==================== block 1
block_1/class_map.png
Bar = 20 um.
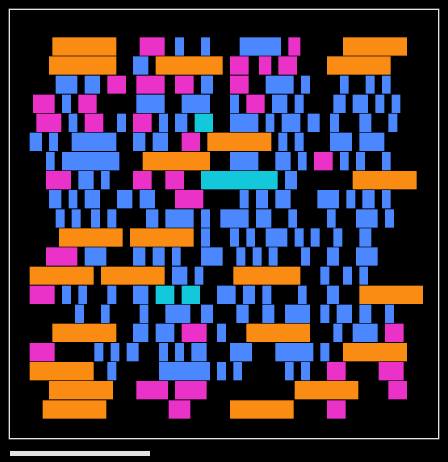

### config.mk
export PLATFORM = sky130hd
export DESIGN_NAME = vend_dispense_ctrl
export DESIGN_NICKNAME = d
export VERILOG_FILES = /design/src/rtl/vend_dispense_ctrl.sv
export SDC_FILE = /design/constraint.sdc
export NUM_CORES = 1
export LEC_CHECK = 0
export ABC_AREA = 1
export CELL_PAD_IN_SITES_DETAIL_PLACEMENT = 1
export CELL_PAD_IN_SITES_GLOBAL_PLACEMENT = 1
export CORE_MARGIN = 2
export CORE_UTILIZATION = 40
export CTS_CLUSTER_SIZE = 10
export DETAILED_ROUTE_END_ITERATION = 12
export GPL_ROUTABILITY_DRIVEN = 0
export PLACE_DENSITY_LB_ADDON = 0.1
export SETUP_SLACK_MARGIN = 0.5
export SYNTH_ARGS = -nofsm -noshare
export SYNTH_HDL_FRONTEND = slang
export SYNTH_SLANG_ARGS = --single-unit
### constraint.sdc
create_clock -name clk -period 2.4 [get_ports clk]
set_input_delay 0.48 -clock clk [delete_from_list [all_inputs] [get_ports clk]]
set_output_delay 0.48 -clock clk [all_outputs]
set_load 0.02 [all_outputs]
### src/rtl/vend_dispense_ctrl.sv
`default_nettype none
// ============================================================================
//  Module   : vend_dispense_ctrl
//  Purpose  : Responder end of the vend FSM output interface. Queues product
//             and change request pulses in saturating counters and drives the
//             spiral motor and the change-hopper solenoid. Each product is
//             confirmed by the drop sensor; a missing drop leads to FAULT.
//  Revision : 1.0 - initial release
// ----------------------------------------------------------------------------
//  Ports
//    clk         in   clock
//    rst_n       in   asynchronous active-low reset
//    prod_req    in   one-cycle pulse: dispense one product
//    change_req  in   one-cycle pulse: return one change coin
//    drop_sense  in   raw asynchronous drop sensor (high while product falls)
//    fault_clr   in   one-cycle pulse: acknowledge a fault
//    motor_en    out  spiral motor drive
//    change_en   out  hopper solenoid drive
//    busy        out  activity in progress or work pending
//    fault       out  FAULT state indicator
//    ovf         out  sticky: a request was dropped on a full queue
//    pend_prod   out  pending product count
//    pend_chg    out  pending change count
// ============================================================================
module vend_dispense_ctrl #(
  parameter int MOTOR_CYCLES   = 16,
  parameter int CHG_CYCLES     = 4,
  parameter int TIMEOUT_CYCLES = 64,
  parameter int QDEPTH         = 4
) (
  input  logic       clk,
  input  logic       rst_n,
  input  logic       prod_req,
  input  logic       change_req,
  input  logic       drop_sense,
  input  logic       fault_clr,
  output logic       motor_en,
  output logic       change_en,
  output logic       busy,
  output logic       fault,
  output logic       ovf,
  output logic [2:0] pend_prod,
  output logic [2:0] pend_chg
);

  // One shared cycle counter serves MOTOR, WAIT_DROP and CHANGE; size it for
  // the longest of the three phases.
  localparam int MAX_MC = (MOTOR_CYCLES > CHG_CYCLES) ? MOTOR_CYCLES : CHG_CYCLES;
  localparam int MAX_ALL = (MAX_MC > TIMEOUT_CYCLES) ? MAX_MC : TIMEOUT_CYCLES;
  localparam int CW = $clog2(MAX_ALL + 1);

  localparam logic [CW-1:0] CNT_ONE    = CW'(1);
  localparam logic [CW-1:0] MOTOR_LAST = CW'(MOTOR_CYCLES - 1);
  localparam logic [CW-1:0] CHG_LAST   = CW'(CHG_CYCLES - 1);
  localparam logic [CW-1:0] TO_LAST    = CW'(TIMEOUT_CYCLES - 1);
  localparam logic [2:0]    Q_FULL     = 3'(QDEPTH);

  typedef enum logic [2:0] {
    IDLE      = 3'd0,
    MOTOR     = 3'd1,
    WAIT_DROP = 3'd2,
    CHANGE    = 3'd3,
    FAULT     = 3'd4
  } state_t;

  state_t        state, state_nxt;
  logic [CW-1:0] cnt, cnt_nxt;
  logic          drop_seen, drop_seen_nxt;
  logic          dec_prod, dec_chg;

  // --------------------------------------------------------------------------
  // drop_sense: two synchronizer flops, a history flop and a registered
  // rising-edge pulse. A pin edge reaches drop_pulse after three clock edges.
  // --------------------------------------------------------------------------
  logic sync1, sync2, sync3, drop_pulse;

  always_ff @(posedge clk or negedge rst_n) begin
    if (!rst_n) begin
      sync1      <= 1'b0;
      sync2      <= 1'b0;
      sync3      <= 1'b0;
      drop_pulse <= 1'b0;
    end else begin
      sync1      <= drop_sense;
      sync2      <= sync1;
      sync3      <= sync2;
      drop_pulse <= sync2 & ~sync3;
    end
  end

  // --------------------------------------------------------------------------
  // State register
  // --------------------------------------------------------------------------
  always_ff @(posedge clk or negedge rst_n) begin
    if (!rst_n) begin
      state     <= IDLE;
      cnt       <= '0;
      drop_seen <= 1'b0;
    end else begin
      state     <= state_nxt;
      cnt       <= cnt_nxt;
      drop_seen <= drop_seen_nxt;
    end
  end

  // --------------------------------------------------------------------------
  // Next-state logic
  // --------------------------------------------------------------------------
  always_comb begin
    state_nxt     = state;
    cnt_nxt       = cnt;
    drop_seen_nxt = drop_seen;
    dec_prod      = 1'b0;
    dec_chg       = 1'b0;
    case (state)
      IDLE: begin
        // Products win arbitration over change coins.
        if (pend_prod != 3'd0) begin
          state_nxt     = MOTOR;
          cnt_nxt       = '0;
          drop_seen_nxt = 1'b0;
        end else if (pend_chg != 3'd0) begin
          state_nxt = CHANGE;
          cnt_nxt   = '0;
        end
      end
      MOTOR: begin
        // A product may fall while the spiral is still turning; remember it
        // so WAIT_DROP completes straight away.
        if (drop_pulse) begin
          drop_seen_nxt = 1'b1;
        end
        if (cnt == MOTOR_LAST) begin
          state_nxt = WAIT_DROP;
          cnt_nxt   = '0;
        end else begin
          cnt_nxt = cnt + CNT_ONE;
        end
      end
      WAIT_DROP: begin
        if (drop_pulse) begin
          drop_seen_nxt = 1'b1;
        end
        if (drop_seen || drop_pulse) begin
          dec_prod  = 1'b1;
          state_nxt = IDLE;
          cnt_nxt   = '0;
        end else if (cnt == TO_LAST) begin
          state_nxt = FAULT;
          cnt_nxt   = '0;
        end else begin
          cnt_nxt = cnt + CNT_ONE;
        end
      end
      CHANGE: begin
        if (cnt == CHG_LAST) begin
          dec_chg   = 1'b1;
          state_nxt = IDLE;
          cnt_nxt   = '0;
        end else begin
          cnt_nxt = cnt + CNT_ONE;
        end
      end
      FAULT: begin
        // Acknowledging the fault abandons the item that never dropped.
        if (fault_clr) begin
          dec_prod  = 1'b1;
          state_nxt = IDLE;
        end
      end
      default: begin
        state_nxt = IDLE;
        cnt_nxt   = '0;
      end
    endcase
  end

  // --------------------------------------------------------------------------
  // Pending-request counters. A simultaneous request and completion cancel
  // out, so a full queue that is draining never flags an overflow.
  // --------------------------------------------------------------------------
  logic prod_drop, chg_drop;

  assign prod_drop = prod_req & ~dec_prod & (pend_prod == Q_FULL);
  assign chg_drop  = change_req & ~dec_chg & (pend_chg == Q_FULL);

  always_ff @(posedge clk or negedge rst_n) begin
    if (!rst_n) begin
      pend_prod <= 3'd0;
    end else if (prod_req && !dec_prod) begin
      if (pend_prod != Q_FULL) begin
        pend_prod <= pend_prod + 3'd1;
      end
    end else if (!prod_req && dec_prod) begin
      pend_prod <= pend_prod - 3'd1;
    end
  end

  always_ff @(posedge clk or negedge rst_n) begin
    if (!rst_n) begin
      pend_chg <= 3'd0;
    end else if (change_req && !dec_chg) begin
      if (pend_chg != Q_FULL) begin
        pend_chg <= pend_chg + 3'd1;
      end
    end else if (!change_req && dec_chg) begin
      pend_chg <= pend_chg - 3'd1;
    end
  end

  always_ff @(posedge clk or negedge rst_n) begin
    if (!rst_n) begin
      ovf <= 1'b0;
    end else if (prod_drop || chg_drop) begin
      ovf <= 1'b1;
    end
  end

  // --------------------------------------------------------------------------
  // Moore outputs
  // --------------------------------------------------------------------------
  assign motor_en  = (state == MOTOR);
  assign change_en = (state == CHANGE);
  assign fault     = (state == FAULT);
  assign busy      = (state != IDLE) | (|pend_prod) | (|pend_chg);

endmodule
`default_nettype wire

==================== block 2
--- src/rtl/id_pipe_pkg.sv ---
// Shared opcode encoding, decode-stage FSM states and instruction field offsets
// for the registered instruction decode stage.
package id_pipe_pkg;

    typedef enum logic [3:0] {
        OP_ADD = 4'h0,
        OP_SUB = 4'h1,
        OP_AND = 4'h2,
        OP_OR  = 4'h3,
        OP_XOR = 4'h4,
        OP_NOT = 4'h5,
        OP_SHL = 4'h6,
        OP_SHR = 4'h7,
        OP_NOP = 4'h8,
        OP_STM = 4'h9,
        OP_ST  = 4'hA,
        OP_LDM = 4'hB,
        OP_LD  = 4'hC
    } full_operation_t;

    typedef enum logic [1:0] {
        S_RUN     = 2'd0,
        S_LD_HOLD = 2'd1,
        S_LD_WAIT = 2'd2
    } id_state_t;

    localparam int OPCODE_W        = 4;
    // Direct-load flag sits this many bits above the RF address field.
    localparam int DIRECT_FLAG_OFS = 5;

endpackage

--- src/rtl/id_decode_comb.sv ---
// Pure combinational decode of one instruction word into the datapath control bundle.
// Unused opcodes behave as ALU operations and load the accumulator.
module id_decode_comb
    import id_pipe_pkg::*;
#(
    parameter int RF_AW = 2,
    parameter int DM_AW = 10,
    parameter int DW    = 8,
    localparam int IW     = DM_AW + OPCODE_W + RF_AW,
    localparam int NUM_RF = 2 ** RF_AW
) (
    input  logic [IW-1:0]     i_instruction,
    output logic [2:0]        o_operation_code,
    output logic [RF_AW-1:0]  o_register_file_addr,
    output logic [NUM_RF-1:0] o_register_file_we,
    output logic              o_acumulator_ce,
    output logic [DM_AW-1:0]  o_data_memory_addr,
    output logic              o_memory_write_enable,
    output logic              o_memory_read_enable,
    output logic [DW-1:0]     o_direct_data,
    output logic              o_direct_load,
    output logic              o_is_ldm
);

    logic [OPCODE_W-1:0] w_opcode;
    full_operation_t     w_op;

    assign w_opcode = i_instruction[RF_AW+OPCODE_W-1:RF_AW];
    assign w_op     = full_operation_t'(w_opcode);

    always_comb begin
        o_operation_code      = w_opcode[2:0];
        o_register_file_addr  = i_instruction[RF_AW-1:0];
        o_data_memory_addr    = i_instruction[IW-1 -: DM_AW];
        o_register_file_we    = '0;
        o_acumulator_ce       = 1'b0;
        o_memory_write_enable = 1'b0;
        o_memory_read_enable  = 1'b0;
        o_direct_data         = '0;
        o_direct_load         = 1'b0;
        o_is_ldm              = 1'b0;
        case (w_op)
            OP_NOP: ;
            OP_STM: o_memory_write_enable = 1'b1;
            OP_ST:  o_register_file_we[i_instruction[RF_AW-1:0]] = 1'b1;
            OP_LDM: begin
                o_acumulator_ce      = 1'b1;
                o_memory_read_enable = 1'b1;
                o_is_ldm             = 1'b1;
            end
            OP_LD: begin
                o_acumulator_ce = 1'b1;
                if (i_instruction[RF_AW+DIRECT_FLAG_OFS]) begin
                    o_direct_load = 1'b1;
                    o_direct_data = i_instruction[IW-1 -: DW];
                end
            end
            default: o_acumulator_ce = 1'b1;
        endcase
    end

endmodule

--- src/rtl/id_pipe.sv ---
// Registered decode stage: one control bundle per accepted word, and a front-end
// stall after OP_LDM until the data-memory read latency has elapsed.
module id_pipe
    import id_pipe_pkg::*;
#(
    parameter int RF_AW      = 2,
    parameter int DM_AW      = 10,
    parameter int DW         = 8,
    parameter int MEM_RD_LAT = 2,
    localparam int IW     = DM_AW + OPCODE_W + RF_AW,
    localparam int NUM_RF = 2 ** RF_AW
) (
    input  logic              i_clk,
    input  logic              i_rst,
    input  logic [IW-1:0]     i_instruction,
    input  logic              i_valid,
    output logic              o_ready,
    output logic              o_valid,
    input  logic              i_ready,
    output logic [2:0]        o_operation_code,
    output logic [RF_AW-1:0]  o_register_file_addr,
    output logic [NUM_RF-1:0] o_register_file_we,
    output logic              o_acumulator_ce,
    output logic [DM_AW-1:0]  o_data_memory_addr,
    output logic              o_memory_write_enable,
    output logic              o_memory_read_enable,
    output logic [DW-1:0]     o_direct_data,
    output logic              o_direct_load,
    output logic              o_ld_pending
);

    localparam int CNT_W = $clog2(MEM_RD_LAT + 1);

    logic [2:0]        w_operation_code;
    logic [RF_AW-1:0]  w_register_file_addr;
    logic [NUM_RF-1:0] w_register_file_we;
    logic              w_acumulator_ce;
    logic [DM_AW-1:0]  w_data_memory_addr;
    logic              w_memory_write_enable;
    logic              w_memory_read_enable;
    logic [DW-1:0]     w_direct_data;
    logic              w_direct_load;
    logic              w_is_ldm;

    id_state_t         r_state;
    id_state_t         w_state_next;
    logic [CNT_W-1:0]  r_cnt;
    logic [CNT_W-1:0]  w_cnt_next;
    logic              r_valid;
    logic              w_accept;
    logic              w_consume;

    id_decode_comb #(
        .RF_AW (RF_AW),
        .DM_AW (DM_AW),
        .DW    (DW)
    ) u_decode (
        .i_instruction         (i_instruction),
        .o_operation_code      (w_operation_code),
        .o_register_file_addr  (w_register_file_addr),
        .o_register_file_we    (w_register_file_we),
        .o_acumulator_ce       (w_acumulator_ce),
        .o_data_memory_addr    (w_data_memory_addr),
        .o_memory_write_enable (w_memory_write_enable),
        .o_memory_read_enable  (w_memory_read_enable),
        .o_direct_data         (w_direct_data),
        .o_direct_load         (w_direct_load),
        .o_is_ldm              (w_is_ldm)
    );

    // Handshake: a word transfers on i_valid && o_ready, a bundle on o_valid && i_ready;
    // the bundle is held unchanged while o_valid && !i_ready, and o_ready is low in reset.
    assign o_ready      = !i_rst && (r_state == S_RUN) && (!r_valid || i_ready);
    assign w_accept     = i_valid && o_ready;
    assign w_consume    = r_valid && i_ready;
    assign o_valid      = r_valid;
    assign o_ld_pending = (r_state != S_RUN);

    always_comb begin
        w_state_next = r_state;
        w_cnt_next   = r_cnt;
        case (r_state)
            S_RUN: begin
                if (w_accept && w_is_ldm) w_state_next = S_LD_HOLD;
            end
            S_LD_HOLD: begin
                if (w_consume) begin
                    w_state_next = S_LD_WAIT;
                    w_cnt_next   = CNT_W'(MEM_RD_LAT - 1);
                end
            end
            S_LD_WAIT: begin
                if (r_cnt == '0) w_state_next = S_RUN;
                else             w_cnt_next   = r_cnt - 1'b1;
            end
            default: w_state_next = S_RUN;
        endcase
    end

    always_ff @(posedge i_clk) begin
        if (i_rst) begin
            r_state <= S_RUN;
            r_cnt   <= '0;
        end else begin
            r_state <= w_state_next;
            r_cnt   <= w_cnt_next;
        end
    end

    always_ff @(posedge i_clk) begin
        if (i_rst) begin
            r_valid               <= 1'b0;
            o_operation_code      <= '0;
            o_register_file_addr  <= '0;
            o_register_file_we    <= '0;
            o_acumulator_ce       <= 1'b0;
            o_data_memory_addr    <= '0;
            o_memory_write_enable <= 1'b0;
            o_memory_read_enable  <= 1'b0;
            o_direct_data         <= '0;
            o_direct_load         <= 1'b0;
        end else if (w_accept) begin
            r_valid               <= 1'b1;
            o_operation_code      <= w_operation_code;
            o_register_file_addr  <= w_register_file_addr;
            o_register_file_we    <= w_register_file_we;
            o_acumulator_ce       <= w_acumulator_ce;
            o_data_memory_addr    <= w_data_memory_addr;
            o_memory_write_enable <= w_memory_write_enable;
            o_memory_read_enable  <= w_memory_read_enable;
            o_direct_data         <= w_direct_data;
            o_direct_load         <= w_direct_load;
        end else if (w_consume) begin
            // Drop strobes so a stale bundle can never fire twice downstream.
            r_valid               <= 1'b0;
            o_register_file_we    <= '0;
            o_acumulator_ce       <= 1'b0;
            o_memory_write_enable <= 1'b0;
            o_memory_read_enable  <= 1'b0;
            o_direct_load         <= 1'b0;
        end
    end

endmodule

--- config.mk ---
export PLATFORM = sky130hd
export DESIGN_NAME = id_pipe
export DESIGN_NICKNAME = d
export VERILOG_FILES = /design/src/rtl/id_pipe_pkg.sv /design/src/rtl/id_decode_comb.sv /design/src/rtl/id_pipe.sv
export SDC_FILE = /design/constraint.sdc
export NUM_CORES = 1
export LEC_CHECK = 0
export ABC_AREA = 1
export CORE_MARGIN = 2
export CORE_UTILIZATION = 40
export DETAILED_ROUTE_END_ITERATION = 12
export GPL_TIMING_DRIVEN = 0
export HOLD_SLACK_MARGIN = 0.15
export PLACE_DENSITY = 0.71
export SLEW_MARGIN = 20
export SYNTH_ARGS = -nofsm -noshare
export SYNTH_HDL_FRONTEND = slang
export SYNTH_HIERARCHICAL = 1
export SYNTH_SLANG_ARGS = --single-unit
--- constraint.sdc ---
create_clock -name i_clk -period 1.4 [get_ports i_clk]
set_input_delay 0.28 -clock i_clk [delete_from_list [all_inputs] [get_ports i_clk]]
set_output_delay 0.28 -clock i_clk [all_outputs]
set_load 0.03 [all_outputs]
==================== block 3
--- config.mk ---
export PLATFORM = sky130hd
export DESIGN_NAME = l1a_lct_match_n
export DESIGN_NICKNAME = d
export VERILOG_FILES = /design/src/rtl/l1a_lct_match_n.sv
export SDC_FILE = /design/constraint.sdc
export NUM_CORES = 1
export LEC_CHECK = 0
export CAP_MARGIN = 40
export CORE_MARGIN = 4
export CORE_UTILIZATION = 40
export CTS_CLUSTER_DIAMETER = 100
export DETAILED_ROUTE_END_ITERATION = 6
export MAX_ROUTING_LAYER = met4
export PLACE_DENSITY = 0.65
export SLEW_MARGIN = 25
export SYNTH_ARGS = -nofsm -noshare
export SYNTH_HDL_FRONTEND = slang
export SYNTH_SLANG_ARGS = --single-unit
export TNS_END_PERCENT = 100
--- constraint.sdc ---
create_clock -name CLK -period 25.5 [get_ports CLK]
set_input_delay 2.55 -clock CLK [delete_from_list [all_inputs] [get_ports CLK]]
set_output_delay 2.55 -clock CLK [all_outputs]
set_load 0.1 [all_outputs]
--- src/rtl/l1a_lct_match_n.sv ---
// Multi-channel LCT/L1A coincidence matcher with programmable latency/window,
// optional LCT consumption, and saturating L1A / no-match counters.
module l1a_lct_match_n #(
    parameter int NCH   = 7,
    parameter int LAT_W = 6,
    parameter int WIN_W = 4,
    parameter int TMR   = 0
) (
    input  logic             CLK,
    input  logic             RST,
    input  logic [NCH-1:0]   LCT,
    input  logic             L1A,
    input  logic [LAT_W-1:0] LATENCY,
    input  logic [WIN_W-1:0] WINDOW,
    input  logic [NCH-1:0]   KILL,
    input  logic             CONSUME,
    input  logic             CNT_CLR,
    output logic [NCH-1:0]   L1A_MATCH,
    output logic             L1A_OUT,
    output logic             NOMATCH,
    output logic [15:0]      L1A_CNT,
    output logic [15:0]      NOMATCH_CNT
);

    localparam int DEPTH = 2**LAT_W + 2**WIN_W;
    localparam int SW    = NCH*DEPTH + NCH + 2 + 32;

    logic [NCH-1:0][DEPTH-1:0] hist_q;
    logic [NCH-1:0][DEPTH-1:0] hist_d;
    logic [NCH-1:0][DEPTH:0]   hist_x;
    logic [DEPTH:0]            wmask;
    logic [WIN_W-1:0]          win_eff;
    int                        lo;
    int                        hi;
    logic [NCH-1:0]            match_d;
    logic                      nomatch_d;
    logic [15:0]               l1a_cnt_d;
    logic [15:0]               nm_cnt_d;
    logic [SW-1:0]             state_d;
    logic [SW-1:0]             state_q;

    // Window spans [LATENCY, LATENCY+W-1] in "BX ago" units; index 0 is the live LCT input.
    always_comb begin
        win_eff = (WINDOW == '0) ? WIN_W'(1) : WINDOW;
        lo      = {{(32-LAT_W){1'b0}}, LATENCY};
        hi      = lo + {{(32-WIN_W){1'b0}}, win_eff};
        wmask   = '0;
        for (int k = 0; k <= DEPTH; k++) begin
            wmask[k] = (k >= lo) && (k < hi);
        end
    end

    for (genvar c = 0; c < NCH; c++) begin : g_ch
        assign hist_x[c]  = {hist_q[c], LCT[c]};
        assign match_d[c] = L1A & ~KILL[c] & (|(hist_x[c] & wmask));
        // Consumed bits are cleared before the shift so they travel onward as zeros.
        assign hist_d[c]  = (match_d[c] & CONSUME) ? hist_x[c][DEPTH-1:0] & ~wmask[DEPTH-1:0]
                                                   : hist_x[c][DEPTH-1:0];
    end

    assign nomatch_d = L1A & ~(|match_d);

    always_comb begin
        l1a_cnt_d = L1A_CNT;
        nm_cnt_d  = NOMATCH_CNT;
        if (CNT_CLR) begin
            l1a_cnt_d = '0;
            nm_cnt_d  = '0;
        end else begin
            if (L1A && (L1A_CNT != 16'hFFFF)) begin
                l1a_cnt_d = L1A_CNT + 16'd1;
            end
            if (nomatch_d && (NOMATCH_CNT != 16'hFFFF)) begin
                nm_cnt_d = NOMATCH_CNT + 16'd1;
            end
        end
    end

    assign state_d = {hist_d, match_d, L1A, nomatch_d, l1a_cnt_d, nm_cnt_d};
    assign {hist_q, L1A_MATCH, L1A_OUT, NOMATCH, L1A_CNT, NOMATCH_CNT} = state_q;

    if (TMR != 0) begin : g_tmr
        logic [SW-1:0] r0_q;
        logic [SW-1:0] r1_q;
        logic [SW-1:0] r2_q;

        always_ff @(posedge CLK or posedge RST) begin
            if (RST) begin
                r0_q <= '0;
                r1_q <= '0;
                r2_q <= '0;
            end else begin
                r0_q <= state_d;
                r1_q <= state_d;
                r2_q <= state_d;
            end
        end

        // Bitwise majority; next state is built from the voted value so an upset is scrubbed.
        assign state_q = (r0_q & r1_q) | (r0_q & r2_q) | (r1_q & r2_q);
    end else begin : g_plain
        logic [SW-1:0] r_q;

        always_ff @(posedge CLK or posedge RST) begin
            if (RST) begin
                r_q <= '0;
            end else begin
                r_q <= state_d;
            end
        end

        assign state_q = r_q;
    end

endmodule


==> screenshots <==
Clock distribution.
image #1
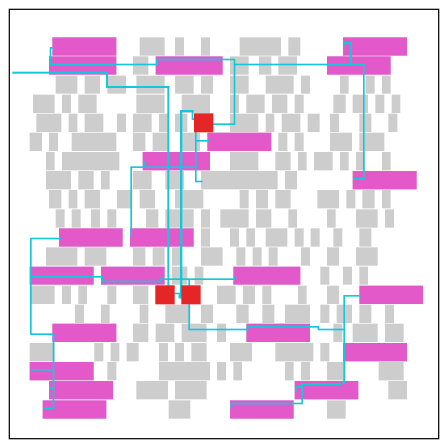
image #2
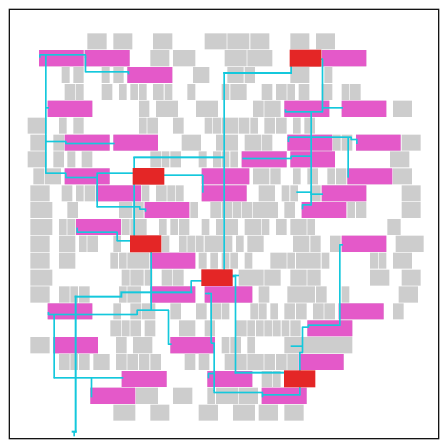
image #3
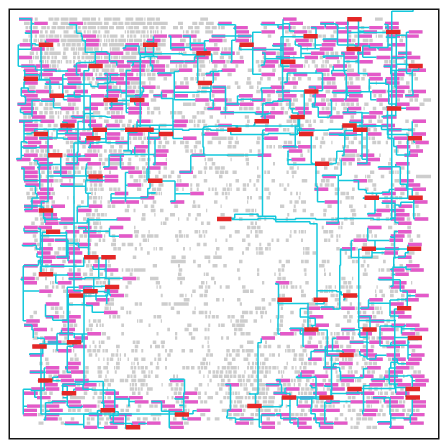
block 3: image #3
block 2: image #2
block 1: image #1
The one with the most sequential cells is image #3.

Key to image #1:
[magenta] flip-flops | count: 22
[cyan] clock wires | length: 337 um
[red] clock-net drivers | count: 3
flops lie: widely spread

block_2/class_map.png
Bar = 20 um.
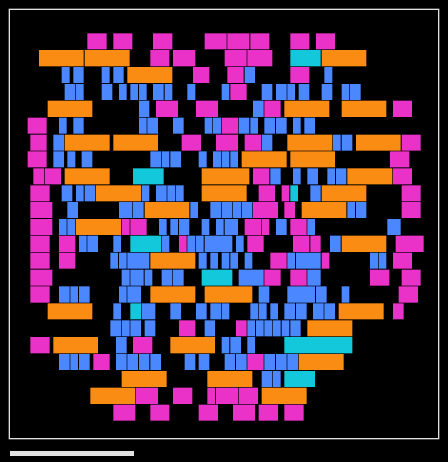
[magenta] remaining buffers and delay cells | cells: 84 | share of their area: 30%
[blue] remaining logic cells | cells: 167 | share of their area: 34%
[orange] registers | cells: 36 | share of their area: 31%
[cyan] clock drivers and dummy loads | cells: 8 | share of their area: 4.7%
Design Area, Final: 2360 um2
# rows: 23
Core ar.: 4030 um2
Final Util: 58.5%
flop share of the area: 30.7%

block_2/congestion_map.png
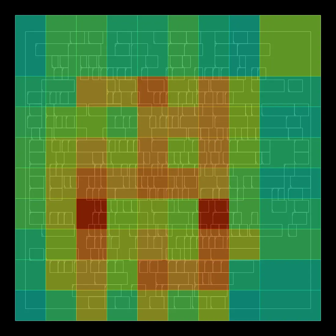
met2 Usage GRT: 30.9%
global-route met1 utilization: 25.6%
Top Usage Layer GRT: met2
met3 usage: 4.06%
drt wl/cell: 11.7 um

==> results.txt, block 2 <==
fresh numbers from the pnr run: R2R depth=7, post-route setup TNS=0 ns, clock-pin slew on the worst setup and hold paths=0.07 ns, fin worst setup slack=0.0173 ns, Switch Pwr=0.000639 W, Synth Warn #=6, vias in the first global route=~1,500, Logic pwr share=17.3%, sw frac=26.7%, WL met2=roughly 1900 um, Die Wd=69.0 um, top post-synthesis cells by area=dfxtp_1, nand3_1, nand2_1, hold crit path type=input pin to register, run status=finished clean, Pint=0.00176 W, wl on met1=approximately 1800 um, n_diodes=0, CP startpoint=r_state[1]$_SDFFE_PP0P_, CP endpoint=o_ready, DP Worst Slack=-0.912 ns, CTS H-tree lvls=2, CTS Buf Count=5, Setup CP Type=register to primary output, fmax=slightly above 700 MHz
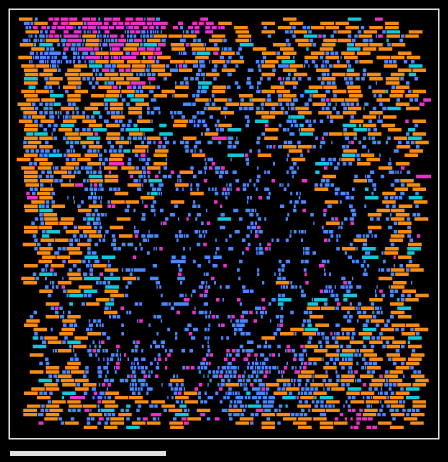
block_3/class_map.png
Bar = 100 um.
[magenta] remaining buffers and delay cells | cells: 271 | share of their area: 8.3%
[blue] remaining logic cells | cells: 1,812 | share of their area: 38%
[cyan] clock drivers and dummy loads | cells: 125 | share of their area: 7.2%
[orange] registers | cells: 601 | share of their area: 46%
flop share of the area: 44.5%
Design Area, Final: 33,800 um2
# rows: 97
Core ar.: 70,000 um2

==> results.txt, block 3 <==
fresh numbers from the pnr run: run status=complete, but fails checks, violated checks=design-rule violations, Late-Pin Clk Latency=0.64 ns, Final Critical Period=10.23 ns, hold-critical path depth=1, global-route met1 utilization=roughly three fifths, crit-path leading delay family=simple AND/OR/NAND/NOR gates, vias=27,200, wl on met1=66,300 um, vias in the first global route=26,200, global-route usage over all layers=approximately 47%, Biggest register=g_plain.r_q, DRT antenna net count=0, Comb gates=around 1,800, Max Cap Viol=0, GRT Residual Overflow=0, n_taps=940, top post-synthesis cells by area=dfrtp_1, o21a_1, a22oi_1, crit share post-route=around 40%, largest family of logic cells by area=AND-OR/OR-AND gates, Flop area=15,000 um2, Peak VDD IR=roughly 0.063 mV, Final #Nets=2,792, setup bufs post-CTS=0, Final Util=48.3%, Commonest cells post-synth=dfrtp_1, o21a_1, nand2_1, post-route setup TNS=0 ns, CP endpoint=g_plain.r_q[275]$_DFF_PP0_, slew margin rel.=between 30% and 40%, Mapped Avg Cell Area=10.8 um2, Residual DRC=55, area share, top type=53.2%, CTS tree=done, Die Wd=274 um, PostCTS Resize Cnt=0, CTS Buf Count=70
block_1/congestion_map.png
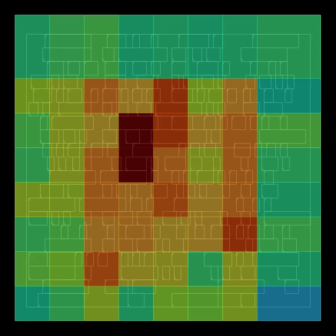
Final Util: 57.3%
met3 usage: 1.92%
global-route usage over all layers: 20.6%
Top Usage Layer GRT: met2

block_1/floorplan.png
Pins as bars on the die edge. Tap cells in gray.
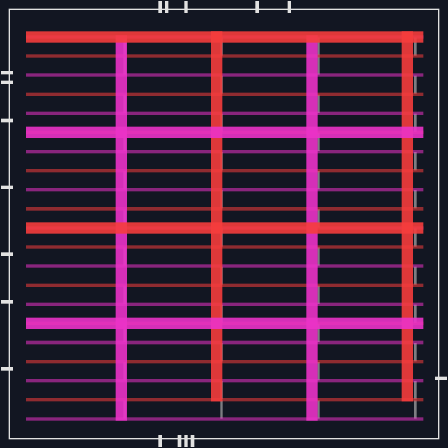
[red] VDD
[magenta] VSS
rows: 20
tap cells: 44
met4 straps: 4
Die Wd: 61.0 um
Core ar.: 3080 um2
die height: 61.0 um
Peak VDD IR: 0.502 mV

Notes on block_1/class_map.png above:
[cyan] clock drivers and dummy loads | cells: 4 | share of their area: 3.1%
[blue] remaining logic cells | cells: 143 | share of their area: 48%
[magenta] remaining buffers and delay cells | cells: 33 | share of their area: 17%
[orange] registers | cells: 22 | share of their area: 33%
Design Area, Final: 1760 um2
flop share of the area: 31.5%

==> results.txt, block 1 <==
fresh numbers from the pnr run: wl on met1=1530 um, met2 Usage GRT=between 30 and 40%, Setup CP Type=register to primary output, placed cell areas=1520 um2, run status=finished clean, WL met2=2040 um, Synth Seq Share=42.4%, final setup violation count=0, HP Start=sync1$_DFF_PN0_, count leader, synth=nand2_1, WP data required=between 1.5 and 2 ns, Residual DRC=0, Final Critical Period=1.89 ns, Cell Area, Synth=1300 um2, Post-Synthesis Net Count=174, Synth Instances=165, CP max-delay cell=dfrtp_2, DR WL met3=59 um, Commonest cells post-synth=nand2_1, dfrtp_1, inv_1, # clk buffers=3, sequential power share=28.5%, tool warnings=27, Clock group=0.000296 W, top layer in use=met4, R2R depth=9, multiplexer share of the synthesized area=0%, Flops=22, Sequential Power=0.000610 W, Worst Tran Pin Value=0.336 ns, Avg Vias per Cell=5.00, setup bufs post-CTS=7, clock sink total=22, Data arrival, critical path=1.41 ns, Non-clock buffering overhead=16.2%

==================== block 4
### src/rtl/rca_nibble_add_seq.sv
// rca_nibble_add_seq: nibble-serial 32-bit add/subtract sequencer reusing one 4-bit ripple-carry slice

module bit4_RCA (
    input  logic [3:0] a_i,
    input  logic [3:0] b_i,
    input  logic       cin_i,
    output logic [3:0] s_o,
    output logic       cout_o
);
    logic [4:0] c;
    assign c[0] = cin_i;
    for (genvar i = 0; i < 4; i++) begin : g_fa
        assign s_o[i]   = a_i[i] ^ b_i[i] ^ c[i];
        assign c[i + 1] = (a_i[i] & b_i[i]) | (c[i] & (a_i[i] ^ b_i[i]));
    end
    assign cout_o = c[4];
endmodule

module rca_nibble_add_seq #(
    parameter int NIBBLES = 8
) (
    input  logic                   clk,
    input  logic                   rst,
    input  logic                   in_valid,
    output logic                   in_ready,
    input  logic [4*NIBBLES-1:0]   a,
    input  logic [4*NIBBLES-1:0]   b,
    input  logic                   cin,
    input  logic                   op_sub,
    output logic                   out_valid,
    input  logic                   out_ready,
    output logic [4*NIBBLES-1:0]   sum,
    output logic                   cout,
    output logic                   ovf,
    output logic                   busy
);
    localparam int W  = 4 * NIBBLES;
    localparam int CW = (NIBBLES > 1) ? $clog2(NIBBLES) : 1;

    typedef enum logic [1:0] {IDLE, RUN, DONE} state_t;

    state_t          state_q, state_d;
    logic [W-1:0]    a_q, b_q, sum_q;
    logic [CW-1:0]   cnt_q;
    logic            c_q, cout_q, ovf_q;
    logic [3:0]      s;
    logic            co, last;

    assign last      = cnt_q == CW'(NIBBLES - 1);
    assign in_ready  = state_q == IDLE;
    assign out_valid = state_q == DONE;
    assign busy      = state_q != IDLE;
    assign sum       = sum_q;
    assign cout      = cout_q;
    assign ovf       = ovf_q;

    bit4_RCA u_slice (
        .a_i    (a_q[4*cnt_q +: 4]),
        .b_i    (b_q[4*cnt_q +: 4]),
        .cin_i  (c_q),
        .s_o    (s),
        .cout_o (co)
    );

    // state register
    always_ff @(posedge clk) begin
        if (rst) state_q <= IDLE;
        else     state_q <= state_d;
    end

    // accept in IDLE, step through nibbles in RUN, hold result in DONE until taken
    always_comb begin
        state_d = state_q;
        state_d = state_q == IDLE ? (in_valid ? RUN : IDLE) :
                  state_q == RUN  ? (last ? DONE : RUN) :
                                    (out_ready ? IDLE : DONE);
    end

    // operand latch on accept, one nibble of sum and the carry chain per RUN cycle
    always_ff @(posedge clk) begin
        if (rst) begin
            a_q    <= '0;
            b_q    <= '0;
            c_q    <= 1'b0;
            cnt_q  <= '0;
            sum_q  <= '0;
            cout_q <= 1'b0;
            ovf_q  <= 1'b0;
        end else if (state_q == IDLE && in_valid) begin
            a_q   <= a;
            b_q   <= op_sub ? ~b : b;
            c_q   <= op_sub ? 1'b1 : cin;
            cnt_q <= '0;
            sum_q <= '0;
        end else if (state_q == RUN) begin
            sum_q[4*cnt_q +: 4] <= s;
            c_q                 <= co;
            cnt_q               <= cnt_q + CW'(1);
            if (last) begin
                cout_q <= co;
                ovf_q  <= (a_q[W-1] == b_q[W-1]) && (s[3] != a_q[W-1]);
            end
        end
    end
endmodule

### config.mk
export PLATFORM = sky130hd
export DESIGN_NAME = rca_nibble_add_seq
export DESIGN_NICKNAME = d
export VERILOG_FILES = /design/src/rtl/rca_nibble_add_seq.sv
export SDC_FILE = /design/constraint.sdc
export NUM_CORES = 1
export LEC_CHECK = 0
export ABC_AREA = 1
export CAP_MARGIN = 20
export CELL_PAD_IN_SITES_DETAIL_PLACEMENT = 0
export CELL_PAD_IN_SITES_GLOBAL_PLACEMENT = 2
export CORE_MARGIN = 1
export CORE_UTILIZATION = 28
export DETAILED_ROUTE_END_ITERATION = 10
export GPL_TIMING_DRIVEN = 0
export MAX_ROUTING_LAYER = met4
export PLACE_DENSITY_LB_ADDON = 0.3
export SLEW_MARGIN = 20
export SYNTH_ARGS = -nofsm -noshare
export SYNTH_HDL_FRONTEND = slang
export SYNTH_SLANG_ARGS = --single-unit
### constraint.sdc
create_clock -name clk -period 3.6 [get_ports clk]
set_clock_uncertainty 0.1 [all_clocks]
set_input_delay 0.72 -clock clk [delete_from_list [all_inputs] [get_ports clk]]
set_output_delay 0.72 -clock clk [all_outputs]
set_load 0.02 [all_outputs]
==================== block 5
### config.mk
export PLATFORM = sky130hd
export DESIGN_NAME = board_frame_scheduler
export DESIGN_NICKNAME = d
export VERILOG_FILES = /design/src/rtl/tetris_pkg.sv /design/src/rtl/rr_arbiter2.sv /design/src/rtl/board_frame_scheduler.sv
export SDC_FILE = /design/constraint.sdc
export NUM_CORES = 1
export LEC_CHECK = 0
export CAP_MARGIN = 20
export CORE_MARGIN = 2
export CORE_UTILIZATION = 49
export DETAILED_ROUTE_END_ITERATION = 10
export PLACE_DENSITY = 0.73
export SYNTH_ARGS = -nofsm -noshare
export SYNTH_HDL_FRONTEND = slang
export SYNTH_SLANG_ARGS = --single-unit
export TNS_END_PERCENT = 20
### constraint.sdc
create_clock -name clk -period 2.3 [get_ports clk]
set_input_delay 0.345 -clock clk [delete_from_list [all_inputs] [get_ports clk]]
set_output_delay 0.345 -clock clk [all_outputs]
set_load 0.005 [all_outputs]
### src/rtl/tetris_pkg.sv
// Shared Tetris board geometry, VGA commit timing and scheduler state encoding.
package tetris_pkg;
    localparam int COLS     = 10;
    localparam int ROWS     = 24;
    localparam int BOARD_W  = COLS * ROWS;
    localparam int ROW_W    = 5;
    localparam int H_TOTAL  = 800;
    localparam int H_LAST   = 799;
    localparam int V_COMMIT = 514;

    typedef enum logic [1:0] {
        IDLE  = 2'd0,
        WRITE = 2'd1,
        CLEAR = 2'd2
    } sched_state_t;
endpackage

### src/rtl/rr_arbiter2.sv
// Two-way round-robin arbiter: on a tie the requester that did not win last time gets the grant.
module rr_arbiter2 (
    input  logic       clk_i,
    input  logic       rst_i,
    input  logic [1:0] req_i,
    input  logic       advance_i,
    output logic [1:0] grant_o
);
    logic last_q, last_d;

    always_comb begin
        grant_o = 2'b00;
        case (req_i)
            2'b01:   grant_o = 2'b01;
            2'b10:   grant_o = 2'b10;
            2'b11:   grant_o = last_q ? 2'b01 : 2'b10;
            default: grant_o = 2'b00;
        endcase
        last_d = last_q;
        if (advance_i && (req_i != 2'b00))
            last_d = grant_o[1];
    end

    // Reset to 1 so requester 0 wins the first tie.
    always_ff @(posedge clk_i) begin
        if (rst_i) last_q <= 1'b1;
        else       last_q <= last_d;
    end
endmodule

### src/rtl/board_frame_scheduler.sv
// Shadow Tetris board fed by two row writers plus a clear; the displayed copy only
// changes at the end of the last active line, so a frame never shows a half-applied update.
module board_frame_scheduler
    import tetris_pkg::*;
(
    input  logic                  clk,
    input  logic                  rst,
    input  logic [9:0]            counter_x,
    input  logic [9:0]            counter_y,
    input  logic                  clr_req,
    output logic                  clr_ack,
    input  logic [1:0]            wr_valid,
    input  logic [ROW_W-1:0]      wr_row0,
    input  logic [ROW_W-1:0]      wr_row1,
    input  logic [COLS-1:0]       wr_data0,
    input  logic [COLS-1:0]       wr_data1,
    input  logic [COLS-1:0]       wr_mask0,
    input  logic [COLS-1:0]       wr_mask1,
    output logic [1:0]            wr_ready,
    output logic                  wr_err,
    output logic [BOARD_W-1:0]    data,
    output logic                  frame_tick
);
    sched_state_t         state_q, state_d;
    logic [1:0]           gnt_q, gnt_d, arb_gnt;
    logic [BOARD_W-1:0]   shadow_q, shadow_d, data_q, data_d;
    logic                 dirty_q, dirty_d, tick_q, tick_d;
    logic                 advance, commit, row_ok;
    logic [ROW_W-1:0]     sel_row;
    logic [COLS-1:0]      sel_data, sel_mask;

    assign advance = (state_q == IDLE) && !clr_req && (wr_valid != 2'b00);
    assign commit  = (counter_x == 10'(H_LAST)) && (counter_y == 10'(V_COMMIT));

    rr_arbiter2 u_arb (
        .clk_i     (clk),
        .rst_i     (rst),
        .req_i     (wr_valid),
        .advance_i (advance),
        .grant_o   (arb_gnt)
    );

    // Payload is read during WRITE; the requester holds it until it sees ready.
    assign sel_row  = gnt_q[1] ? wr_row1  : wr_row0;
    assign sel_data = gnt_q[1] ? wr_data1 : wr_data0;
    assign sel_mask = gnt_q[1] ? wr_mask1 : wr_mask0;
    assign row_ok   = sel_row < ROW_W'(ROWS);

    always_ff @(posedge clk) begin
        if (rst) begin
            state_q  <= IDLE;
            gnt_q    <= 2'b00;
            shadow_q <= '0;
            data_q   <= '0;
            dirty_q  <= 1'b0;
            tick_q   <= 1'b0;
        end else begin
            state_q  <= state_d;
            gnt_q    <= gnt_d;
            shadow_q <= shadow_d;
            data_q   <= data_d;
            dirty_q  <= dirty_d;
            tick_q   <= tick_d;
        end
    end

    always_comb begin
        state_d = state_q;
        gnt_d   = gnt_q;
        case (state_q)
            IDLE: begin
                if (clr_req) begin
                    state_d = CLEAR;
                end else if (wr_valid != 2'b00) begin
                    state_d = WRITE;
                    gnt_d   = arb_gnt;
                end
            end
            WRITE:   state_d = IDLE;
            CLEAR:   state_d = IDLE;
            default: state_d = IDLE;
        endcase
    end

    always_comb begin
        wr_ready = (state_q == WRITE) ? gnt_q : 2'b00;
        wr_err   = (state_q == WRITE) && !row_ok;
        clr_ack  = (state_q == CLEAR);
    end

    // Commit copies the pre-update shadow; a same-cycle update keeps dirty set for next frame.
    always_comb begin
        shadow_d = shadow_q;
        data_d   = data_q;
        dirty_d  = dirty_q;
        tick_d   = commit;
        if (commit) begin
            if (dirty_q) data_d = shadow_q;
            dirty_d = 1'b0;
        end
        if (state_q == WRITE && row_ok) begin
            for (int r = 0; r < ROWS; r++) begin
                if (sel_row == ROW_W'(r))
                    shadow_d[r*COLS +: COLS] = (shadow_q[r*COLS +: COLS] & ~sel_mask) |
                                               (sel_data & sel_mask);
            end
            dirty_d = 1'b1;
        end else if (state_q == CLEAR) begin
            shadow_d = '0;
            dirty_d  = 1'b1;
        end
    end

    assign data       = data_q;
    assign frame_tick = tick_q;
endmodule

==> notes/layouts.md <==
Pictures saved along the way, in no particular order.

Congestion heat map.
shot_01.png
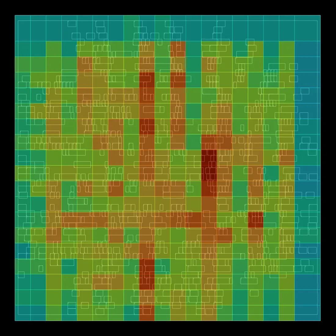
shot_02.png
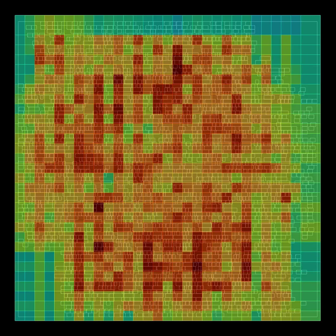
Block 4 is shot_01.png.
Block 5 is shot_02.png.
- most wire per cell: shot_02.png

block_5/floorplan.png
Pins as bars on the die edge. Tap cells in gray.
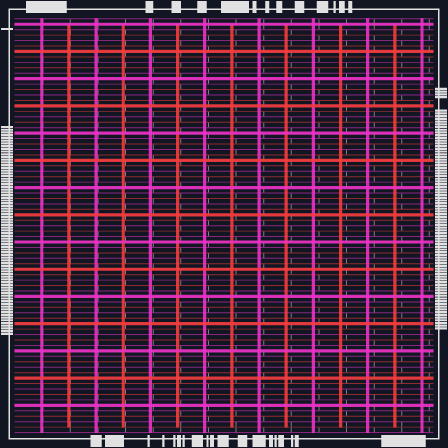
[red] VDD
[magenta] VSS
signal pins: 320
tap cells: 585
met1 rails: 77
Core ar.: 43,300 um2
die height: 214 um

==> results.txt, block 5 <==
fresh numbers from the pnr run: ao+oa area frac=roughly a quarter, placed cells=around 3,200, clock network area share=5.23%, CTS Buf Count=48, filler cell count in the final layout=3,474, crit share post-route=a little under 100%, clock sink total=487, HP Start=rst, Synth Instances=2,399, Residual DRC=0, Final Slew Violations=0, Post-synth EDFFs=0, Critical Path Stages=3, slew margin rel.=27.8%, hold_ws=approximately 0.19 ns, Final Critical Period=2.27 ns, # port buffers=approximately 320, Repair and plain buffers=~530, Leading cell kind=logic gates, Top Layout Cells=dfxtp_1, clkdlybuf4s50_1, a21oi_1, run status=finished clean, Comb group=0.00171 W, Comb gates=1,628, Yosys reg bits=a little under 500, Fin. Hold Viols=0, Gate Area=10,700 um2, CTS tree=done, CP startpoint=state_q[0]$_SDFFE_PP0P_, vias in the first global route=approximately 20,000, PostCTS Resize Cnt=9, worst path bufs/invs=2
block_4/floorplan.png
Pins as bars on the die edge. Tap cells in gray.
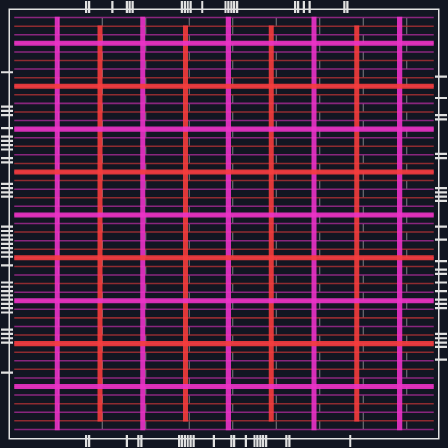
[magenta] VSS
[red] VDD
signal pins: 107
rows: 48
tap cells: 225
die height: 136 um
Core ar.: 17,400 um2
Peak VDD IR: 0.211 mV

block_4/ff_map.png
Other sequential cells in the stronger gray, the rest of the logic in the fainter gray.
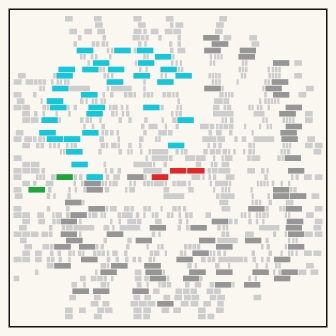
[red] cnt_q | placed flops: 3
[cyan] a_q | placed flops: 32
[green] state_q | placed flops: 2
flop share of the area: 31.1%
Final Util: 38.6%

==> results.txt, block 4 <==
fresh numbers from the pnr run: run status=finished clean, Post-Synthesis Net Count=~760, area share, top type=41.6%, CTS Hold Buffers Added=0, fraction of registers with async set/reset=0%, Synth Seq Share=about two fifths, Final Critical Period=3.45 ns, routability congestion estimate=0.853, wl on met1=6930 um, fmax=290 MHz, Worst Tran Pin Value=0.506 ns, Final #Nets=872, CP startpoint=cnt_q[0]$_SDFFE_PP0P_, Switch Pwr=0.000805 W, Clock group=0.000994 W, crit-path leading delay family=adder cells, worst path bufs/invs=7, placed cell areas=6340 um2, RSZ-0062 raised after global routing=yes, Flop area=2080 um2, WP data required=3.73 ns, Commonest cells post-synth=nor2_1, dfxtp_1, o21ai_0, critical path fanouts, max=10, multiplexer share of the synthesized area=0%, vias=approximately 4,600, Commonest Layout Cell=nor2_1, crit share post-route=a little over nine tenths, Crit. End Element=register, Floorplan Utilization=between 20% and 30%, placed cells=1,007, CP max-delay cell=fa_2, CTS H-tree lvls=3, count leader, synth=nor2_1, reg2reg start=cnt_q[0]$_SDFFE_PP0P_, Gate Area=around 2500 um2, hold crit path type=register to register, FF-to-FF End=ovf$_SDFFE_PP0P_, # Cells Yosys=677, DP Worst Slack=-0.285 ns, Residual DRC=0, Initial DRT Pass Iterations=4

==================== block 6
block_6/class_map.png
Bar = 20 um.
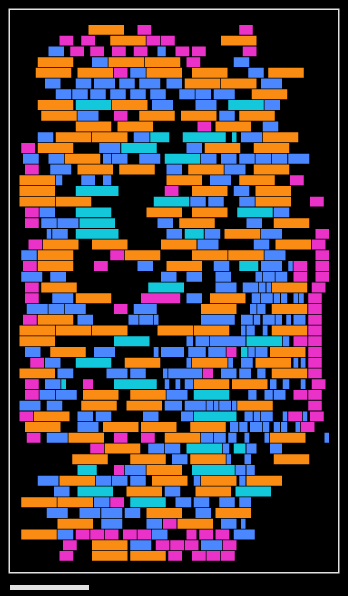

[config.mk]
export PLATFORM = sky130hd
export DESIGN_NAME = z16_fetch_unit
export DESIGN_NICKNAME = d
export VERILOG_FILES = /design/src/rtl/z16_fetch_unit.sv
export SDC_FILE = /design/constraint.sdc
export NUM_CORES = 1
export LEC_CHECK = 0
export CORE_ASPECT_RATIO = 1.75
export CORE_MARGIN = 2
export CORE_UTILIZATION = 48
export CTS_CLUSTER_DIAMETER = 150
export DETAILED_ROUTE_END_ITERATION = 12
export PLACE_DENSITY = 0.83
export SKIP_LAST_GASP = 1
export SLEW_MARGIN = 20
export SYNTH_ARGS = -nofsm -noshare
export SYNTH_HDL_FRONTEND = slang
export SYNTH_SLANG_ARGS = --single-unit
[constraint.sdc]
create_clock -name i_clk -period 11.1 [get_ports i_clk]
set_input_delay 1.665 -clock i_clk [delete_from_list [all_inputs] [get_ports i_clk]]
set_output_delay 1.665 -clock i_clk [all_outputs]
set_load 0.02 [all_outputs]
[src/rtl/z16_fetch_unit.sv]
// Z16 instruction-fetch front end: PC register, combinational imem address,
// and a 2-entry {instr, pc} queue drained by the decoder over valid/ready.
module z16_fetch_unit #(
  parameter logic [15:0] RESET_PC = 16'h0000
) (
  input  logic        i_clk,
  input  logic        i_rst,
  input  logic        i_enable,
  output logic [15:0] o_imem_addr,
  input  logic [15:0] i_imem_instr,
  output logic        o_valid,
  output logic [15:0] o_instr,
  output logic [15:0] o_pc,
  input  logic        i_ready,
  input  logic        i_redirect,
  input  logic [15:0] i_redirect_pc
);

  localparam int unsigned XW    = 16;
  localparam int unsigned DEPTH = 2;
  localparam int unsigned CW    = 2;

  logic [XW-1:0] pc_q, pc_n;
  logic [XW-1:0] qi_q [DEPTH];
  logic [XW-1:0] qi_n [DEPTH];
  logic [XW-1:0] qp_q [DEPTH];
  logic [XW-1:0] qp_n [DEPTH];
  logic [CW-1:0] count_q, count_n;
  logic          head_q, head_n;
  logic          tail_q, tail_n;
  logic          valid_q, valid_n;
  logic [XW-1:0] instr_q, instr_n;
  logic [XW-1:0] opc_q, opc_n;
  logic          pop_c;
  logic          push_c;

  // Bit 0 of the redirect target is architecturally ignored.
  logic unused_redirect_lsb;
  assign unused_redirect_lsb = i_redirect_pc[0];

  // Redirect suppresses both queue ports; a full queue blocks fetch even on pop.
  assign pop_c  = valid_q & i_ready & ~i_redirect;
  assign push_c = i_enable & ~i_redirect & (count_q < CW'(DEPTH));

  // Next-state: queue, pointers, PC and the registered head view.
  always_comb begin
    pc_n    = pc_q;
    qi_n    = qi_q;
    qp_n    = qp_q;
    count_n = count_q;
    head_n  = head_q;
    tail_n  = tail_q;

    if (i_redirect) begin
      pc_n    = {i_redirect_pc[XW-1:1], 1'b0};
      count_n = '0;
      head_n  = 1'b0;
      tail_n  = 1'b0;
    end else begin
      if (push_c) begin
        qi_n[tail_q] = i_imem_instr;
        qp_n[tail_q] = pc_q;
        tail_n       = ~tail_q;
        pc_n         = pc_q + XW'(2);
      end
      if (pop_c) begin
        head_n = ~head_q;
      end
      count_n = count_q + CW'(push_c) - CW'(pop_c);
    end

    // Head outputs track the next head entry; they hold while the queue is empty.
    valid_n = (count_n != '0);
    instr_n = instr_q;
    opc_n   = opc_q;
    if (valid_n) begin
      instr_n = qi_n[head_n];
      opc_n   = qp_n[head_n];
    end
  end

  always_ff @(posedge i_clk or posedge i_rst) begin
    if (i_rst) begin
      pc_q    <= RESET_PC;
      count_q <= '0;
      head_q  <= 1'b0;
      tail_q  <= 1'b0;
      valid_q <= 1'b0;
      instr_q <= '0;
      opc_q   <= '0;
      for (int i = 0; i < int'(DEPTH); i++) begin
        qi_q[i] <= '0;
        qp_q[i] <= '0;
      end
    end else begin
      pc_q    <= pc_n;
      count_q <= count_n;
      head_q  <= head_n;
      tail_q  <= tail_n;
      valid_q <= valid_n;
      instr_q <= instr_n;
      opc_q   <= opc_n;
      for (int i = 0; i < int'(DEPTH); i++) begin
        qi_q[i] <= qi_n[i];
        qp_q[i] <= qp_n[i];
      end
    end
  end

  assign o_imem_addr = pc_q;
  assign o_valid     = valid_q;
  assign o_instr     = instr_q;
  assign o_pc        = opc_q;

endmodule
==================== block 7
$ cat src/rtl/data_mem_ctrl.sv
// Two-port byte-serial data memory controller, big-endian, round-robin grant.
// Define DMEM_CTRL_FIXED_PRIO_EN for fixed priority (port 0 wins every tie).
module data_mem_ctrl #(
  parameter int MEM_BYTES = 2000,
  parameter int ADDR_W    = 12
) (
  input  logic              clk,
  input  logic              reset,
  input  logic              p0_req,
  input  logic              p0_we,
  input  logic [1:0]        p0_size,
  input  logic [ADDR_W-1:0] p0_addr,
  input  logic [31:0]       p0_wdata,
  output logic [31:0]       p0_rdata,
  output logic              p0_done,
  output logic              p0_err,
  input  logic              p1_req,
  input  logic              p1_we,
  input  logic [1:0]        p1_size,
  input  logic [ADDR_W-1:0] p1_addr,
  input  logic [31:0]       p1_wdata,
  output logic [31:0]       p1_rdata,
  output logic              p1_done,
  output logic              p1_err,
  output logic [ADDR_W-1:0] mem_addr,
  output logic [7:0]        mem_wdata,
  input  logic [7:0]        mem_rdata,
  output logic              mem_we,
  output logic              mem_re
);

  typedef enum logic [1:0] {
    S_IDLE,
    S_XFER,
    S_DONE
  } state_t;

  localparam logic [31:0] LP_MEM = 32'(MEM_BYTES);

  state_t            r_state;
  state_t            w_next;
  logic              r_port;
  logic              r_we;
  logic              r_err;
  logic [1:0]        r_size;
  logic [1:0]        r_cnt;
  logic [ADDR_W-1:0] r_addr;
  logic [31:0]       r_shift;
  logic [31:0]       r_p0_rdata;
  logic [31:0]       r_p1_rdata;

  logic              w_any;
  logic              w_gnt1;
  logic              w_we;
  logic [1:0]        w_size;
  logic [ADDR_W-1:0] w_addr;
  logic [31:0]       w_wdata;
  logic [31:0]       w_wd_al;
  logic [2:0]        w_nb;
  logic [31:0]       w_end;
  logic              w_bad;
  logic [1:0]        w_cnt_last;
  logic              w_last;
  logic              w_xfer;
  logic [31:0]       w_ld_val;

  assign w_any = p0_req | p1_req;

`ifdef DMEM_CTRL_FIXED_PRIO_EN
  assign w_gnt1 = p1_req & ~p0_req;
`else
  // r_last is the port granted most recently; the other one wins a tie
  logic r_last;
  assign w_gnt1 = p1_req & (~p0_req | ~r_last);

  always_ff @(posedge clk or posedge reset) begin
    if (reset) begin
      r_last <= 1'b1;
    end else if (r_state == S_IDLE && w_any) begin
      r_last <= w_gnt1;
    end
  end
`endif

  assign w_we    = w_gnt1 ? p1_we    : p0_we;
  assign w_size  = w_gnt1 ? p1_size  : p0_size;
  assign w_addr  = w_gnt1 ? p1_addr  : p0_addr;
  assign w_wdata = w_gnt1 ? p1_wdata : p0_wdata;

  always_comb begin
    w_nb    = 3'd4;
    w_wd_al = w_wdata;
    unique case (w_size)
      2'b00: begin
        w_nb    = 3'd1;
        w_wd_al = {w_wdata[7:0], 24'b0};
      end
      2'b01: begin
        w_nb    = 3'd2;
        w_wd_al = {w_wdata[15:0], 16'b0};
      end
      default: ;
    endcase
  end

  assign w_end = 32'(w_addr) + 32'(w_nb);
  assign w_bad = (w_size == 2'b11)
               | (w_size == 2'b01 & w_addr[0])
               | (w_size == 2'b10 & |w_addr[1:0])
               | (w_end > LP_MEM);

  assign w_cnt_last = (r_size == 2'b00) ? 2'd0 :
                      (r_size == 2'b01) ? 2'd1 : 2'd3;
  assign w_last     = (r_cnt == w_cnt_last);
  assign w_ld_val   = {r_shift[23:0], mem_rdata};

  always_comb begin
    w_next = r_state;
    unique case (r_state)
      S_IDLE: if (w_any) w_next = w_bad ? S_DONE : S_XFER;
      S_XFER: if (w_last) w_next = S_DONE;
      S_DONE: w_next = S_IDLE;
      default: w_next = S_IDLE;
    endcase
  end

  always_ff @(posedge clk or posedge reset) begin
    if (reset) r_state <= S_IDLE;
    else       r_state <= w_next;
  end

  // One shift register serves both directions: stores shift the
  // left-aligned operand out of the top, loads shift bytes in at the bottom.
  always_ff @(posedge clk or posedge reset) begin
    if (reset) begin
      r_port     <= 1'b0;
      r_we       <= 1'b0;
      r_err      <= 1'b0;
      r_size     <= 2'b00;
      r_cnt      <= 2'd0;
      r_addr     <= '0;
      r_shift    <= 32'd0;
      r_p0_rdata <= 32'd0;
      r_p1_rdata <= 32'd0;
    end else begin
      unique case (r_state)
        S_IDLE: begin
          if (w_any) begin
            r_port  <= w_gnt1;
            r_we    <= w_we;
            r_size  <= w_size;
            r_addr  <= w_addr;
            r_err   <= w_bad;
            r_cnt   <= 2'd0;
            r_shift <= w_we ? w_wd_al : 32'd0;
          end
        end
        S_XFER: begin
          r_cnt   <= w_last ? 2'd0 : r_cnt + 2'd1;
          r_shift <= w_ld_val;
          if (w_last && !r_we) begin
            if (r_port) r_p1_rdata <= w_ld_val;
            else        r_p0_rdata <= w_ld_val;
          end
        end
        default: ;
      endcase
    end
  end

  assign w_xfer    = (r_state == S_XFER);
  assign mem_we    = w_xfer & r_we;
  assign mem_re    = w_xfer & ~r_we;
  assign mem_addr  = w_xfer ? r_addr + ADDR_W'(r_cnt) : '0;
  assign mem_wdata = mem_we ? r_shift[31:24] : 8'd0;

  assign p0_done  = (r_state == S_DONE) & ~r_port;
  assign p1_done  = (r_state == S_DONE) & r_port;
  assign p0_err   = p0_done & r_err;
  assign p1_err   = p1_done & r_err;
  assign p0_rdata = r_p0_rdata;
  assign p1_rdata = r_p1_rdata;

endmodule

$ cat config.mk
export PLATFORM = sky130hd
export DESIGN_NAME = data_mem_ctrl
export DESIGN_NICKNAME = d
export VERILOG_FILES = /design/src/rtl/data_mem_ctrl.sv
export SDC_FILE = /design/constraint.sdc
export NUM_CORES = 1
export LEC_CHECK = 0
export CAP_MARGIN = 20
export CORE_ASPECT_RATIO = 1.25
export CORE_MARGIN = 2
export CORE_UTILIZATION = 45
export DETAILED_ROUTE_END_ITERATION = 6
export PLACE_DENSITY = 0.74
export REMOVE_ABC_BUFFERS = 1
export SYNTH_ARGS = -nofsm -noshare
export SYNTH_HDL_FRONTEND = slang
export SYNTH_SLANG_ARGS = --single-unit
$ cat constraint.sdc
create_clock -name clk -period 7.15 [get_ports clk]
set_input_delay 0.715 -clock clk [delete_from_list [all_inputs] [get_ports clk]]
set_output_delay 0.715 -clock clk [all_outputs]
set_load 0.05 [all_outputs]

==> layout pictures side by side <==
PDN straps and rails.
Pins as bars on the die edge. Tap cells in gray.
(a)
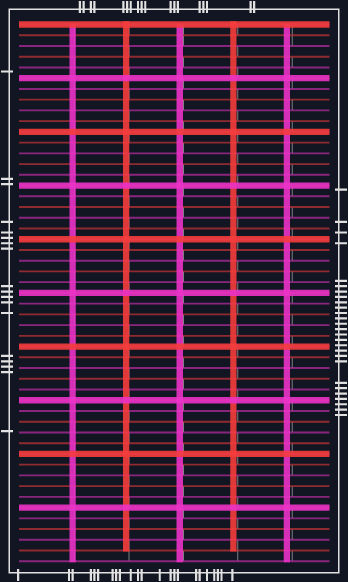
(b)
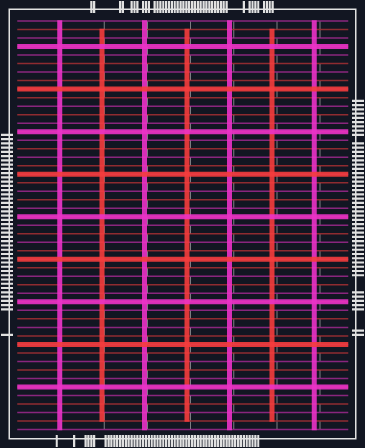
| from | picture |
|---|---|
| block 6 | (a) |
| block 7 | (b) |
- most pins: (b)

block_6/clock_wires.png
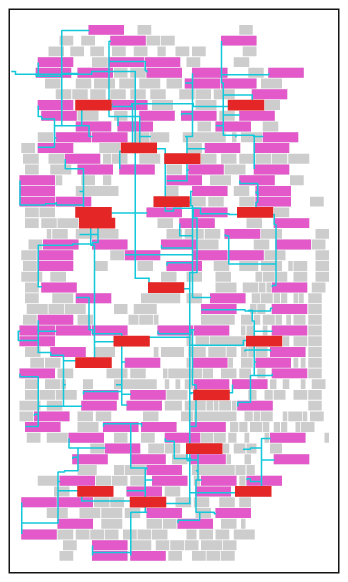
[cyan] clock wires | length: 1,380 um
[magenta] flip-flops | count: 116
[red] clock-net drivers | count: 17
flops lie: widely spread
Clock power frac: 32.9%
Max Clock Skew: 0.00856 ns
Late-Pin Clk Latency: 0.41 ns
Clock group: 0.000625 W

## Picture notes: block_6/class_map.png
[orange] registers | cells: 116 | share of their area: 43%
[cyan] clock drivers and dummy loads | cells: 31 | share of their area: 10%
[magenta] remaining buffers and delay cells | cells: 89 | share of their area: 13%
[blue] remaining logic cells | cells: 223 | share of their area: 33%
# rows: 50
Core ar.: 10,700 um2

==> results.txt, block 6 <==
fresh numbers from the pnr run: area share, top type=55.3%, Syn-to-layout area delta=30.9%, initial detailed-routing violation count=roughly 150, XORs/XNORs by Area=under 10%, yosys stat area=roughly 5300 um2, top post-synthesis cells by area=dfrtp_1, mux2_2, mux2_4, R2R depth=9, r2r setup slk=7.95 ns, hold crit path type=register to register, Gate Area=~2200 um2, Crit. End Element=register, HP Start=qp_q[17]$_DFF_PP0_, GRT Residual Overflow=0, Post-Synth Adder-Cell Area=0.714%, count leader, synth=dfrtp_1, Comb gates=219, Mapped Avg Cell Area=14.6 um2, Switch Pwr=0.000510 W, setup bufs post-CTS=0, run status=finished clean, wl on met1=4300 um, die height=142 um, RSZ-0062 raised after global routing=no, CP max-delay cell=clkdlybuf4s50_1, Yosys reg bits=roughly 120, # Cells Yosys=roughly 360, Initial DRT Pass Iterations=4, Final Critical Period=about 4.5 ns, Floorplan Utilization=49.1%, Top Usage Layer GRT=met2, DP HPWL=7040 um, fraction of registers with async set/reset=100%, Residual DRC=0, sw frac=26.9%, wirelength, routed=10,900 um, FF-to-FF End=o_pc[9]$_DFFE_PP0P_, drt wl/cell=18.5 um, global-route usage over all layers=19.9%, n_diodes=0, DR WL met3=463 um, Synth area leader=dfrtp_1
block_7/ff_map.png
Other sequential cells in the stronger gray, the rest of the logic in the fainter gray.
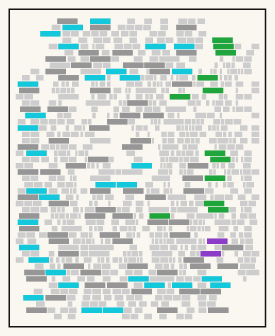
[green] r_addr | placed flops: 12
[cyan] p0_rdata | placed flops: 32
[purple] r_cnt | placed flops: 2
not colored: 72
Final Util: 65.6%
flop share of the area: 32.6%
Flop area: 2950 um2

==> results.txt, block 7 <==
fresh numbers from the pnr run: run status=finished clean, Top Usage Layer GRT=met2, tool warnings=25, # rows=48, final setup violation count=0, Power Dens Cells=between 400 and 500 nW/um2, Initial DRT Pass Iterations=5, critical path fanouts, max=35, n_taps=175, Avg Vias per Cell=5.66, crit path cell chain=clkdlybuf4s50_1 -> a21bo_2 -> buf_4 -> mux2i_4 -> inv_1 -> nor2_2 -> ha_1 -> a21o_1 -> a21oi_2 -> nor4b_1 -> o21ai_0 -> a21boi_0 -> nor4_2 -> o311a_1, Flops=~120, DP HPWL=13,500 um, Design Area, Final=9060 um2, Logic pwr share=50.8%, Clock power frac=20.1%, wl on met1=between 7000 and 8000 um, count leader, synth=dfrtp_1, HP Start=p1_rdata[10]$_DFFE_PP0P_, largest family of logic cells by area=multiplexers, setup bufs post-CTS=0, crit share post-route=68.1%, CTS Buf Count=17, Gate Area=roughly 3200 um2, Synth Instances=between 600 and 700, r2r setup slk=2.71 ns, Top Layout Cells=clkdlybuf4s50_1, dfrtp_1, o21ai_0, Commonest Layout Cell=clkdlybuf4s50_1, vias=5,531, top post-synthesis cells by area=dfrtp_1, mux2_2, mux2i_1, fin worst setup slack=2.28 ns, # Cells Yosys=606, CTS H-tree lvls=4, P_leak=3.80 nW, dominant synthesized flop cell=dfrtp_1, global-route usage over all layers=26.2%, Root Buffer=clkbuf_16, clock network area share=6.67%

==================== block 8
block_8/class_map.png
Bar = 100 um.
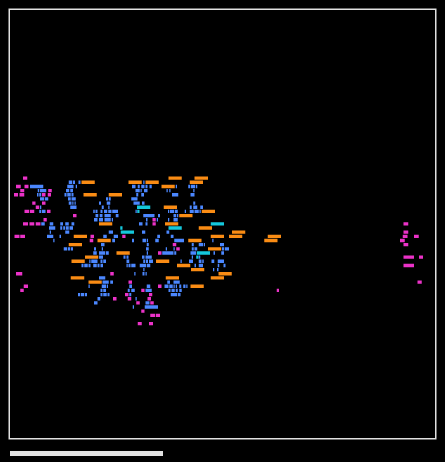

### src/rtl/tmr_resp_splitter_pkg.sv
// Default OBI request/response types for the TMR response splitter.
package tmr_resp_splitter_pkg;

  typedef struct packed {
    logic        req;
    logic        we;
    logic [3:0]  be;
    logic [31:0] addr;
    logic [31:0] wdata;
  } obi_req_t;

  typedef struct packed {
    logic        gnt;
    logic        rvalid;
    logic [31:0] rdata;
  } obi_resp_t;

endpackage

### src/rtl/tmr_resp_splitter.sv
// Distributes instruction/data OBI responses to three redundant harts, tracking
// outstanding transactions per bus and per hart and flagging protocol errors.
module tmr_resp_splitter #(
  parameter type         obi_req_t       = tmr_resp_splitter_pkg::obi_req_t,
  parameter type         obi_resp_t      = tmr_resp_splitter_pkg::obi_resp_t,
  parameter int unsigned NHARTS          = 3,
  parameter int unsigned MAX_OUTSTANDING = 2,
  parameter int unsigned TIMEOUT         = 256
) (
  input  logic                         clk_i,
  input  logic                         rst_ni,
  input  obi_req_t  [NHARTS-1:0]       core_instr_req_i,
  input  obi_resp_t                    bus_instr_resp_i,
  output obi_resp_t [NHARTS-1:0]       core_instr_resp_o,
  input  obi_req_t  [NHARTS-1:0]       core_data_req_i,
  input  obi_resp_t                    bus_data_resp_i,
  output obi_resp_t [NHARTS-1:0]       core_data_resp_o,
  input  logic                         enable_i,
  output logic                         error_o,
  output logic      [NHARTS-1:0]       error_id_o,
  output logic                         timeout_o
);

  localparam int unsigned CW = $clog2(MAX_OUTSTANDING + 1);
  localparam int unsigned TW = (TIMEOUT > 1) ? $clog2(TIMEOUT) : 1;
  localparam logic [CW-1:0] CNT_MAX  = CW'(MAX_OUTSTANDING);
  localparam logic [TW-1:0] TMR_LAST = TW'(TIMEOUT - 1);

  // Channel 0 is instruction, channel 1 is data.
  logic      [NHARTS-1:0] req_v  [2];
  obi_resp_t              bus_v  [2];
  obi_resp_t [NHARTS-1:0] resp_v [2];

  logic [CW-1:0] bcnt_q [2];
  logic [CW-1:0] bcnt_d [2];
  logic [CW-1:0] hcnt_q [2][NHARTS];
  logic [CW-1:0] hcnt_d [2][NHARTS];
  logic [TW-1:0] tmr_q  [2];
  logic [TW-1:0] tmr_d  [2];

  logic              error_q, error_d;
  logic [NHARTS-1:0] error_id_q, error_id_d;
  logic              timeout_q, timeout_d;

  logic unused_req_fields;
  assign unused_req_fields = ^{core_instr_req_i, core_data_req_i};

  function automatic logic [CW-1:0] sat_step(input logic [CW-1:0] v,
                                             input logic inc, input logic dec);
    if (inc && !dec && v != CNT_MAX) return v + CW'(1);
    if (dec && !inc && v != '0)      return v - CW'(1);
    return v;
  endfunction

  always_comb begin
    for (int unsigned h = 0; h < NHARTS; h++) begin
      req_v[0][h] = core_instr_req_i[h].req;
      req_v[1][h] = core_data_req_i[h].req;
    end
    bus_v[0] = bus_instr_resp_i;
    bus_v[1] = bus_data_resp_i;
  end

  assign core_instr_resp_o = resp_v[0];
  assign core_data_resp_o  = resp_v[1];

  always_comb begin
    logic vreq, accept, rv, bzero, hit;
    vreq       = 1'b0;
    accept     = 1'b0;
    rv         = 1'b0;
    bzero      = 1'b0;
    hit        = 1'b0;
    error_d    = 1'b0;
    error_id_d = '0;
    timeout_d  = 1'b0;
    bcnt_d     = bcnt_q;
    hcnt_d     = hcnt_q;
    tmr_d      = tmr_q;
    for (int unsigned c = 0; c < 2; c++) begin
      vreq   = ($countones(req_v[c]) > int'(NHARTS / 2));
      accept = vreq & bus_v[c].gnt;
      rv     = bus_v[c].rvalid;
      bzero  = (bcnt_q[c] == '0);
      for (int unsigned h = 0; h < NHARTS; h++) begin
        resp_v[c][h] = bus_v[c];
        if (enable_i) begin
          resp_v[c][h].gnt    = accept & req_v[c][h];
          resp_v[c][h].rvalid = rv & (hcnt_q[c][h] != '0);
        end
      end
      if (!enable_i) begin
        bcnt_d[c] = '0;
        tmr_d[c]  = '0;
        for (int unsigned h = 0; h < NHARTS; h++) hcnt_d[c][h] = '0;
      end else begin
        // A same-cycle rvalid suppresses the timeout.
        hit = !bzero && !rv && (tmr_q[c] == TMR_LAST);
        if ((rv && bzero) || (accept && bcnt_q[c] == CNT_MAX && !rv) || hit)
          error_d = 1'b1;
        for (int unsigned h = 0; h < NHARTS; h++) begin
          if (rv && !bzero && hcnt_q[c][h] == '0) begin
            error_id_d[h] = 1'b1;
            error_d       = 1'b1;
          end
        end
        if (hit) begin
          timeout_d = 1'b1;
          bcnt_d[c] = '0;
          tmr_d[c]  = '0;
          for (int unsigned h = 0; h < NHARTS; h++) hcnt_d[c][h] = '0;
        end else begin
          bcnt_d[c] = sat_step(bcnt_q[c], accept, rv);
          for (int unsigned h = 0; h < NHARTS; h++)
            hcnt_d[c][h] = sat_step(hcnt_q[c][h], accept & req_v[c][h],
                                    rv & (hcnt_q[c][h] != '0));
          tmr_d[c] = (bzero || rv) ? '0 : tmr_q[c] + TW'(1);
        end
      end
    end
  end

  always_ff @(posedge clk_i or negedge rst_ni) begin
    if (!rst_ni) begin
      for (int unsigned c = 0; c < 2; c++) begin
        bcnt_q[c] <= '0;
        tmr_q[c]  <= '0;
        for (int unsigned h = 0; h < NHARTS; h++) hcnt_q[c][h] <= '0;
      end
      error_q    <= 1'b0;
      error_id_q <= '0;
      timeout_q  <= 1'b0;
    end else begin
      bcnt_q     <= bcnt_d;
      hcnt_q     <= hcnt_d;
      tmr_q      <= tmr_d;
      error_q    <= error_d;
      error_id_q <= error_id_d;
      timeout_q  <= timeout_d;
    end
  end

  assign error_o    = error_q;
  assign error_id_o = error_id_q;
  assign timeout_o  = timeout_q;

endmodule

### config.mk
export PLATFORM = sky130hd
export DESIGN_NAME = tmr_resp_splitter
export DESIGN_NICKNAME = d
export VERILOG_FILES = /design/src/rtl/tmr_resp_splitter_pkg.sv /design/src/rtl/tmr_resp_splitter.sv
export SDC_FILE = /design/constraint.sdc
export NUM_CORES = 1
export LEC_CHECK = 0
export CORE_AREA = 2 2 276 278
export DETAILED_ROUTE_END_ITERATION = 10
export DIE_AREA = 0 0 278 280
export PLACE_DENSITY = 0.3
export SLEW_MARGIN = 30
export SYNTH_ARGS = -nofsm -noshare
export SYNTH_HDL_FRONTEND = slang
export SYNTH_SLANG_ARGS = --single-unit
### constraint.sdc
create_clock -name clk_i -period 2.9 [get_ports clk_i]
set_input_delay 0.725 -clock clk_i [delete_from_list [all_inputs] [get_ports clk_i]]
set_output_delay 0.725 -clock clk_i [all_outputs]
set_load 0.005 [all_outputs]
==================== block 9
$ cat config.mk
export PLATFORM = sky130hd
export DESIGN_NAME = keypad_scan_ctrl
export DESIGN_NICKNAME = d
export VERILOG_FILES = /design/src/rtl/keypad_scan_ctrl.sv
export SDC_FILE = /design/constraint.sdc
export NUM_CORES = 1
export LEC_CHECK = 0
export ABC_AREA = 0
export CAP_MARGIN = 20
export CORE_ASPECT_RATIO = 0.6
export CORE_MARGIN = 5
export CORE_UTILIZATION = 55
export CTS_CLUSTER_SIZE = 20
export DETAILED_ROUTE_END_ITERATION = 8
export MAX_ROUTING_LAYER = met4
export PLACE_DENSITY_LB_ADDON = 0.05
export SLEW_MARGIN = 20
export SYNTH_ARGS = -nofsm -noshare
export SYNTH_HDL_FRONTEND = slang
export SYNTH_SLANG_ARGS = --single-unit
$ cat constraint.sdc
create_clock -name CLK -period 12.41 [get_ports CLK]
set_input_delay 2.482 -clock CLK [delete_from_list [all_inputs] [get_ports CLK]]
set_output_delay 2.482 -clock CLK [all_outputs]
set_load 0.1 [all_outputs]
$ cat src/rtl/keypad_scan_ctrl.sv
// keypad_scan_ctrl
//   4x4 keypad scanner for the step-judging front end. A column timer strobes
//   one column at a time (active-low, one-cold). After a settle delay the rows
//   are latched and the four keys of that column are debounced one per cycle.
//   Each debounced press or release becomes an event in a small show-ahead FIFO.
//
// Ports
//   CLK          system clock
//   RST          synchronous active-high reset
//   row[3:0]     keypad rows, active-low, row[3] = top row
//   col[3:0]     column strobe, active-low one-cold
//   evt_valid    FIFO head holds an event
//   evt_ready    consumer accepts the head event
//   evt_key      key code of the head event
//   evt_release  0 = press, 1 = release
//   key_state    debounced held bitmap, bit n = key code n
//   overflow     sticky: an event was dropped because the FIFO was full
//   ovf_clr      clears overflow (a same-cycle set wins)
//
// state    | meaning
// ---------+-----------------------------------------------
// S_IDLE   | waiting for timer == SETTLE in the column slot
// S_SAMPLE | latch inverted rows into r_row_q
// S_EVAL0  | debounce row 0 (top, r_row_q[3]) of the column
// S_EVAL1  | debounce row 1 (r_row_q[2])
// S_EVAL2  | debounce row 2 (r_row_q[1])
// S_EVAL3  | debounce row 3 (bottom, r_row_q[0]), back to idle

module keypad_scan_ctrl #(
  parameter int SCAN_TICKS = 100000,
  parameter int SETTLE     = 10,
  parameter int DEBOUNCE   = 3,
  parameter int FIFO_DEPTH = 4
) (
  input  logic        CLK,
  input  logic        RST,
  input  logic [3:0]  row,
  output logic [3:0]  col,
  output logic        evt_valid,
  input  logic        evt_ready,
  output logic [3:0]  evt_key,
  output logic        evt_release,
  output logic [15:0] key_state,
  output logic        overflow,
  input  logic        ovf_clr
);

  localparam int TW = (SCAN_TICKS > 1) ? $clog2(SCAN_TICKS) : 1;
  localparam int PW = $clog2(FIFO_DEPTH);
  localparam logic [TW-1:0] T_LAST   = TW'(SCAN_TICKS - 1);
  localparam logic [TW-1:0] T_SETTLE = TW'(SETTLE);
  localparam logic [2:0]    DB_LIM   = 3'(DEBOUNCE);

  typedef enum logic [2:0] {
    S_IDLE, S_SAMPLE, S_EVAL0, S_EVAL1, S_EVAL2, S_EVAL3
  } state_t;

  state_t          r_state;
  logic [TW-1:0]   r_timer;
  logic [1:0]      r_col_idx;
  logic [3:0]      r_col;
  logic [3:0]      r_row_q;
  logic [15:0]     r_key_state;
  logic [2:0]      r_cnt [16];

  logic [4:0]      r_mem [FIFO_DEPTH];
  logic [PW:0]     r_wr_ptr;
  logic [PW:0]     r_rd_ptr;
  logic            r_overflow;

  logic            w_is_eval;
  logic [1:0]      w_row_i;
  logic [3:0]      w_key;
  logic            w_raw;
  logic [2:0]      w_cnt_inc;
  logic            w_flip;
  logic [4:0]      w_push_data;
  logic            w_empty;
  logic            w_full;
  logic            w_pop;
  logic            w_push_ok;

  function automatic logic [3:0] key_code(input logic [1:0] c, input logic [1:0] r);
    logic [3:0] k;
    case ({c, r})
      4'b00_00: k = 4'h1;  4'b00_01: k = 4'h4;  4'b00_10: k = 4'h7;  4'b00_11: k = 4'h0;
      4'b01_00: k = 4'h2;  4'b01_01: k = 4'h5;  4'b01_10: k = 4'h8;  4'b01_11: k = 4'hF;
      4'b10_00: k = 4'h3;  4'b10_01: k = 4'h6;  4'b10_10: k = 4'h9;  4'b10_11: k = 4'hE;
      4'b11_00: k = 4'hA;  4'b11_01: k = 4'hB;  4'b11_10: k = 4'hC;  default:  k = 4'hD;
    endcase
    return k;
  endfunction

  // Column timer; the strobe rotates in the same edge that advances col_idx.
  always_ff @(posedge CLK) begin
    if (RST) begin
      r_timer   <= '0;
      r_col_idx <= 2'd0;
      r_col     <= 4'b0111;
    end else if (r_timer == T_LAST) begin
      r_timer   <= '0;
      r_col_idx <= r_col_idx + 2'd1;
      r_col     <= {r_col[0], r_col[3:1]};
    end else begin
      r_timer   <= r_timer + TW'(1);
    end
  end

  always_comb begin
    w_is_eval = 1'b0;
    w_row_i   = 2'd0;
    case (r_state)
      S_EVAL0: begin w_is_eval = 1'b1; w_row_i = 2'd0; end
      S_EVAL1: begin w_is_eval = 1'b1; w_row_i = 2'd1; end
      S_EVAL2: begin w_is_eval = 1'b1; w_row_i = 2'd2; end
      S_EVAL3: begin w_is_eval = 1'b1; w_row_i = 2'd3; end
      default: begin w_is_eval = 1'b0; w_row_i = 2'd0; end
    endcase
    w_key       = key_code(r_col_idx, w_row_i);
    w_raw       = r_row_q[2'd3 - w_row_i];
    w_cnt_inc   = r_cnt[w_key] + 3'd1;
    w_flip      = w_is_eval && (w_raw != r_key_state[w_key]) && (w_cnt_inc == DB_LIM);
    // release flag is the state before the flip
    w_push_data = {r_key_state[w_key], w_key};
  end

  // Scan FSM and per-key debounce.
  always_ff @(posedge CLK) begin
    if (RST) begin
      r_state     <= S_IDLE;
      r_row_q     <= 4'd0;
      r_key_state <= 16'd0;
      for (int i = 0; i < 16; i++) r_cnt[i] <= 3'd0;
    end else begin
      case (r_state)
        S_IDLE:   if (r_timer == T_SETTLE) r_state <= S_SAMPLE;
        S_SAMPLE: begin
          r_row_q <= ~row;
          r_state <= S_EVAL0;
        end
        S_EVAL0:  r_state <= S_EVAL1;
        S_EVAL1:  r_state <= S_EVAL2;
        S_EVAL2:  r_state <= S_EVAL3;
        S_EVAL3:  r_state <= S_IDLE;
        default:  r_state <= S_IDLE;
      endcase

      if (w_is_eval) begin
        if (w_raw == r_key_state[w_key]) begin
          r_cnt[w_key] <= 3'd0;
        end else if (w_flip) begin
          r_cnt[w_key]       <= 3'd0;
          r_key_state[w_key] <= ~r_key_state[w_key];
        end else begin
          r_cnt[w_key] <= w_cnt_inc;
        end
      end
    end
  end

  assign w_empty   = (r_wr_ptr == r_rd_ptr);
  assign w_full    = (r_wr_ptr[PW] != r_rd_ptr[PW]) &&
                     (r_wr_ptr[PW-1:0] == r_rd_ptr[PW-1:0]);
  assign w_pop     = !w_empty && evt_ready;
  // when full, a same-cycle pop frees the slot being written
  assign w_push_ok = w_flip && (!w_full || w_pop);

  // Event FIFO and sticky overflow.
  always_ff @(posedge CLK) begin
    if (RST) begin
      r_wr_ptr   <= '0;
      r_rd_ptr   <= '0;
      r_overflow <= 1'b0;
      for (int i = 0; i < FIFO_DEPTH; i++) r_mem[i] <= 5'd0;
    end else begin
      if (w_push_ok) begin
        r_mem[r_wr_ptr[PW-1:0]] <= w_push_data;
        r_wr_ptr <= r_wr_ptr + (PW+1)'(1);
      end
      if (w_pop) r_rd_ptr <= r_rd_ptr + (PW+1)'(1);
      if (w_flip && w_full && !w_pop) r_overflow <= 1'b1;
      else if (ovf_clr)               r_overflow <= 1'b0;
    end
  end

  assign col                    = r_col;
  assign key_state              = r_key_state;
  assign overflow               = r_overflow;
  assign evt_valid              = !w_empty;
  assign {evt_release, evt_key} = r_mem[r_rd_ptr[PW-1:0]];

endmodule
block_9/ff_map.png
Other sequential cells in the stronger gray, the rest of the logic in the fainter gray.
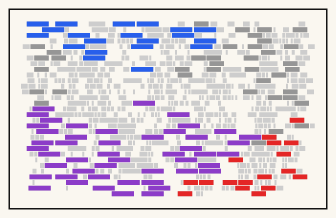
[blue] r_mem | placed flops: 20
[purple] r_cnt | placed flops: 48
[red] r_timer | placed flops: 17 | where: south-east
not colored: 38
flop share of the area: 41.3%
Final Util: 63.6%
Flop area: 3140 um2
Sequential Power: 0.000443 W

==> results.txt, block 9 <==
fresh numbers from the pnr run: DP Worst Slack=roughly 6.4 ns, tool warnings=29, wirelength, routed=18,300 um, Max Cap Viol=0, PostCTS Resize Cnt=0, first-pass GRT wire length=28,900 um, Pint=0.000758 W, largest net degree at the start of global routing=45, slew margin rel.=33.3%, CTS Hold Buffers Added=0, hold_ws=0.479 ns, Yosys reg bits=123, Critical Path Stages=14, CP endpoint=r_mem[1][3]$_SDFFCE_PN0P_, setup bufs post-CTS=0, met3 usage=under 10%, XORs/XNORs by Area=3.46%, clock network area share=7.93%, WL met2=7530 um, HP Start=overflow$_SDFFE_PP0P_, run status=finished clean, CTS Buf Count=17, Die Area=14,500 um2, Synth Warn #=0
block_8/ff_map.png
Other sequential cells in the stronger gray, the rest of the logic in the fainter gray.
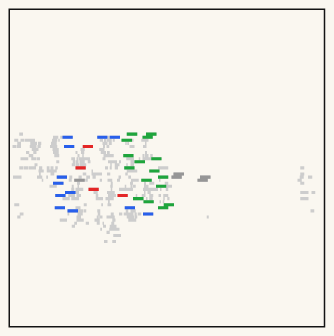
[green] tmr_q | placed flops: 16 | where: center
[red] bcnt_q | placed flops: 4 | where: west
[blue] hcnt_q | placed flops: 12 | where: west
Sequential Power: 0.000685 W
Final Util: 5.82%
Flop area: 926 um2
flop share of the area: 21.2%

block_8/clock_wires.png
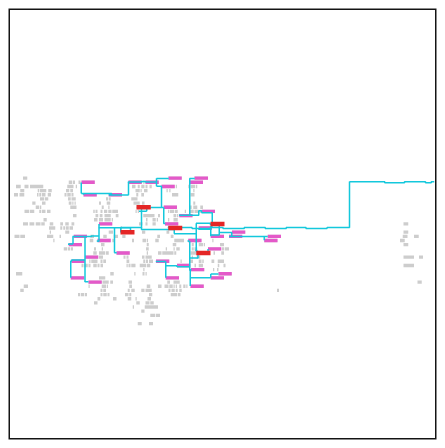
[cyan] clock wires | length: 806 um
[magenta] flip-flops | count: 37
[red] clock-net drivers | count: 5
routed clock nets: 6
Clock group: 0.000527 W
Late-Pin Clk Latency: 0.28 ns

About block_8/class_map.png:
[cyan] clock drivers and dummy loads | cells: 8 | share of their area: 4.3%
[blue] remaining logic cells | cells: 230 | share of their area: 49%
[orange] registers | cells: 37 | share of their area: 29%
[magenta] remaining buffers and delay cells | cells: 60 | share of their area: 17%
# rows: 101
Design Area, Final: 4370 um2
Core ar.: 75,200 um2

==> results.txt, block 8 <==
fresh numbers from the pnr run: sequential power share=between 30% and 40%, Post-Synth Adder-Cell Area=6.42%, slew margin rel.=64.1%, multi-input combinational area share=33.7%, fraction of registers with async set/reset=100%, Largest regs=tmr_q x16, hcnt_q x12, bcnt_q x4, vias=2,278, # Cells Yosys=465, global-route usage over all layers=~2.8%, Post-Synthesis Net Count=approximately 980, Synth Instances=465, sw frac=between 30% and 40%, met2 Usage GRT=2.98%, Mapped Avg Cell Area=approximately 8.4 um2, run status=finished clean, R2R depth=5, initial detailed-routing violation count=108

==> layout pictures side by side <==
Congestion heat map.
panel A
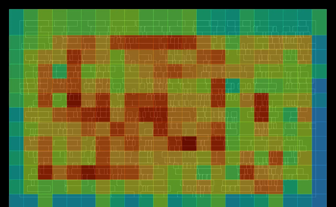
panel B
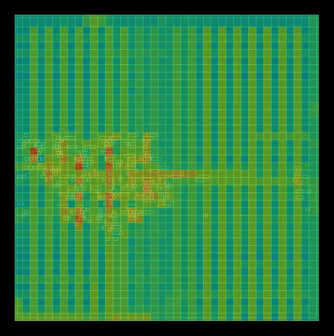
| from | picture |
|---|---|
| block 8 | panel B |
| block 9 | panel A |
Of these, highest utilization: panel A


==================== block 10
block_10/class_map.png
Bar = 20 um.
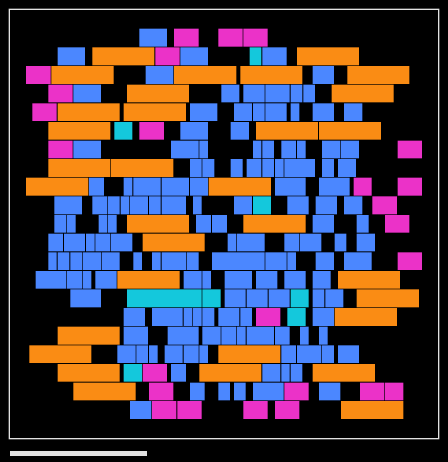

===== config.mk =====
export PLATFORM = sky130hd
export DESIGN_NAME = seq_pattern_tx
export DESIGN_NICKNAME = d
export VERILOG_FILES = /design/src/rtl/seq_pkg.sv /design/src/rtl/seq_tx_shreg.sv /design/src/rtl/seq_pattern_tx.sv
export SDC_FILE = /design/constraint.sdc
export NUM_CORES = 1
export LEC_CHECK = 0
export CORE_MARGIN = 2
export CORE_UTILIZATION = 55
export DETAILED_ROUTE_END_ITERATION = 8
export HOLD_SLACK_MARGIN = 0.1
export PLACE_DENSITY_LB_ADDON = 0.3
export SKIP_LAST_GASP = 1
export SLEW_MARGIN = 10
export SYNTH_ARGS = -nofsm -noshare
export SYNTH_HDL_FRONTEND = slang
export SYNTH_SLANG_ARGS = --single-unit

===== constraint.sdc =====
create_clock -name clk -period 3.9 [get_ports clk]
set_input_delay 0.78 -clock clk [delete_from_list [all_inputs] [get_ports clk]]
set_output_delay 0.78 -clock clk [all_outputs]
set_load 0.01 [all_outputs]

===== src/rtl/seq_pkg.sv =====
// seq_pkg: shared constants for the serial pattern transmitter.
//   ST_*        FSM state encodings (ST_PAR only reachable with SEQ_TX_PARITY_EN)
//   PAT_DEFAULT reference 4-bit pattern used by the link bring-up flows
package seq_pkg;

    localparam logic [1:0] ST_IDLE  = 2'd0;
    localparam logic [1:0] ST_SHIFT = 2'd1;
    localparam logic [1:0] ST_GAP   = 2'd2;
    localparam logic [1:0] ST_PAR   = 2'd3;

    localparam logic [3:0] PAT_DEFAULT = 4'b1010;

endpackage


===== src/rtl/seq_tx_shreg.sv =====
// seq_tx_shreg: pattern register with parallel load, one-bit shift and
// bit-index counter for the serial transmitter.
//   clk, rst   clock / async active-low reset
//   clr        synchronous clear (abort / end of frame)
//   load       load din, index := PAT_W-1 (MSB currently on the line)
//   shift      advance one bit, index decrements
//   din        pattern to load
//   nxt        bit that goes on the line after the next shift
//   idx        index of the bit currently on the line
module seq_tx_shreg #(
    parameter int PAT_W = 4,
    parameter int IDX_W = $clog2(PAT_W)
) (
    input  logic             clk,
    input  logic             rst,
    input  logic             clr,
    input  logic             load,
    input  logic             shift,
    input  logic [PAT_W-1:0] din,
    output logic             nxt,
    output logic [IDX_W-1:0] idx
);

    logic [PAT_W-1:0] sh;

    // Rotate rather than shift: the register is reloaded before the
    // wrapped bit could ever reach the tap, and every bit stays live.
    always_ff @(posedge clk or negedge rst) begin
        if (!rst) begin
            sh  <= '0;
            idx <= '0;
        end else if (clr) begin
            sh  <= '0;
            idx <= '0;
        end else if (load) begin
            sh  <= din;
            idx <= IDX_W'(PAT_W - 1);
        end else if (shift) begin
            sh  <= {sh[PAT_W-2:0], sh[PAT_W-1]};
            idx <= idx - 1'b1;
        end
    end

    assign nxt = sh[PAT_W-2];

endmodule


===== src/rtl/seq_pattern_tx.sv =====
// seq_pattern_tx: serial pattern transmitter, MSB first, one bit per clk,
// repeated max(repeat_n,1) times with gap_n idle cycles between repetitions.
//   clk, rst   clock / async active-low reset
//   start      request transmission (sampled in IDLE only)
//   abort      synchronous abort, back to IDLE, no done pulse
//   pattern    PAT_W-bit pattern, latched on accepted start
//   repeat_n   repetition count (0 behaves as 1)
//   gap_n      idle cycles between repetitions
//   x_out      serial bit (0 when not valid)
//   valid      x_out carries a pattern/parity bit
//   busy       transmission in progress (through the done cycle)
//   done       pulse with the final bit of the final repetition
// Optional feature: define SEQ_TX_PARITY_EN to append an even-parity bit
// after every repetition.
module seq_pattern_tx
    import seq_pkg::*;
#(
    parameter int PAT_W = 4,
    parameter int CNT_W = 8,
    parameter int GAP_W = 4
) (
    input  logic             clk,
    input  logic             rst,
    input  logic             start,
    input  logic             abort,
    input  logic [PAT_W-1:0] pattern,
    input  logic [CNT_W-1:0] repeat_n,
    input  logic [GAP_W-1:0] gap_n,
    output logic             x_out,
    output logic             valid,
    output logic             busy,
    output logic             done
);

    localparam int IDX_W = $clog2(PAT_W);
`ifdef SEQ_TX_PARITY_EN
    localparam bit PAR_EN = 1'b1;
`else
    localparam bit PAR_EN = 1'b0;
`endif

    logic [1:0]       state, state_d;
    logic [PAT_W-1:0] pat_q, pat_d;
    logic [CNT_W-1:0] rep_cnt, rep_d;
    logic [GAP_W-1:0] gap_q, gap_qd, gap_cnt, gapc_d;
    logic             x_d, valid_d, busy_d, done_d;
    logic             sh_clr, sh_load, sh_shift, sh_nxt, rep_end;
    logic [PAT_W-1:0] sh_din;
    logic [IDX_W-1:0] idx;
    logic             last_rep;

    seq_tx_shreg #(.PAT_W(PAT_W), .IDX_W(IDX_W)) u_shreg (
        .clk   (clk),
        .rst   (rst),
        .clr   (sh_clr),
        .load  (sh_load),
        .shift (sh_shift),
        .din   (sh_din),
        .nxt   (sh_nxt),
        .idx   (idx)
    );

    assign last_rep = (rep_cnt == CNT_W'(1));

    // Next-state/next-output logic; outputs are registered so each branch
    // describes what the line shows in the following cycle.
    always_comb begin
        state_d  = state;
        pat_d    = pat_q;
        rep_d    = rep_cnt;
        gap_qd   = gap_q;
        gapc_d   = gap_cnt;
        x_d      = 1'b0;
        valid_d  = 1'b0;
        busy_d   = 1'b0;
        done_d   = 1'b0;
        sh_clr   = 1'b0;
        sh_load  = 1'b0;
        sh_shift = 1'b0;
        sh_din   = pat_q;
        rep_end  = 1'b0;

        case (state)
            ST_IDLE: begin
                if (start) begin
                    pat_d   = pattern;
                    rep_d   = (repeat_n == '0) ? CNT_W'(1) : repeat_n;
                    gap_qd  = gap_n;
                    sh_din  = pattern;
                    sh_load = 1'b1;
                    x_d     = pattern[PAT_W-1];
                    valid_d = 1'b1;
                    busy_d  = 1'b1;
                    state_d = ST_SHIFT;
                end
            end
            ST_SHIFT: begin
                if (idx != '0) begin
                    sh_shift = 1'b1;
                    x_d      = sh_nxt;
                    valid_d  = 1'b1;
                    busy_d   = 1'b1;
                    // Next cycle carries the LSB; it is the final bit only
                    // when no parity bit follows.
                    done_d   = (idx == IDX_W'(1)) && last_rep && !PAR_EN;
                end else begin
`ifdef SEQ_TX_PARITY_EN
                    x_d     = ^pat_q;
                    valid_d = 1'b1;
                    busy_d  = 1'b1;
                    done_d  = last_rep;
                    state_d = ST_PAR;
`else
                    rep_end = 1'b1;
`endif
                end
            end
            ST_GAP: begin
                busy_d = 1'b1;
                if (gap_cnt == GAP_W'(1)) begin
                    sh_load = 1'b1;
                    x_d     = pat_q[PAT_W-1];
                    valid_d = 1'b1;
                    state_d = ST_SHIFT;
                end else begin
                    gapc_d = gap_cnt - 1'b1;
                end
            end
`ifdef SEQ_TX_PARITY_EN
            ST_PAR: rep_end = 1'b1;
`endif
            default: begin
                state_d = ST_IDLE;
                sh_clr  = 1'b1;
            end
        endcase

        // Last bit of a repetition has just been shown: either restart
        // (optionally via GAP) or finish.
        if (rep_end) begin
            if (!last_rep) begin
                rep_d  = rep_cnt - 1'b1;
                busy_d = 1'b1;
                if (gap_q != '0) begin
                    gapc_d  = gap_q;
                    state_d = ST_GAP;
                end else begin
                    sh_load = 1'b1;
                    x_d     = pat_q[PAT_W-1];
                    valid_d = 1'b1;
                    state_d = ST_SHIFT;
                end
            end else begin
                sh_clr  = 1'b1;
                state_d = ST_IDLE;
            end
        end

        // abort overrides everything, including a start in IDLE.
        if (abort) begin
            state_d  = ST_IDLE;
            x_d      = 1'b0;
            valid_d  = 1'b0;
            busy_d   = 1'b0;
            done_d   = 1'b0;
            sh_clr   = 1'b1;
            sh_load  = 1'b0;
            sh_shift = 1'b0;
            pat_d    = pat_q;
            rep_d    = rep_cnt;
            gap_qd   = gap_q;
            gapc_d   = gap_cnt;
        end
    end

    always_ff @(posedge clk or negedge rst) begin
        if (!rst) begin
            state   <= ST_IDLE;
            pat_q   <= '0;
            rep_cnt <= '0;
            gap_q   <= '0;
            gap_cnt <= '0;
            x_out   <= 1'b0;
            valid   <= 1'b0;
            busy    <= 1'b0;
            done    <= 1'b0;
        end else begin
            state   <= state_d;
            pat_q   <= pat_d;
            rep_cnt <= rep_d;
            gap_q   <= gap_qd;
            gap_cnt <= gapc_d;
            x_out   <= x_d;
            valid   <= valid_d;
            busy    <= busy_d;
            done    <= done_d;
        end
    end

endmodule

==================== block 11
## config.mk

```make
export PLATFORM = sky130hd
export DESIGN_NAME = piso_serializer_flat
export DESIGN_NICKNAME = d
export VERILOG_FILES = /design/src/rtl/piso_serializer_if.sv /design/src/rtl/piso_serializer.sv /design/src/flat_wrapper.sv
export SDC_FILE = /design/constraint.sdc
export NUM_CORES = 1
export LEC_CHECK = 0
export CAP_MARGIN = 20
export CORE_MARGIN = 4
export CORE_UTILIZATION = 40
export DETAILED_ROUTE_END_ITERATION = 10
export PLACE_DENSITY = 0.63
export SYNTH_ARGS = -nofsm -noshare
export SYNTH_HDL_FRONTEND = slang
export SYNTH_SLANG_ARGS = --single-unit
```

## constraint.sdc

```tcl
create_clock -name clock -period 1.75 [get_ports clock]
set_input_delay 0.175 -clock clock [delete_from_list [all_inputs] [get_ports clock]]
set_output_delay 0.175 -clock clock [all_outputs]
set_load 0.005 [all_outputs]
```

## src/rtl/piso_serializer_if.sv

```systemverilog
// Producer/link bundle for the parallel-in serial-out transmitter.
// Latency: none, this is wiring only.
// Backpressure: ready from the transmitter gates valid from the producer.
interface piso_serializer_if #(
  parameter int WIDTH = 8
);

  // Producer side of the handshake plus the synchronous abort.
  logic             clear;
  logic [WIDTH-1:0] data_in;
  logic             valid;
  logic             ready;

  // Link wires and status back toward the producer.
  logic             ser_out;
  logic             ser_en;
  logic             busy;
  logic             done;

  // Producer (or testbench) drives the word and the abort.
  modport master (
    output clear,
    output data_in,
    output valid,
    input  ready,
    input  ser_out,
    input  ser_en,
    input  busy,
    input  done
  );

  // The serializer consumes the word and drives the link.
  modport slave (
    input  clear,
    input  data_in,
    input  valid,
    output ready,
    output ser_out,
    output ser_en,
    output busy,
    output done
  );

endinterface

```

## src/rtl/piso_serializer.sv

```systemverilog
// Parallel-in serial-out transmitter: loads a WIDTH-bit word, shifts it out MSB first, DIV cycles per bit.
// Latency: first ser_en DIV cycles after the accept, done WIDTH*DIV+1 cycles after, ready again one cycle later.
// Backpressure: ready is high only in IDLE; valid seen while ready is low is ignored, never queued.
module piso_serializer #(
  parameter int WIDTH = 8,
  parameter int DIV   = 1
) (
  input  logic              clock,
  input  logic              reset_L,
  piso_serializer_if.slave  bus
);

  // Counter widths: bit_cnt counts down WIDTH-1..0, div_cnt counts up 0..DIV-1.
  localparam int BW = $clog2(WIDTH);
  localparam int DW = $clog2(DIV + 1);

  localparam logic [BW-1:0] BIT_LAST = BW'(WIDTH - 1);
  localparam logic [BW-1:0] BIT_ZERO = '0;
  localparam logic [DW-1:0] DIV_LAST = DW'(DIV - 1);
  localparam logic [DW-1:0] DIV_ZERO = '0;
  localparam logic [DW-1:0] DIV_ONE  = DW'(1);
  localparam logic [BW-1:0] BIT_ONE  = BW'(1);

  typedef enum logic [1:0] {
    S_IDLE = 2'd0,
    S_SEND = 2'd1,
    S_DONE = 2'd2
  } state_t;

  state_t            r_state;
  state_t            w_state_nxt;
  logic [WIDTH-1:0]  r_shreg;
  logic [WIDTH-1:0]  w_shreg_nxt;
  logic [BW-1:0]     r_bit_cnt;
  logic [BW-1:0]     w_bit_cnt_nxt;
  logic [DW-1:0]     r_div_cnt;
  logic [DW-1:0]     w_div_cnt_nxt;

  // Last cycle of the current bit period; with DIV=1 this is every SEND cycle.
  logic              w_bit_tick;
  logic              w_in_send;

  assign w_in_send  = (r_state == S_SEND);
  assign w_bit_tick = (r_div_cnt == DIV_LAST);

  // State register and datapath registers; reset drops everything to an idle, zeroed link.
  always_ff @(posedge clock or negedge reset_L) begin
    if (!reset_L) begin
      r_state   <= S_IDLE;
      r_shreg   <= '0;
      r_bit_cnt <= '0;
      r_div_cnt <= '0;
    end else begin
      r_state   <= w_state_nxt;
      r_shreg   <= w_shreg_nxt;
      r_bit_cnt <= w_bit_cnt_nxt;
      r_div_cnt <= w_div_cnt_nxt;
    end
  end

  // Next-state and datapath update; clear overrides everything, including a word offered the same cycle.
  always_comb begin
    w_state_nxt   = r_state;
    w_shreg_nxt   = r_shreg;
    w_bit_cnt_nxt = r_bit_cnt;
    w_div_cnt_nxt = r_div_cnt;

    unique case (r_state)
      S_IDLE: begin
        if (bus.valid) begin
          w_state_nxt   = S_SEND;
          w_shreg_nxt   = bus.data_in;
          w_bit_cnt_nxt = BIT_LAST;
          w_div_cnt_nxt = DIV_ZERO;
        end
      end

      S_SEND: begin
        if (w_bit_tick) begin
          // Bit period over: move the next bit into the MSB slot.
          w_div_cnt_nxt = DIV_ZERO;
          w_shreg_nxt   = {r_shreg[WIDTH-2:0], 1'b0};
          if (r_bit_cnt == BIT_ZERO) begin
            w_state_nxt = S_DONE;
          end else begin
            w_bit_cnt_nxt = r_bit_cnt - BIT_ONE;
          end
        end else begin
          w_div_cnt_nxt = r_div_cnt + DIV_ONE;
        end
      end

      S_DONE: begin
        w_state_nxt = S_IDLE;
      end

      default: begin
        w_state_nxt   = S_IDLE;
        w_bit_cnt_nxt = BIT_ZERO;
        w_div_cnt_nxt = DIV_ZERO;
      end
    endcase

    // Abort leaves the shift register holding whatever it had; only control state is reset.
    if (bus.clear) begin
      w_state_nxt   = S_IDLE;
      w_shreg_nxt   = r_shreg;
      w_bit_cnt_nxt = BIT_ZERO;
      w_div_cnt_nxt = DIV_ZERO;
    end
  end

  // Outputs decode registered state only, so nothing here depends combinationally on the inputs.
  always_comb begin
    bus.ready   = (r_state == S_IDLE);
    bus.busy    = w_in_send;
    bus.done    = (r_state == S_DONE);
    bus.ser_en  = w_in_send && w_bit_tick;
    bus.ser_out = w_in_send && r_shreg[WIDTH-1];
  end

endmodule

```

## src/flat_wrapper.sv

```systemverilog
// flat-port wrapper written by rule: the top's interface ports become plain ports
module piso_serializer_flat 
#(
  parameter int WIDTH = 8,
  parameter int DIV   = 1
)
  (clock, reset_L, bus_clear, bus_data_in, bus_valid, bus_ready, bus_ser_out, bus_ser_en, bus_busy, bus_done);
  piso_serializer_if #(.WIDTH(WIDTH)) bus_i ();
  input  logic clock;
  input  logic reset_L;
  input wire logic [$bits(bus_i.clear)-1:0] bus_clear;
  input wire logic [$bits(bus_i.data_in)-1:0] bus_data_in;
  input wire logic [$bits(bus_i.valid)-1:0] bus_valid;
  output wire logic [$bits(bus_i.ready)-1:0] bus_ready;
  output wire logic [$bits(bus_i.ser_out)-1:0] bus_ser_out;
  output wire logic [$bits(bus_i.ser_en)-1:0] bus_ser_en;
  output wire logic [$bits(bus_i.busy)-1:0] bus_busy;
  output wire logic [$bits(bus_i.done)-1:0] bus_done;
  assign bus_i.clear = bus_clear;
  assign bus_i.data_in = bus_data_in;
  assign bus_i.valid = bus_valid;
  assign bus_ready = bus_i.ready;
  assign bus_ser_out = bus_i.ser_out;
  assign bus_ser_en = bus_i.ser_en;
  assign bus_busy = bus_i.busy;
  assign bus_done = bus_i.done;
  piso_serializer #(.WIDTH(WIDTH), .DIV(DIV)) u_core (.clock(clock), .reset_L(reset_L), .bus(bus_i));
endmodule
```

==================== block 12
$ cat src/rtl/vga_timing.sv
// vga_timing: 640x480@60 raster timing generator with coordinates, syncs, strobes and frame counter.
// Define VGA_OUT_REG_EN to add one output register stage (1 clk latency on every output).
module vga_timing #(
    parameter int H_ACTIVE = 640,
    parameter int H_FP     = 16,
    parameter int H_SYNC   = 96,
    parameter int H_BP     = 48,
    parameter int V_ACTIVE = 480,
    parameter int V_FP     = 10,
    parameter int V_SYNC   = 2,
    parameter int V_BP     = 33
) (
    input  logic       clk,
    input  logic       reset,
    input  logic       pix_en,
    output logic [9:0] col,
    output logic [9:0] row,
    output logic       valid,
    output logic       hsync,
    output logic       vsync,
    output logic       line_tick,
    output logic       frame_tick,
    output logic [7:0] frame_count
);
    localparam int H_TOTAL = H_ACTIVE + H_FP + H_SYNC + H_BP;
    localparam int V_TOTAL = V_ACTIVE + V_FP + V_SYNC + V_BP;
    localparam logic [9:0] H_LAST   = 10'(H_TOTAL - 1);
    localparam logic [9:0] V_LAST   = 10'(V_TOTAL - 1);
    localparam logic [9:0] H_ACT    = 10'(H_ACTIVE);
    localparam logic [9:0] V_ACT    = 10'(V_ACTIVE);
    localparam logic [9:0] HS_START = 10'(H_ACTIVE + H_FP);
    localparam logic [9:0] HS_END   = 10'(H_ACTIVE + H_FP + H_SYNC);
    localparam logic [9:0] VS_START = 10'(V_ACTIVE + V_FP);
    localparam logic [9:0] VS_END   = 10'(V_ACTIVE + V_FP + V_SYNC);

    if (H_TOTAL > 1024 || V_TOTAL > 1024) begin : g_size_check
        $error("vga_timing: line or frame total does not fit in 10 bits");
    end

    typedef struct packed {
        logic [9:0] col;
        logic [9:0] row;
        logic       valid;
        logic       hsync;
        logic       vsync;
        logic       line_tick;
        logic       frame_tick;
        logic [7:0] frame_count;
    } out_t;

    logic [9:0] hcnt_q, hcnt_d, vcnt_q, vcnt_d;
    logic [7:0] fcnt_q, fcnt_d;
    logic       h_wrap, v_wrap;
    out_t       out_d;

    always_comb begin
        h_wrap = hcnt_q == H_LAST;
        v_wrap = vcnt_q == V_LAST;
        hcnt_d = hcnt_q;
        vcnt_d = vcnt_q;
        if (pix_en) begin
            hcnt_d = h_wrap ? '0 : hcnt_q + 10'd1;
            vcnt_d = !h_wrap ? vcnt_q : v_wrap ? '0 : vcnt_q + 10'd1;
        end
        // Outputs are forced to their idle values for as long as reset is held.
        out_d.col         = reset ? '0 : hcnt_q;
        out_d.row         = reset ? '0 : vcnt_q;
        out_d.valid       = !reset && hcnt_q < H_ACT && vcnt_q < V_ACT;
        out_d.hsync       = reset || !(hcnt_q >= HS_START && hcnt_q < HS_END);
        out_d.vsync       = reset || !(vcnt_q >= VS_START && vcnt_q < VS_END);
        out_d.line_tick   = !reset && pix_en && hcnt_q == '0;
        out_d.frame_tick  = out_d.line_tick && vcnt_q == V_ACT;
        out_d.frame_count = fcnt_q;
        fcnt_d = out_d.frame_tick ? fcnt_q + 8'd1 : fcnt_q;
    end

    always_ff @(posedge clk) begin
        if (reset) begin
            hcnt_q <= '0;
            vcnt_q <= '0;
            fcnt_q <= '0;
        end else begin
            hcnt_q <= hcnt_d;
            vcnt_q <= vcnt_d;
            fcnt_q <= fcnt_d;
        end
    end

`ifdef VGA_OUT_REG_EN
    out_t out_q;

    // Free-running stage: loads the forced values during reset, so it tracks out_d exactly one clk late.
    always_ff @(posedge clk) begin
        out_q <= out_d;
    end

    assign {col, row, valid, hsync, vsync, line_tick, frame_tick, frame_count} = out_q;
`else
    assign {col, row, valid, hsync, vsync, line_tick, frame_tick, frame_count} = out_d;
`endif
endmodule

$ cat config.mk
export PLATFORM = sky130hd
export DESIGN_NAME = vga_timing
export DESIGN_NICKNAME = d
export VERILOG_FILES = /design/src/rtl/vga_timing.sv
export SDC_FILE = /design/constraint.sdc
export NUM_CORES = 1
export LEC_CHECK = 0
export ABC_CLOCK_PERIOD_IN_PS = 3700
export CAP_MARGIN = 10
export CORE_AREA = 4 4 72 54
export CTS_BUF_LIST = sky130_fd_sc_hd__clkbuf_16
export DETAILED_ROUTE_END_ITERATION = 8
export DIE_AREA = 0 0 76 58
export HOLD_SLACK_MARGIN = 0.1
export PLACE_DENSITY = 0.92
export SYNTH_ARGS = -nofsm -noshare
export SYNTH_HDL_FRONTEND = slang
export SYNTH_SLANG_ARGS = --single-unit
$ cat constraint.sdc
create_clock -name clk -period 3.7 [get_ports clk]
set_input_delay 0.74 -clock clk [delete_from_list [all_inputs] [get_ports clk]]
set_output_delay 0.74 -clock clk [all_outputs]
set_load 0.02 [all_outputs]
==================== block 13
**src/rtl/spm_product_deserializer.sv**
```systemverilog
// Serial-to-parallel capture of an SPM product stream (LSB first), held
// with a valid/ready handshake until downstream accepts it.
module spm_product_deserializer #(
  parameter int unsigned WIDTH = 8
) (
  input  logic               clk,
  input  logic               rst,
  input  logic               start,
  input  logic               bit_in,
  input  logic               ready,
  output logic [2*WIDTH-1:0] product,
  output logic               valid,
  output logic               busy
);

  localparam int unsigned PW = 2 * WIDTH;
  localparam int unsigned CW = $clog2(PW);
  localparam logic [CW-1:0] CNT_ONE  = CW'(1);
  localparam logic [CW-1:0] CNT_LAST = CW'(PW - 1);

  typedef enum logic [1:0] {
    IDLE  = 2'd0,
    SHIFT = 2'd1,
    HOLD  = 2'd2
  } state_t;

  state_t        state;
  logic [CW-1:0] cnt;
  logic [PW-1:0] shifted;

  // New bit enters at the MSB so bit 0 lands in product[0] after 2W edges.
  assign shifted = {bit_in, product[PW-1:1]};

  // valid/busy are registered alongside state so they never see inputs combinationally.
  always_ff @(posedge clk or negedge rst) begin
    if (!rst) begin
      state   <= IDLE;
      cnt     <= '0;
      product <= '0;
      valid   <= 1'b0;
      busy    <= 1'b0;
    end else begin
      case (state)
        IDLE: begin
          if (start) begin
            product <= shifted;
            cnt     <= CNT_ONE;
            state   <= SHIFT;
            busy    <= 1'b1;
          end
        end

        SHIFT: begin
          product <= shifted;
          if (cnt == CNT_LAST) begin
            // Counter stays at its last value so it never wraps.
            state <= HOLD;
            busy  <= 1'b0;
            valid <= 1'b1;
          end else begin
            cnt <= cnt + CNT_ONE;
          end
        end

        HOLD: begin
          if (ready) begin
            valid <= 1'b0;
            if (start) begin
              product <= shifted;
              cnt     <= CNT_ONE;
              state   <= SHIFT;
              busy    <= 1'b1;
            end else begin
              state <= IDLE;
            end
          end
        end

        default: begin
          state <= IDLE;
          cnt   <= '0;
          valid <= 1'b0;
          busy  <= 1'b0;
        end
      endcase
    end
  end

endmodule

```
**config.mk**
```make
export PLATFORM = sky130hd
export DESIGN_NAME = spm_product_deserializer
export DESIGN_NICKNAME = d
export VERILOG_FILES = /design/src/rtl/spm_product_deserializer.sv
export SDC_FILE = /design/constraint.sdc
export NUM_CORES = 1
export LEC_CHECK = 0
export ABC_CLOCK_PERIOD_IN_PS = 3600
export CORE_UTILIZATION = 52
export CTS_CLUSTER_SIZE = 20
export DETAILED_ROUTE_END_ITERATION = 16
export PLACE_DENSITY = 0.78
export SYNTH_ARGS = -nofsm -noshare
export SYNTH_HDL_FRONTEND = slang
export SYNTH_SLANG_ARGS = --single-unit
```
**constraint.sdc**
```tcl
create_clock -name clk -period 3.6 [get_ports clk]
set_input_delay 0.9 -clock clk [delete_from_list [all_inputs] [get_ports clk]]
set_output_delay 0.9 -clock clk [all_outputs]
set_load 0.005 [all_outputs]
```
block_11/floorplan.png
Pins as bars on the die edge. Tap cells in gray.
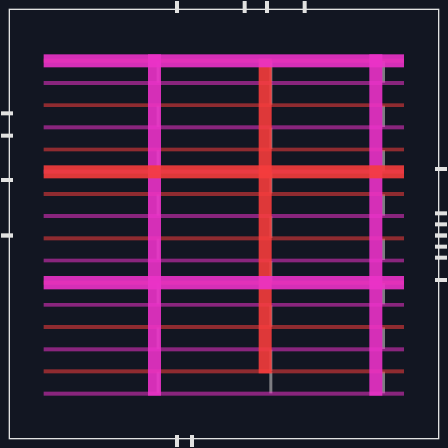
[red] VDD
[magenta] VSS
met5 straps: 3
signal pins: 17
met4 straps: 3
Peak VDD IR: 0.495 mV
die height: 52.5 um
Die Wd: 52.5 um
Core ar.: 1800 um2

block_11/clock_wires.png
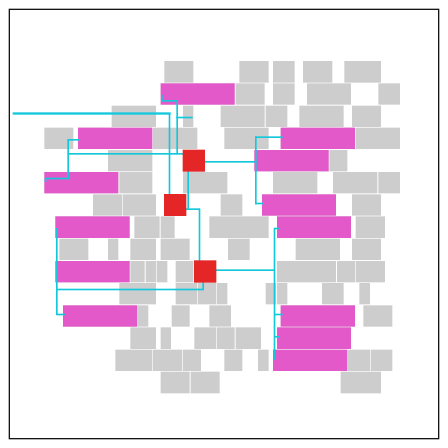
[cyan] clock wires | length: 156 um
[magenta] flip-flops | count: 13
[red] clock-net drivers | count: 3
routed clock nets: 4
Max Clock Skew: 0.00339 ns
Late-Pin Clk Latency: 0.26 ns
Clock power frac: 16.5%
Clock group: 0.000176 W

==> results.txt, block 11 <==
fresh numbers from the pnr run: Initial DRT Pass Iterations=2, Synth Seq Share=41.1%, reg2reg start=u_core.r_state[1]$_DFFE_PN0P_, fraction of registers with async set/reset=100%, CTS tree=done, multiplexer share of the synthesized area=26.9%, Gate Area=422 um2, CTS Buf Count=3, and+or+nand+nor area frac=14.2%, top post-synthesis cells by area=dfrtp_1, mux2_4, o32ai_1, # rows=15, clock network area share=2.44%, Leading cell kind=logic gates, CTS H-tree lvls=1, Yosys reg bits=13, Root Buffer=clkbuf_4, run status=finished clean, routability congestion estimate=0.826, final setup violation count=0, worst path bufs/invs=1, Crit. End Element=primary output, fin worst setup slack=around 0.098 ns, critical path fanouts, max=4
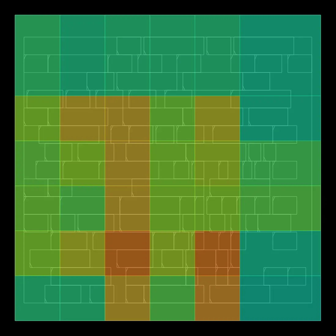
block_13/congestion_map.png
drt wl/cell: 13.2 um
met3 usage: 4.23%

block_13/floorplan.png
Pins as bars on the die edge. Tap cells in gray.
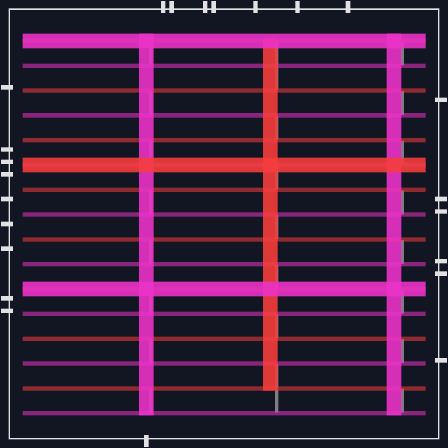
[red] VDD
[magenta] VSS
met5 straps: 3
tap cells: 25
signal pins: 23
rows: 15
met4 straps: 3
die height: 46.9 um
Peak VDD IR: 0.533 mV
Die Wd: 46.9 um
Core ar.: 1800 um2

==> results.txt, block 13 <==
fresh numbers from the pnr run: CP Launch Type=input pin, Final #Nets=~110, r2r setup slk=around 1.9 ns, n_taps=25, Clock group=0.000189 W, FF-to-FF End=product[3]$_DFFE_PN0P_, # rows=15, crit share post-route=between 60% and 70%, Clock power frac=about 16%, Critical Path Stages=4, clock network area share=under 10%, critical path fanouts, max=18, top post-synthesis cells by area=dfrtp_1, mux2_4, mux2_2, sequential power share=about two fifths, Avg Vias per Cell=about 5, run status=finished clean, filler cell count in the final layout=134, n_diodes=0, Commonest cells post-synth=dfrtp_1, mux2_2, mux2_4, Repair and plain buffers=23, Residual DRC=0, Power Dens Cells=918 nW/um2, multiplexer share of the synthesized area=20.0%
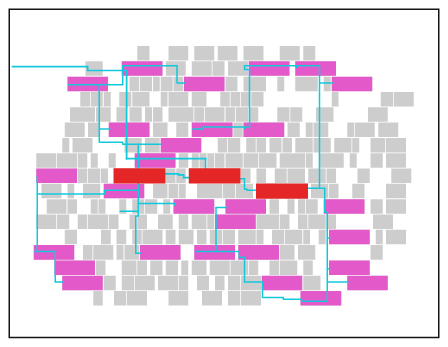
block_12/clock_wires.png
[magenta] flip-flops | count: 28
[red] clock-net drivers | count: 3
[cyan] clock wires | length: 343 um
routed clock nets: 4
flops lie: widely spread
Max Clock Skew: 0.00234 ns
Late-Pin Clk Latency: 0.26 ns
Clock group: 0.000244 W
Clock power frac: 41.2%

==> results.txt, block 12 <==
fresh numbers from the pnr run: run status=finished clean, critical path fanouts, max=3, total power draw=0.000592 W, Die Wd=76 um, hold crit path type=register to register, DRT antenna net count=0, Data arrival, critical path=2.57 ns, multiplexer share of the synthesized area=1.94%, placed cell areas=2040 um2, CP max-delay cell=clkdlybuf4s50_1, Die Area=4410 um2, Top Layout Cells=clkdlybuf4s50_1, dfxtp_1, nor2b_1, reg2reg start=hcnt_q[0]$_SDFFE_PP0P_, CTS Buffer Depth=2, Final Slew Violations=0, Core ar.=3130 um2, Repair and plain buffers=39, wl on met1=1780 um, die height=58 um, multi-input combinational area share=approximately 48%, count leader, synth=dfxtp_1, crit path cell chain=clkdlybuf4s50_1 -> nor4b_1 -> and3_1 -> and2_1 -> clkdlybuf4s50_1, clock network area share=approximately 3.7%
block_10/clock_wires.png
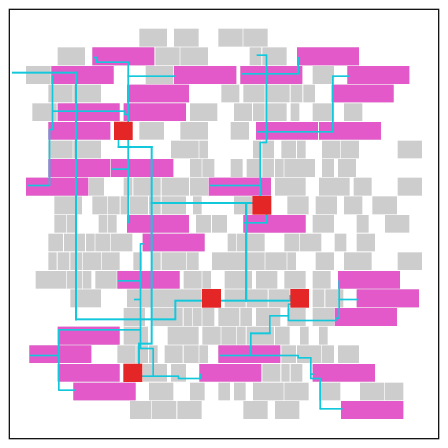
[magenta] flip-flops | count: 32
[cyan] clock wires | length: 417 um
[red] clock-net drivers | count: 5
routed clock nets: 6
Clock group: 0.000255 W
Max Clock Skew: 0.00361 ns
Late-Pin Clk Latency: 0.35 ns

Notes on block_10/class_map.png above:
[blue] remaining logic cells | cells: 144 | share of their area: 48%
[cyan] clock drivers and dummy loads | cells: 8 | share of their area: 3.7%
[magenta] remaining buffers and delay cells | cells: 25 | share of their area: 11%
[orange] registers | cells: 32 | share of their area: 37%
Core ar.: 3310 um2
Design Area, Final: 2240 um2

==> results.txt, block 10 <==
fresh numbers from the pnr run: DRT antenna net count=0, Synth Warn #=0, CTS Hold Buffers Added=0, CTS tree=done, and+or+nand+nor area frac=19.1%, clock sink total=32, crit-path leading delay family=simple AND/OR/NAND/NOR gates, Final Slew Violations=0, Switch Pwr=0.000452 W, post-route setup TNS=0 ns, Worst path max stage delay=0.58 ns, fraction of registers with async set/reset=100%, top layer in use=met4, Top Usage Layer GRT=met2, Worst Hold Path EP=pat_q[2]$_DFFE_PN0N_, critical path fanouts, max=10, Residual DRC=0, yosys stat area=approximately 1900 um2, Non-clock buffering overhead=between 10% and 20%, largest family of logic cells by area=AND-OR/OR-AND gates, # rows=21, run status=finished clean, PostCTS Resize Cnt=0, Logic pwr share=34.2%, CP endpoint=pat_q[0]$_DFFE_PN0N_, Flops=32, # IOs=24, placed cell areas=between 2000 and 2500 um2

==> notes/layouts.md <==
Pictures saved along the way, in no particular order.

Cells colored by class.
picture 1
Bar = 20 um.
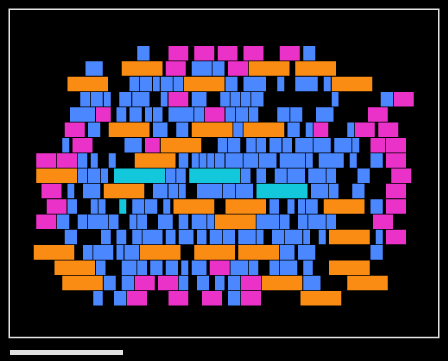
picture 2
Bar = 20 um.
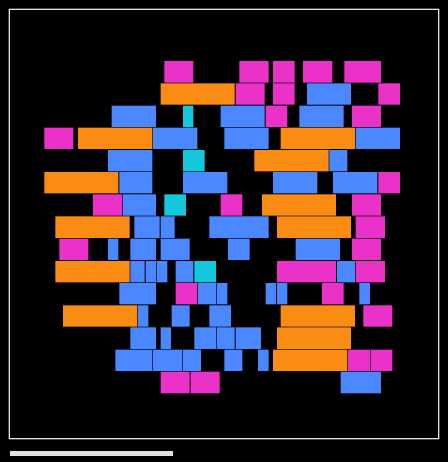
picture 3
Bar = 10 um.
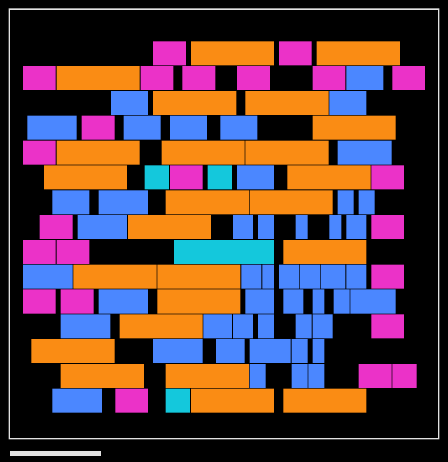
Of these, most cells: picture 1
Of these, fewest sequential cells: picture 2
Picture 2 is block 11.
Picture 1 is block 12.
Picture 3 is block 13.

Key to picture 3:
[orange] registers | cells: 24 | share of their area: 46%
[magenta] remaining buffers and delay cells | cells: 23 | share of their area: 18%
[blue] remaining logic cells | cells: 47 | share of their area: 32%
[cyan] clock drivers and dummy loads | cells: 4 | share of their area: 4.1%



==> notes/layouts.md <==
Pictures saved along the way, in no particular order.

Register map, names as in the netlist.
Plate I
Other sequential cells in the stronger gray, the rest of the logic in the fainter gray.
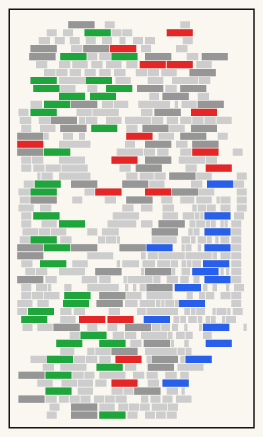
Plate II
Other sequential cells in the stronger gray, the rest of the logic in the fainter gray.
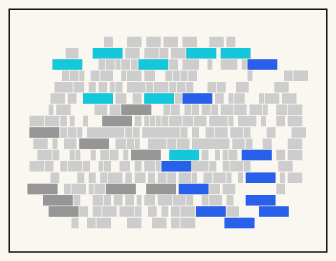
Plate III
Other sequential cells in the stronger gray, the rest of the logic in the fainter gray.
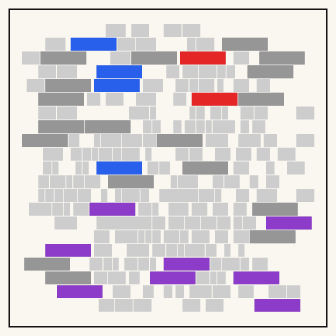
Plate IV
Other sequential cells in the stronger gray, the rest of the logic in the fainter gray.
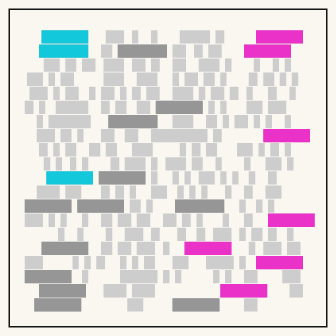
Plate V
Other cells in gray.
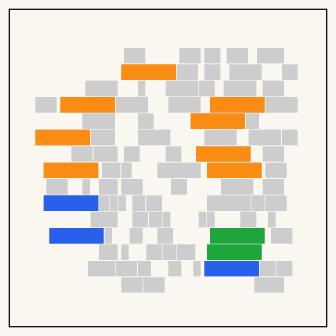
Plate VI
Other sequential cells in the stronger gray, the rest of the logic in the fainter gray.
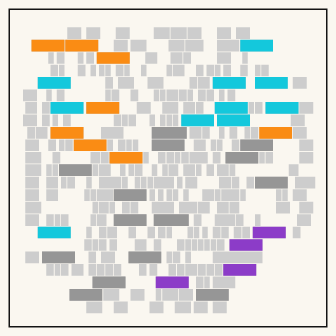
- Plate VI = block 2
- Plate II = block 12
- Plate III = block 10
- Plate I = block 6
- Plate V = block 11
- Plate IV = block 1
Of these, fewest sequential cells: Plate V
Of these, most sequential cells: Plate I


==> notes/layouts.md <==
Pictures saved along the way, in no particular order.

PDN straps and rails.
Pins as bars on the die edge. Tap cells in gray.
image #1
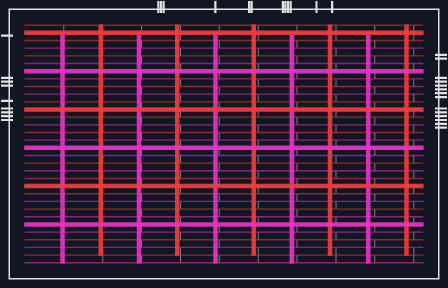
image #2
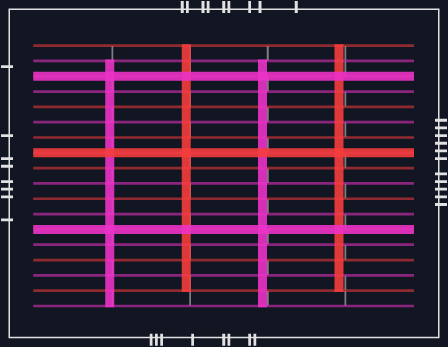
image #3
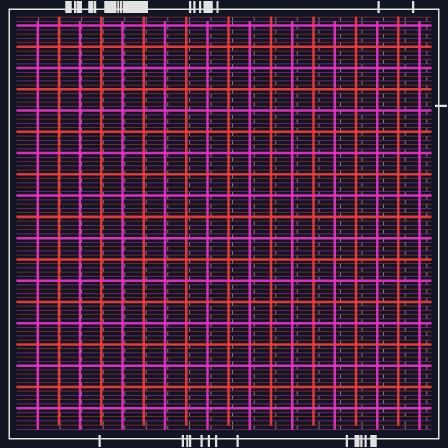
image #4
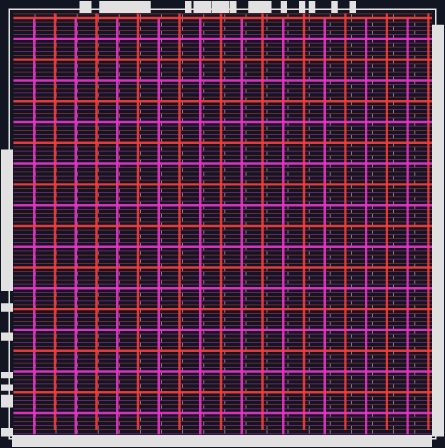
image #5
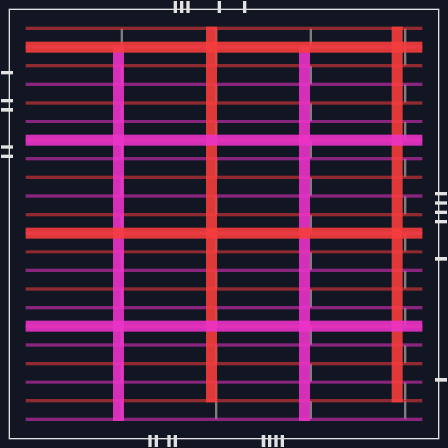
image #6
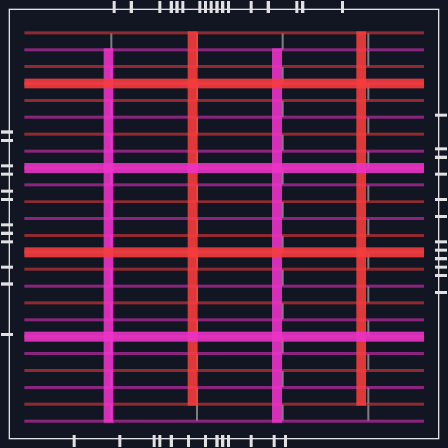
Of these, fewest pins: image #5
Of these, most pins: image #4
- block 3 = image #3
- block 9 = image #1
- block 8 = image #4
- block 2 = image #6
- block 10 = image #5
- block 12 = image #2

Power and IR drop assume default switching activity.
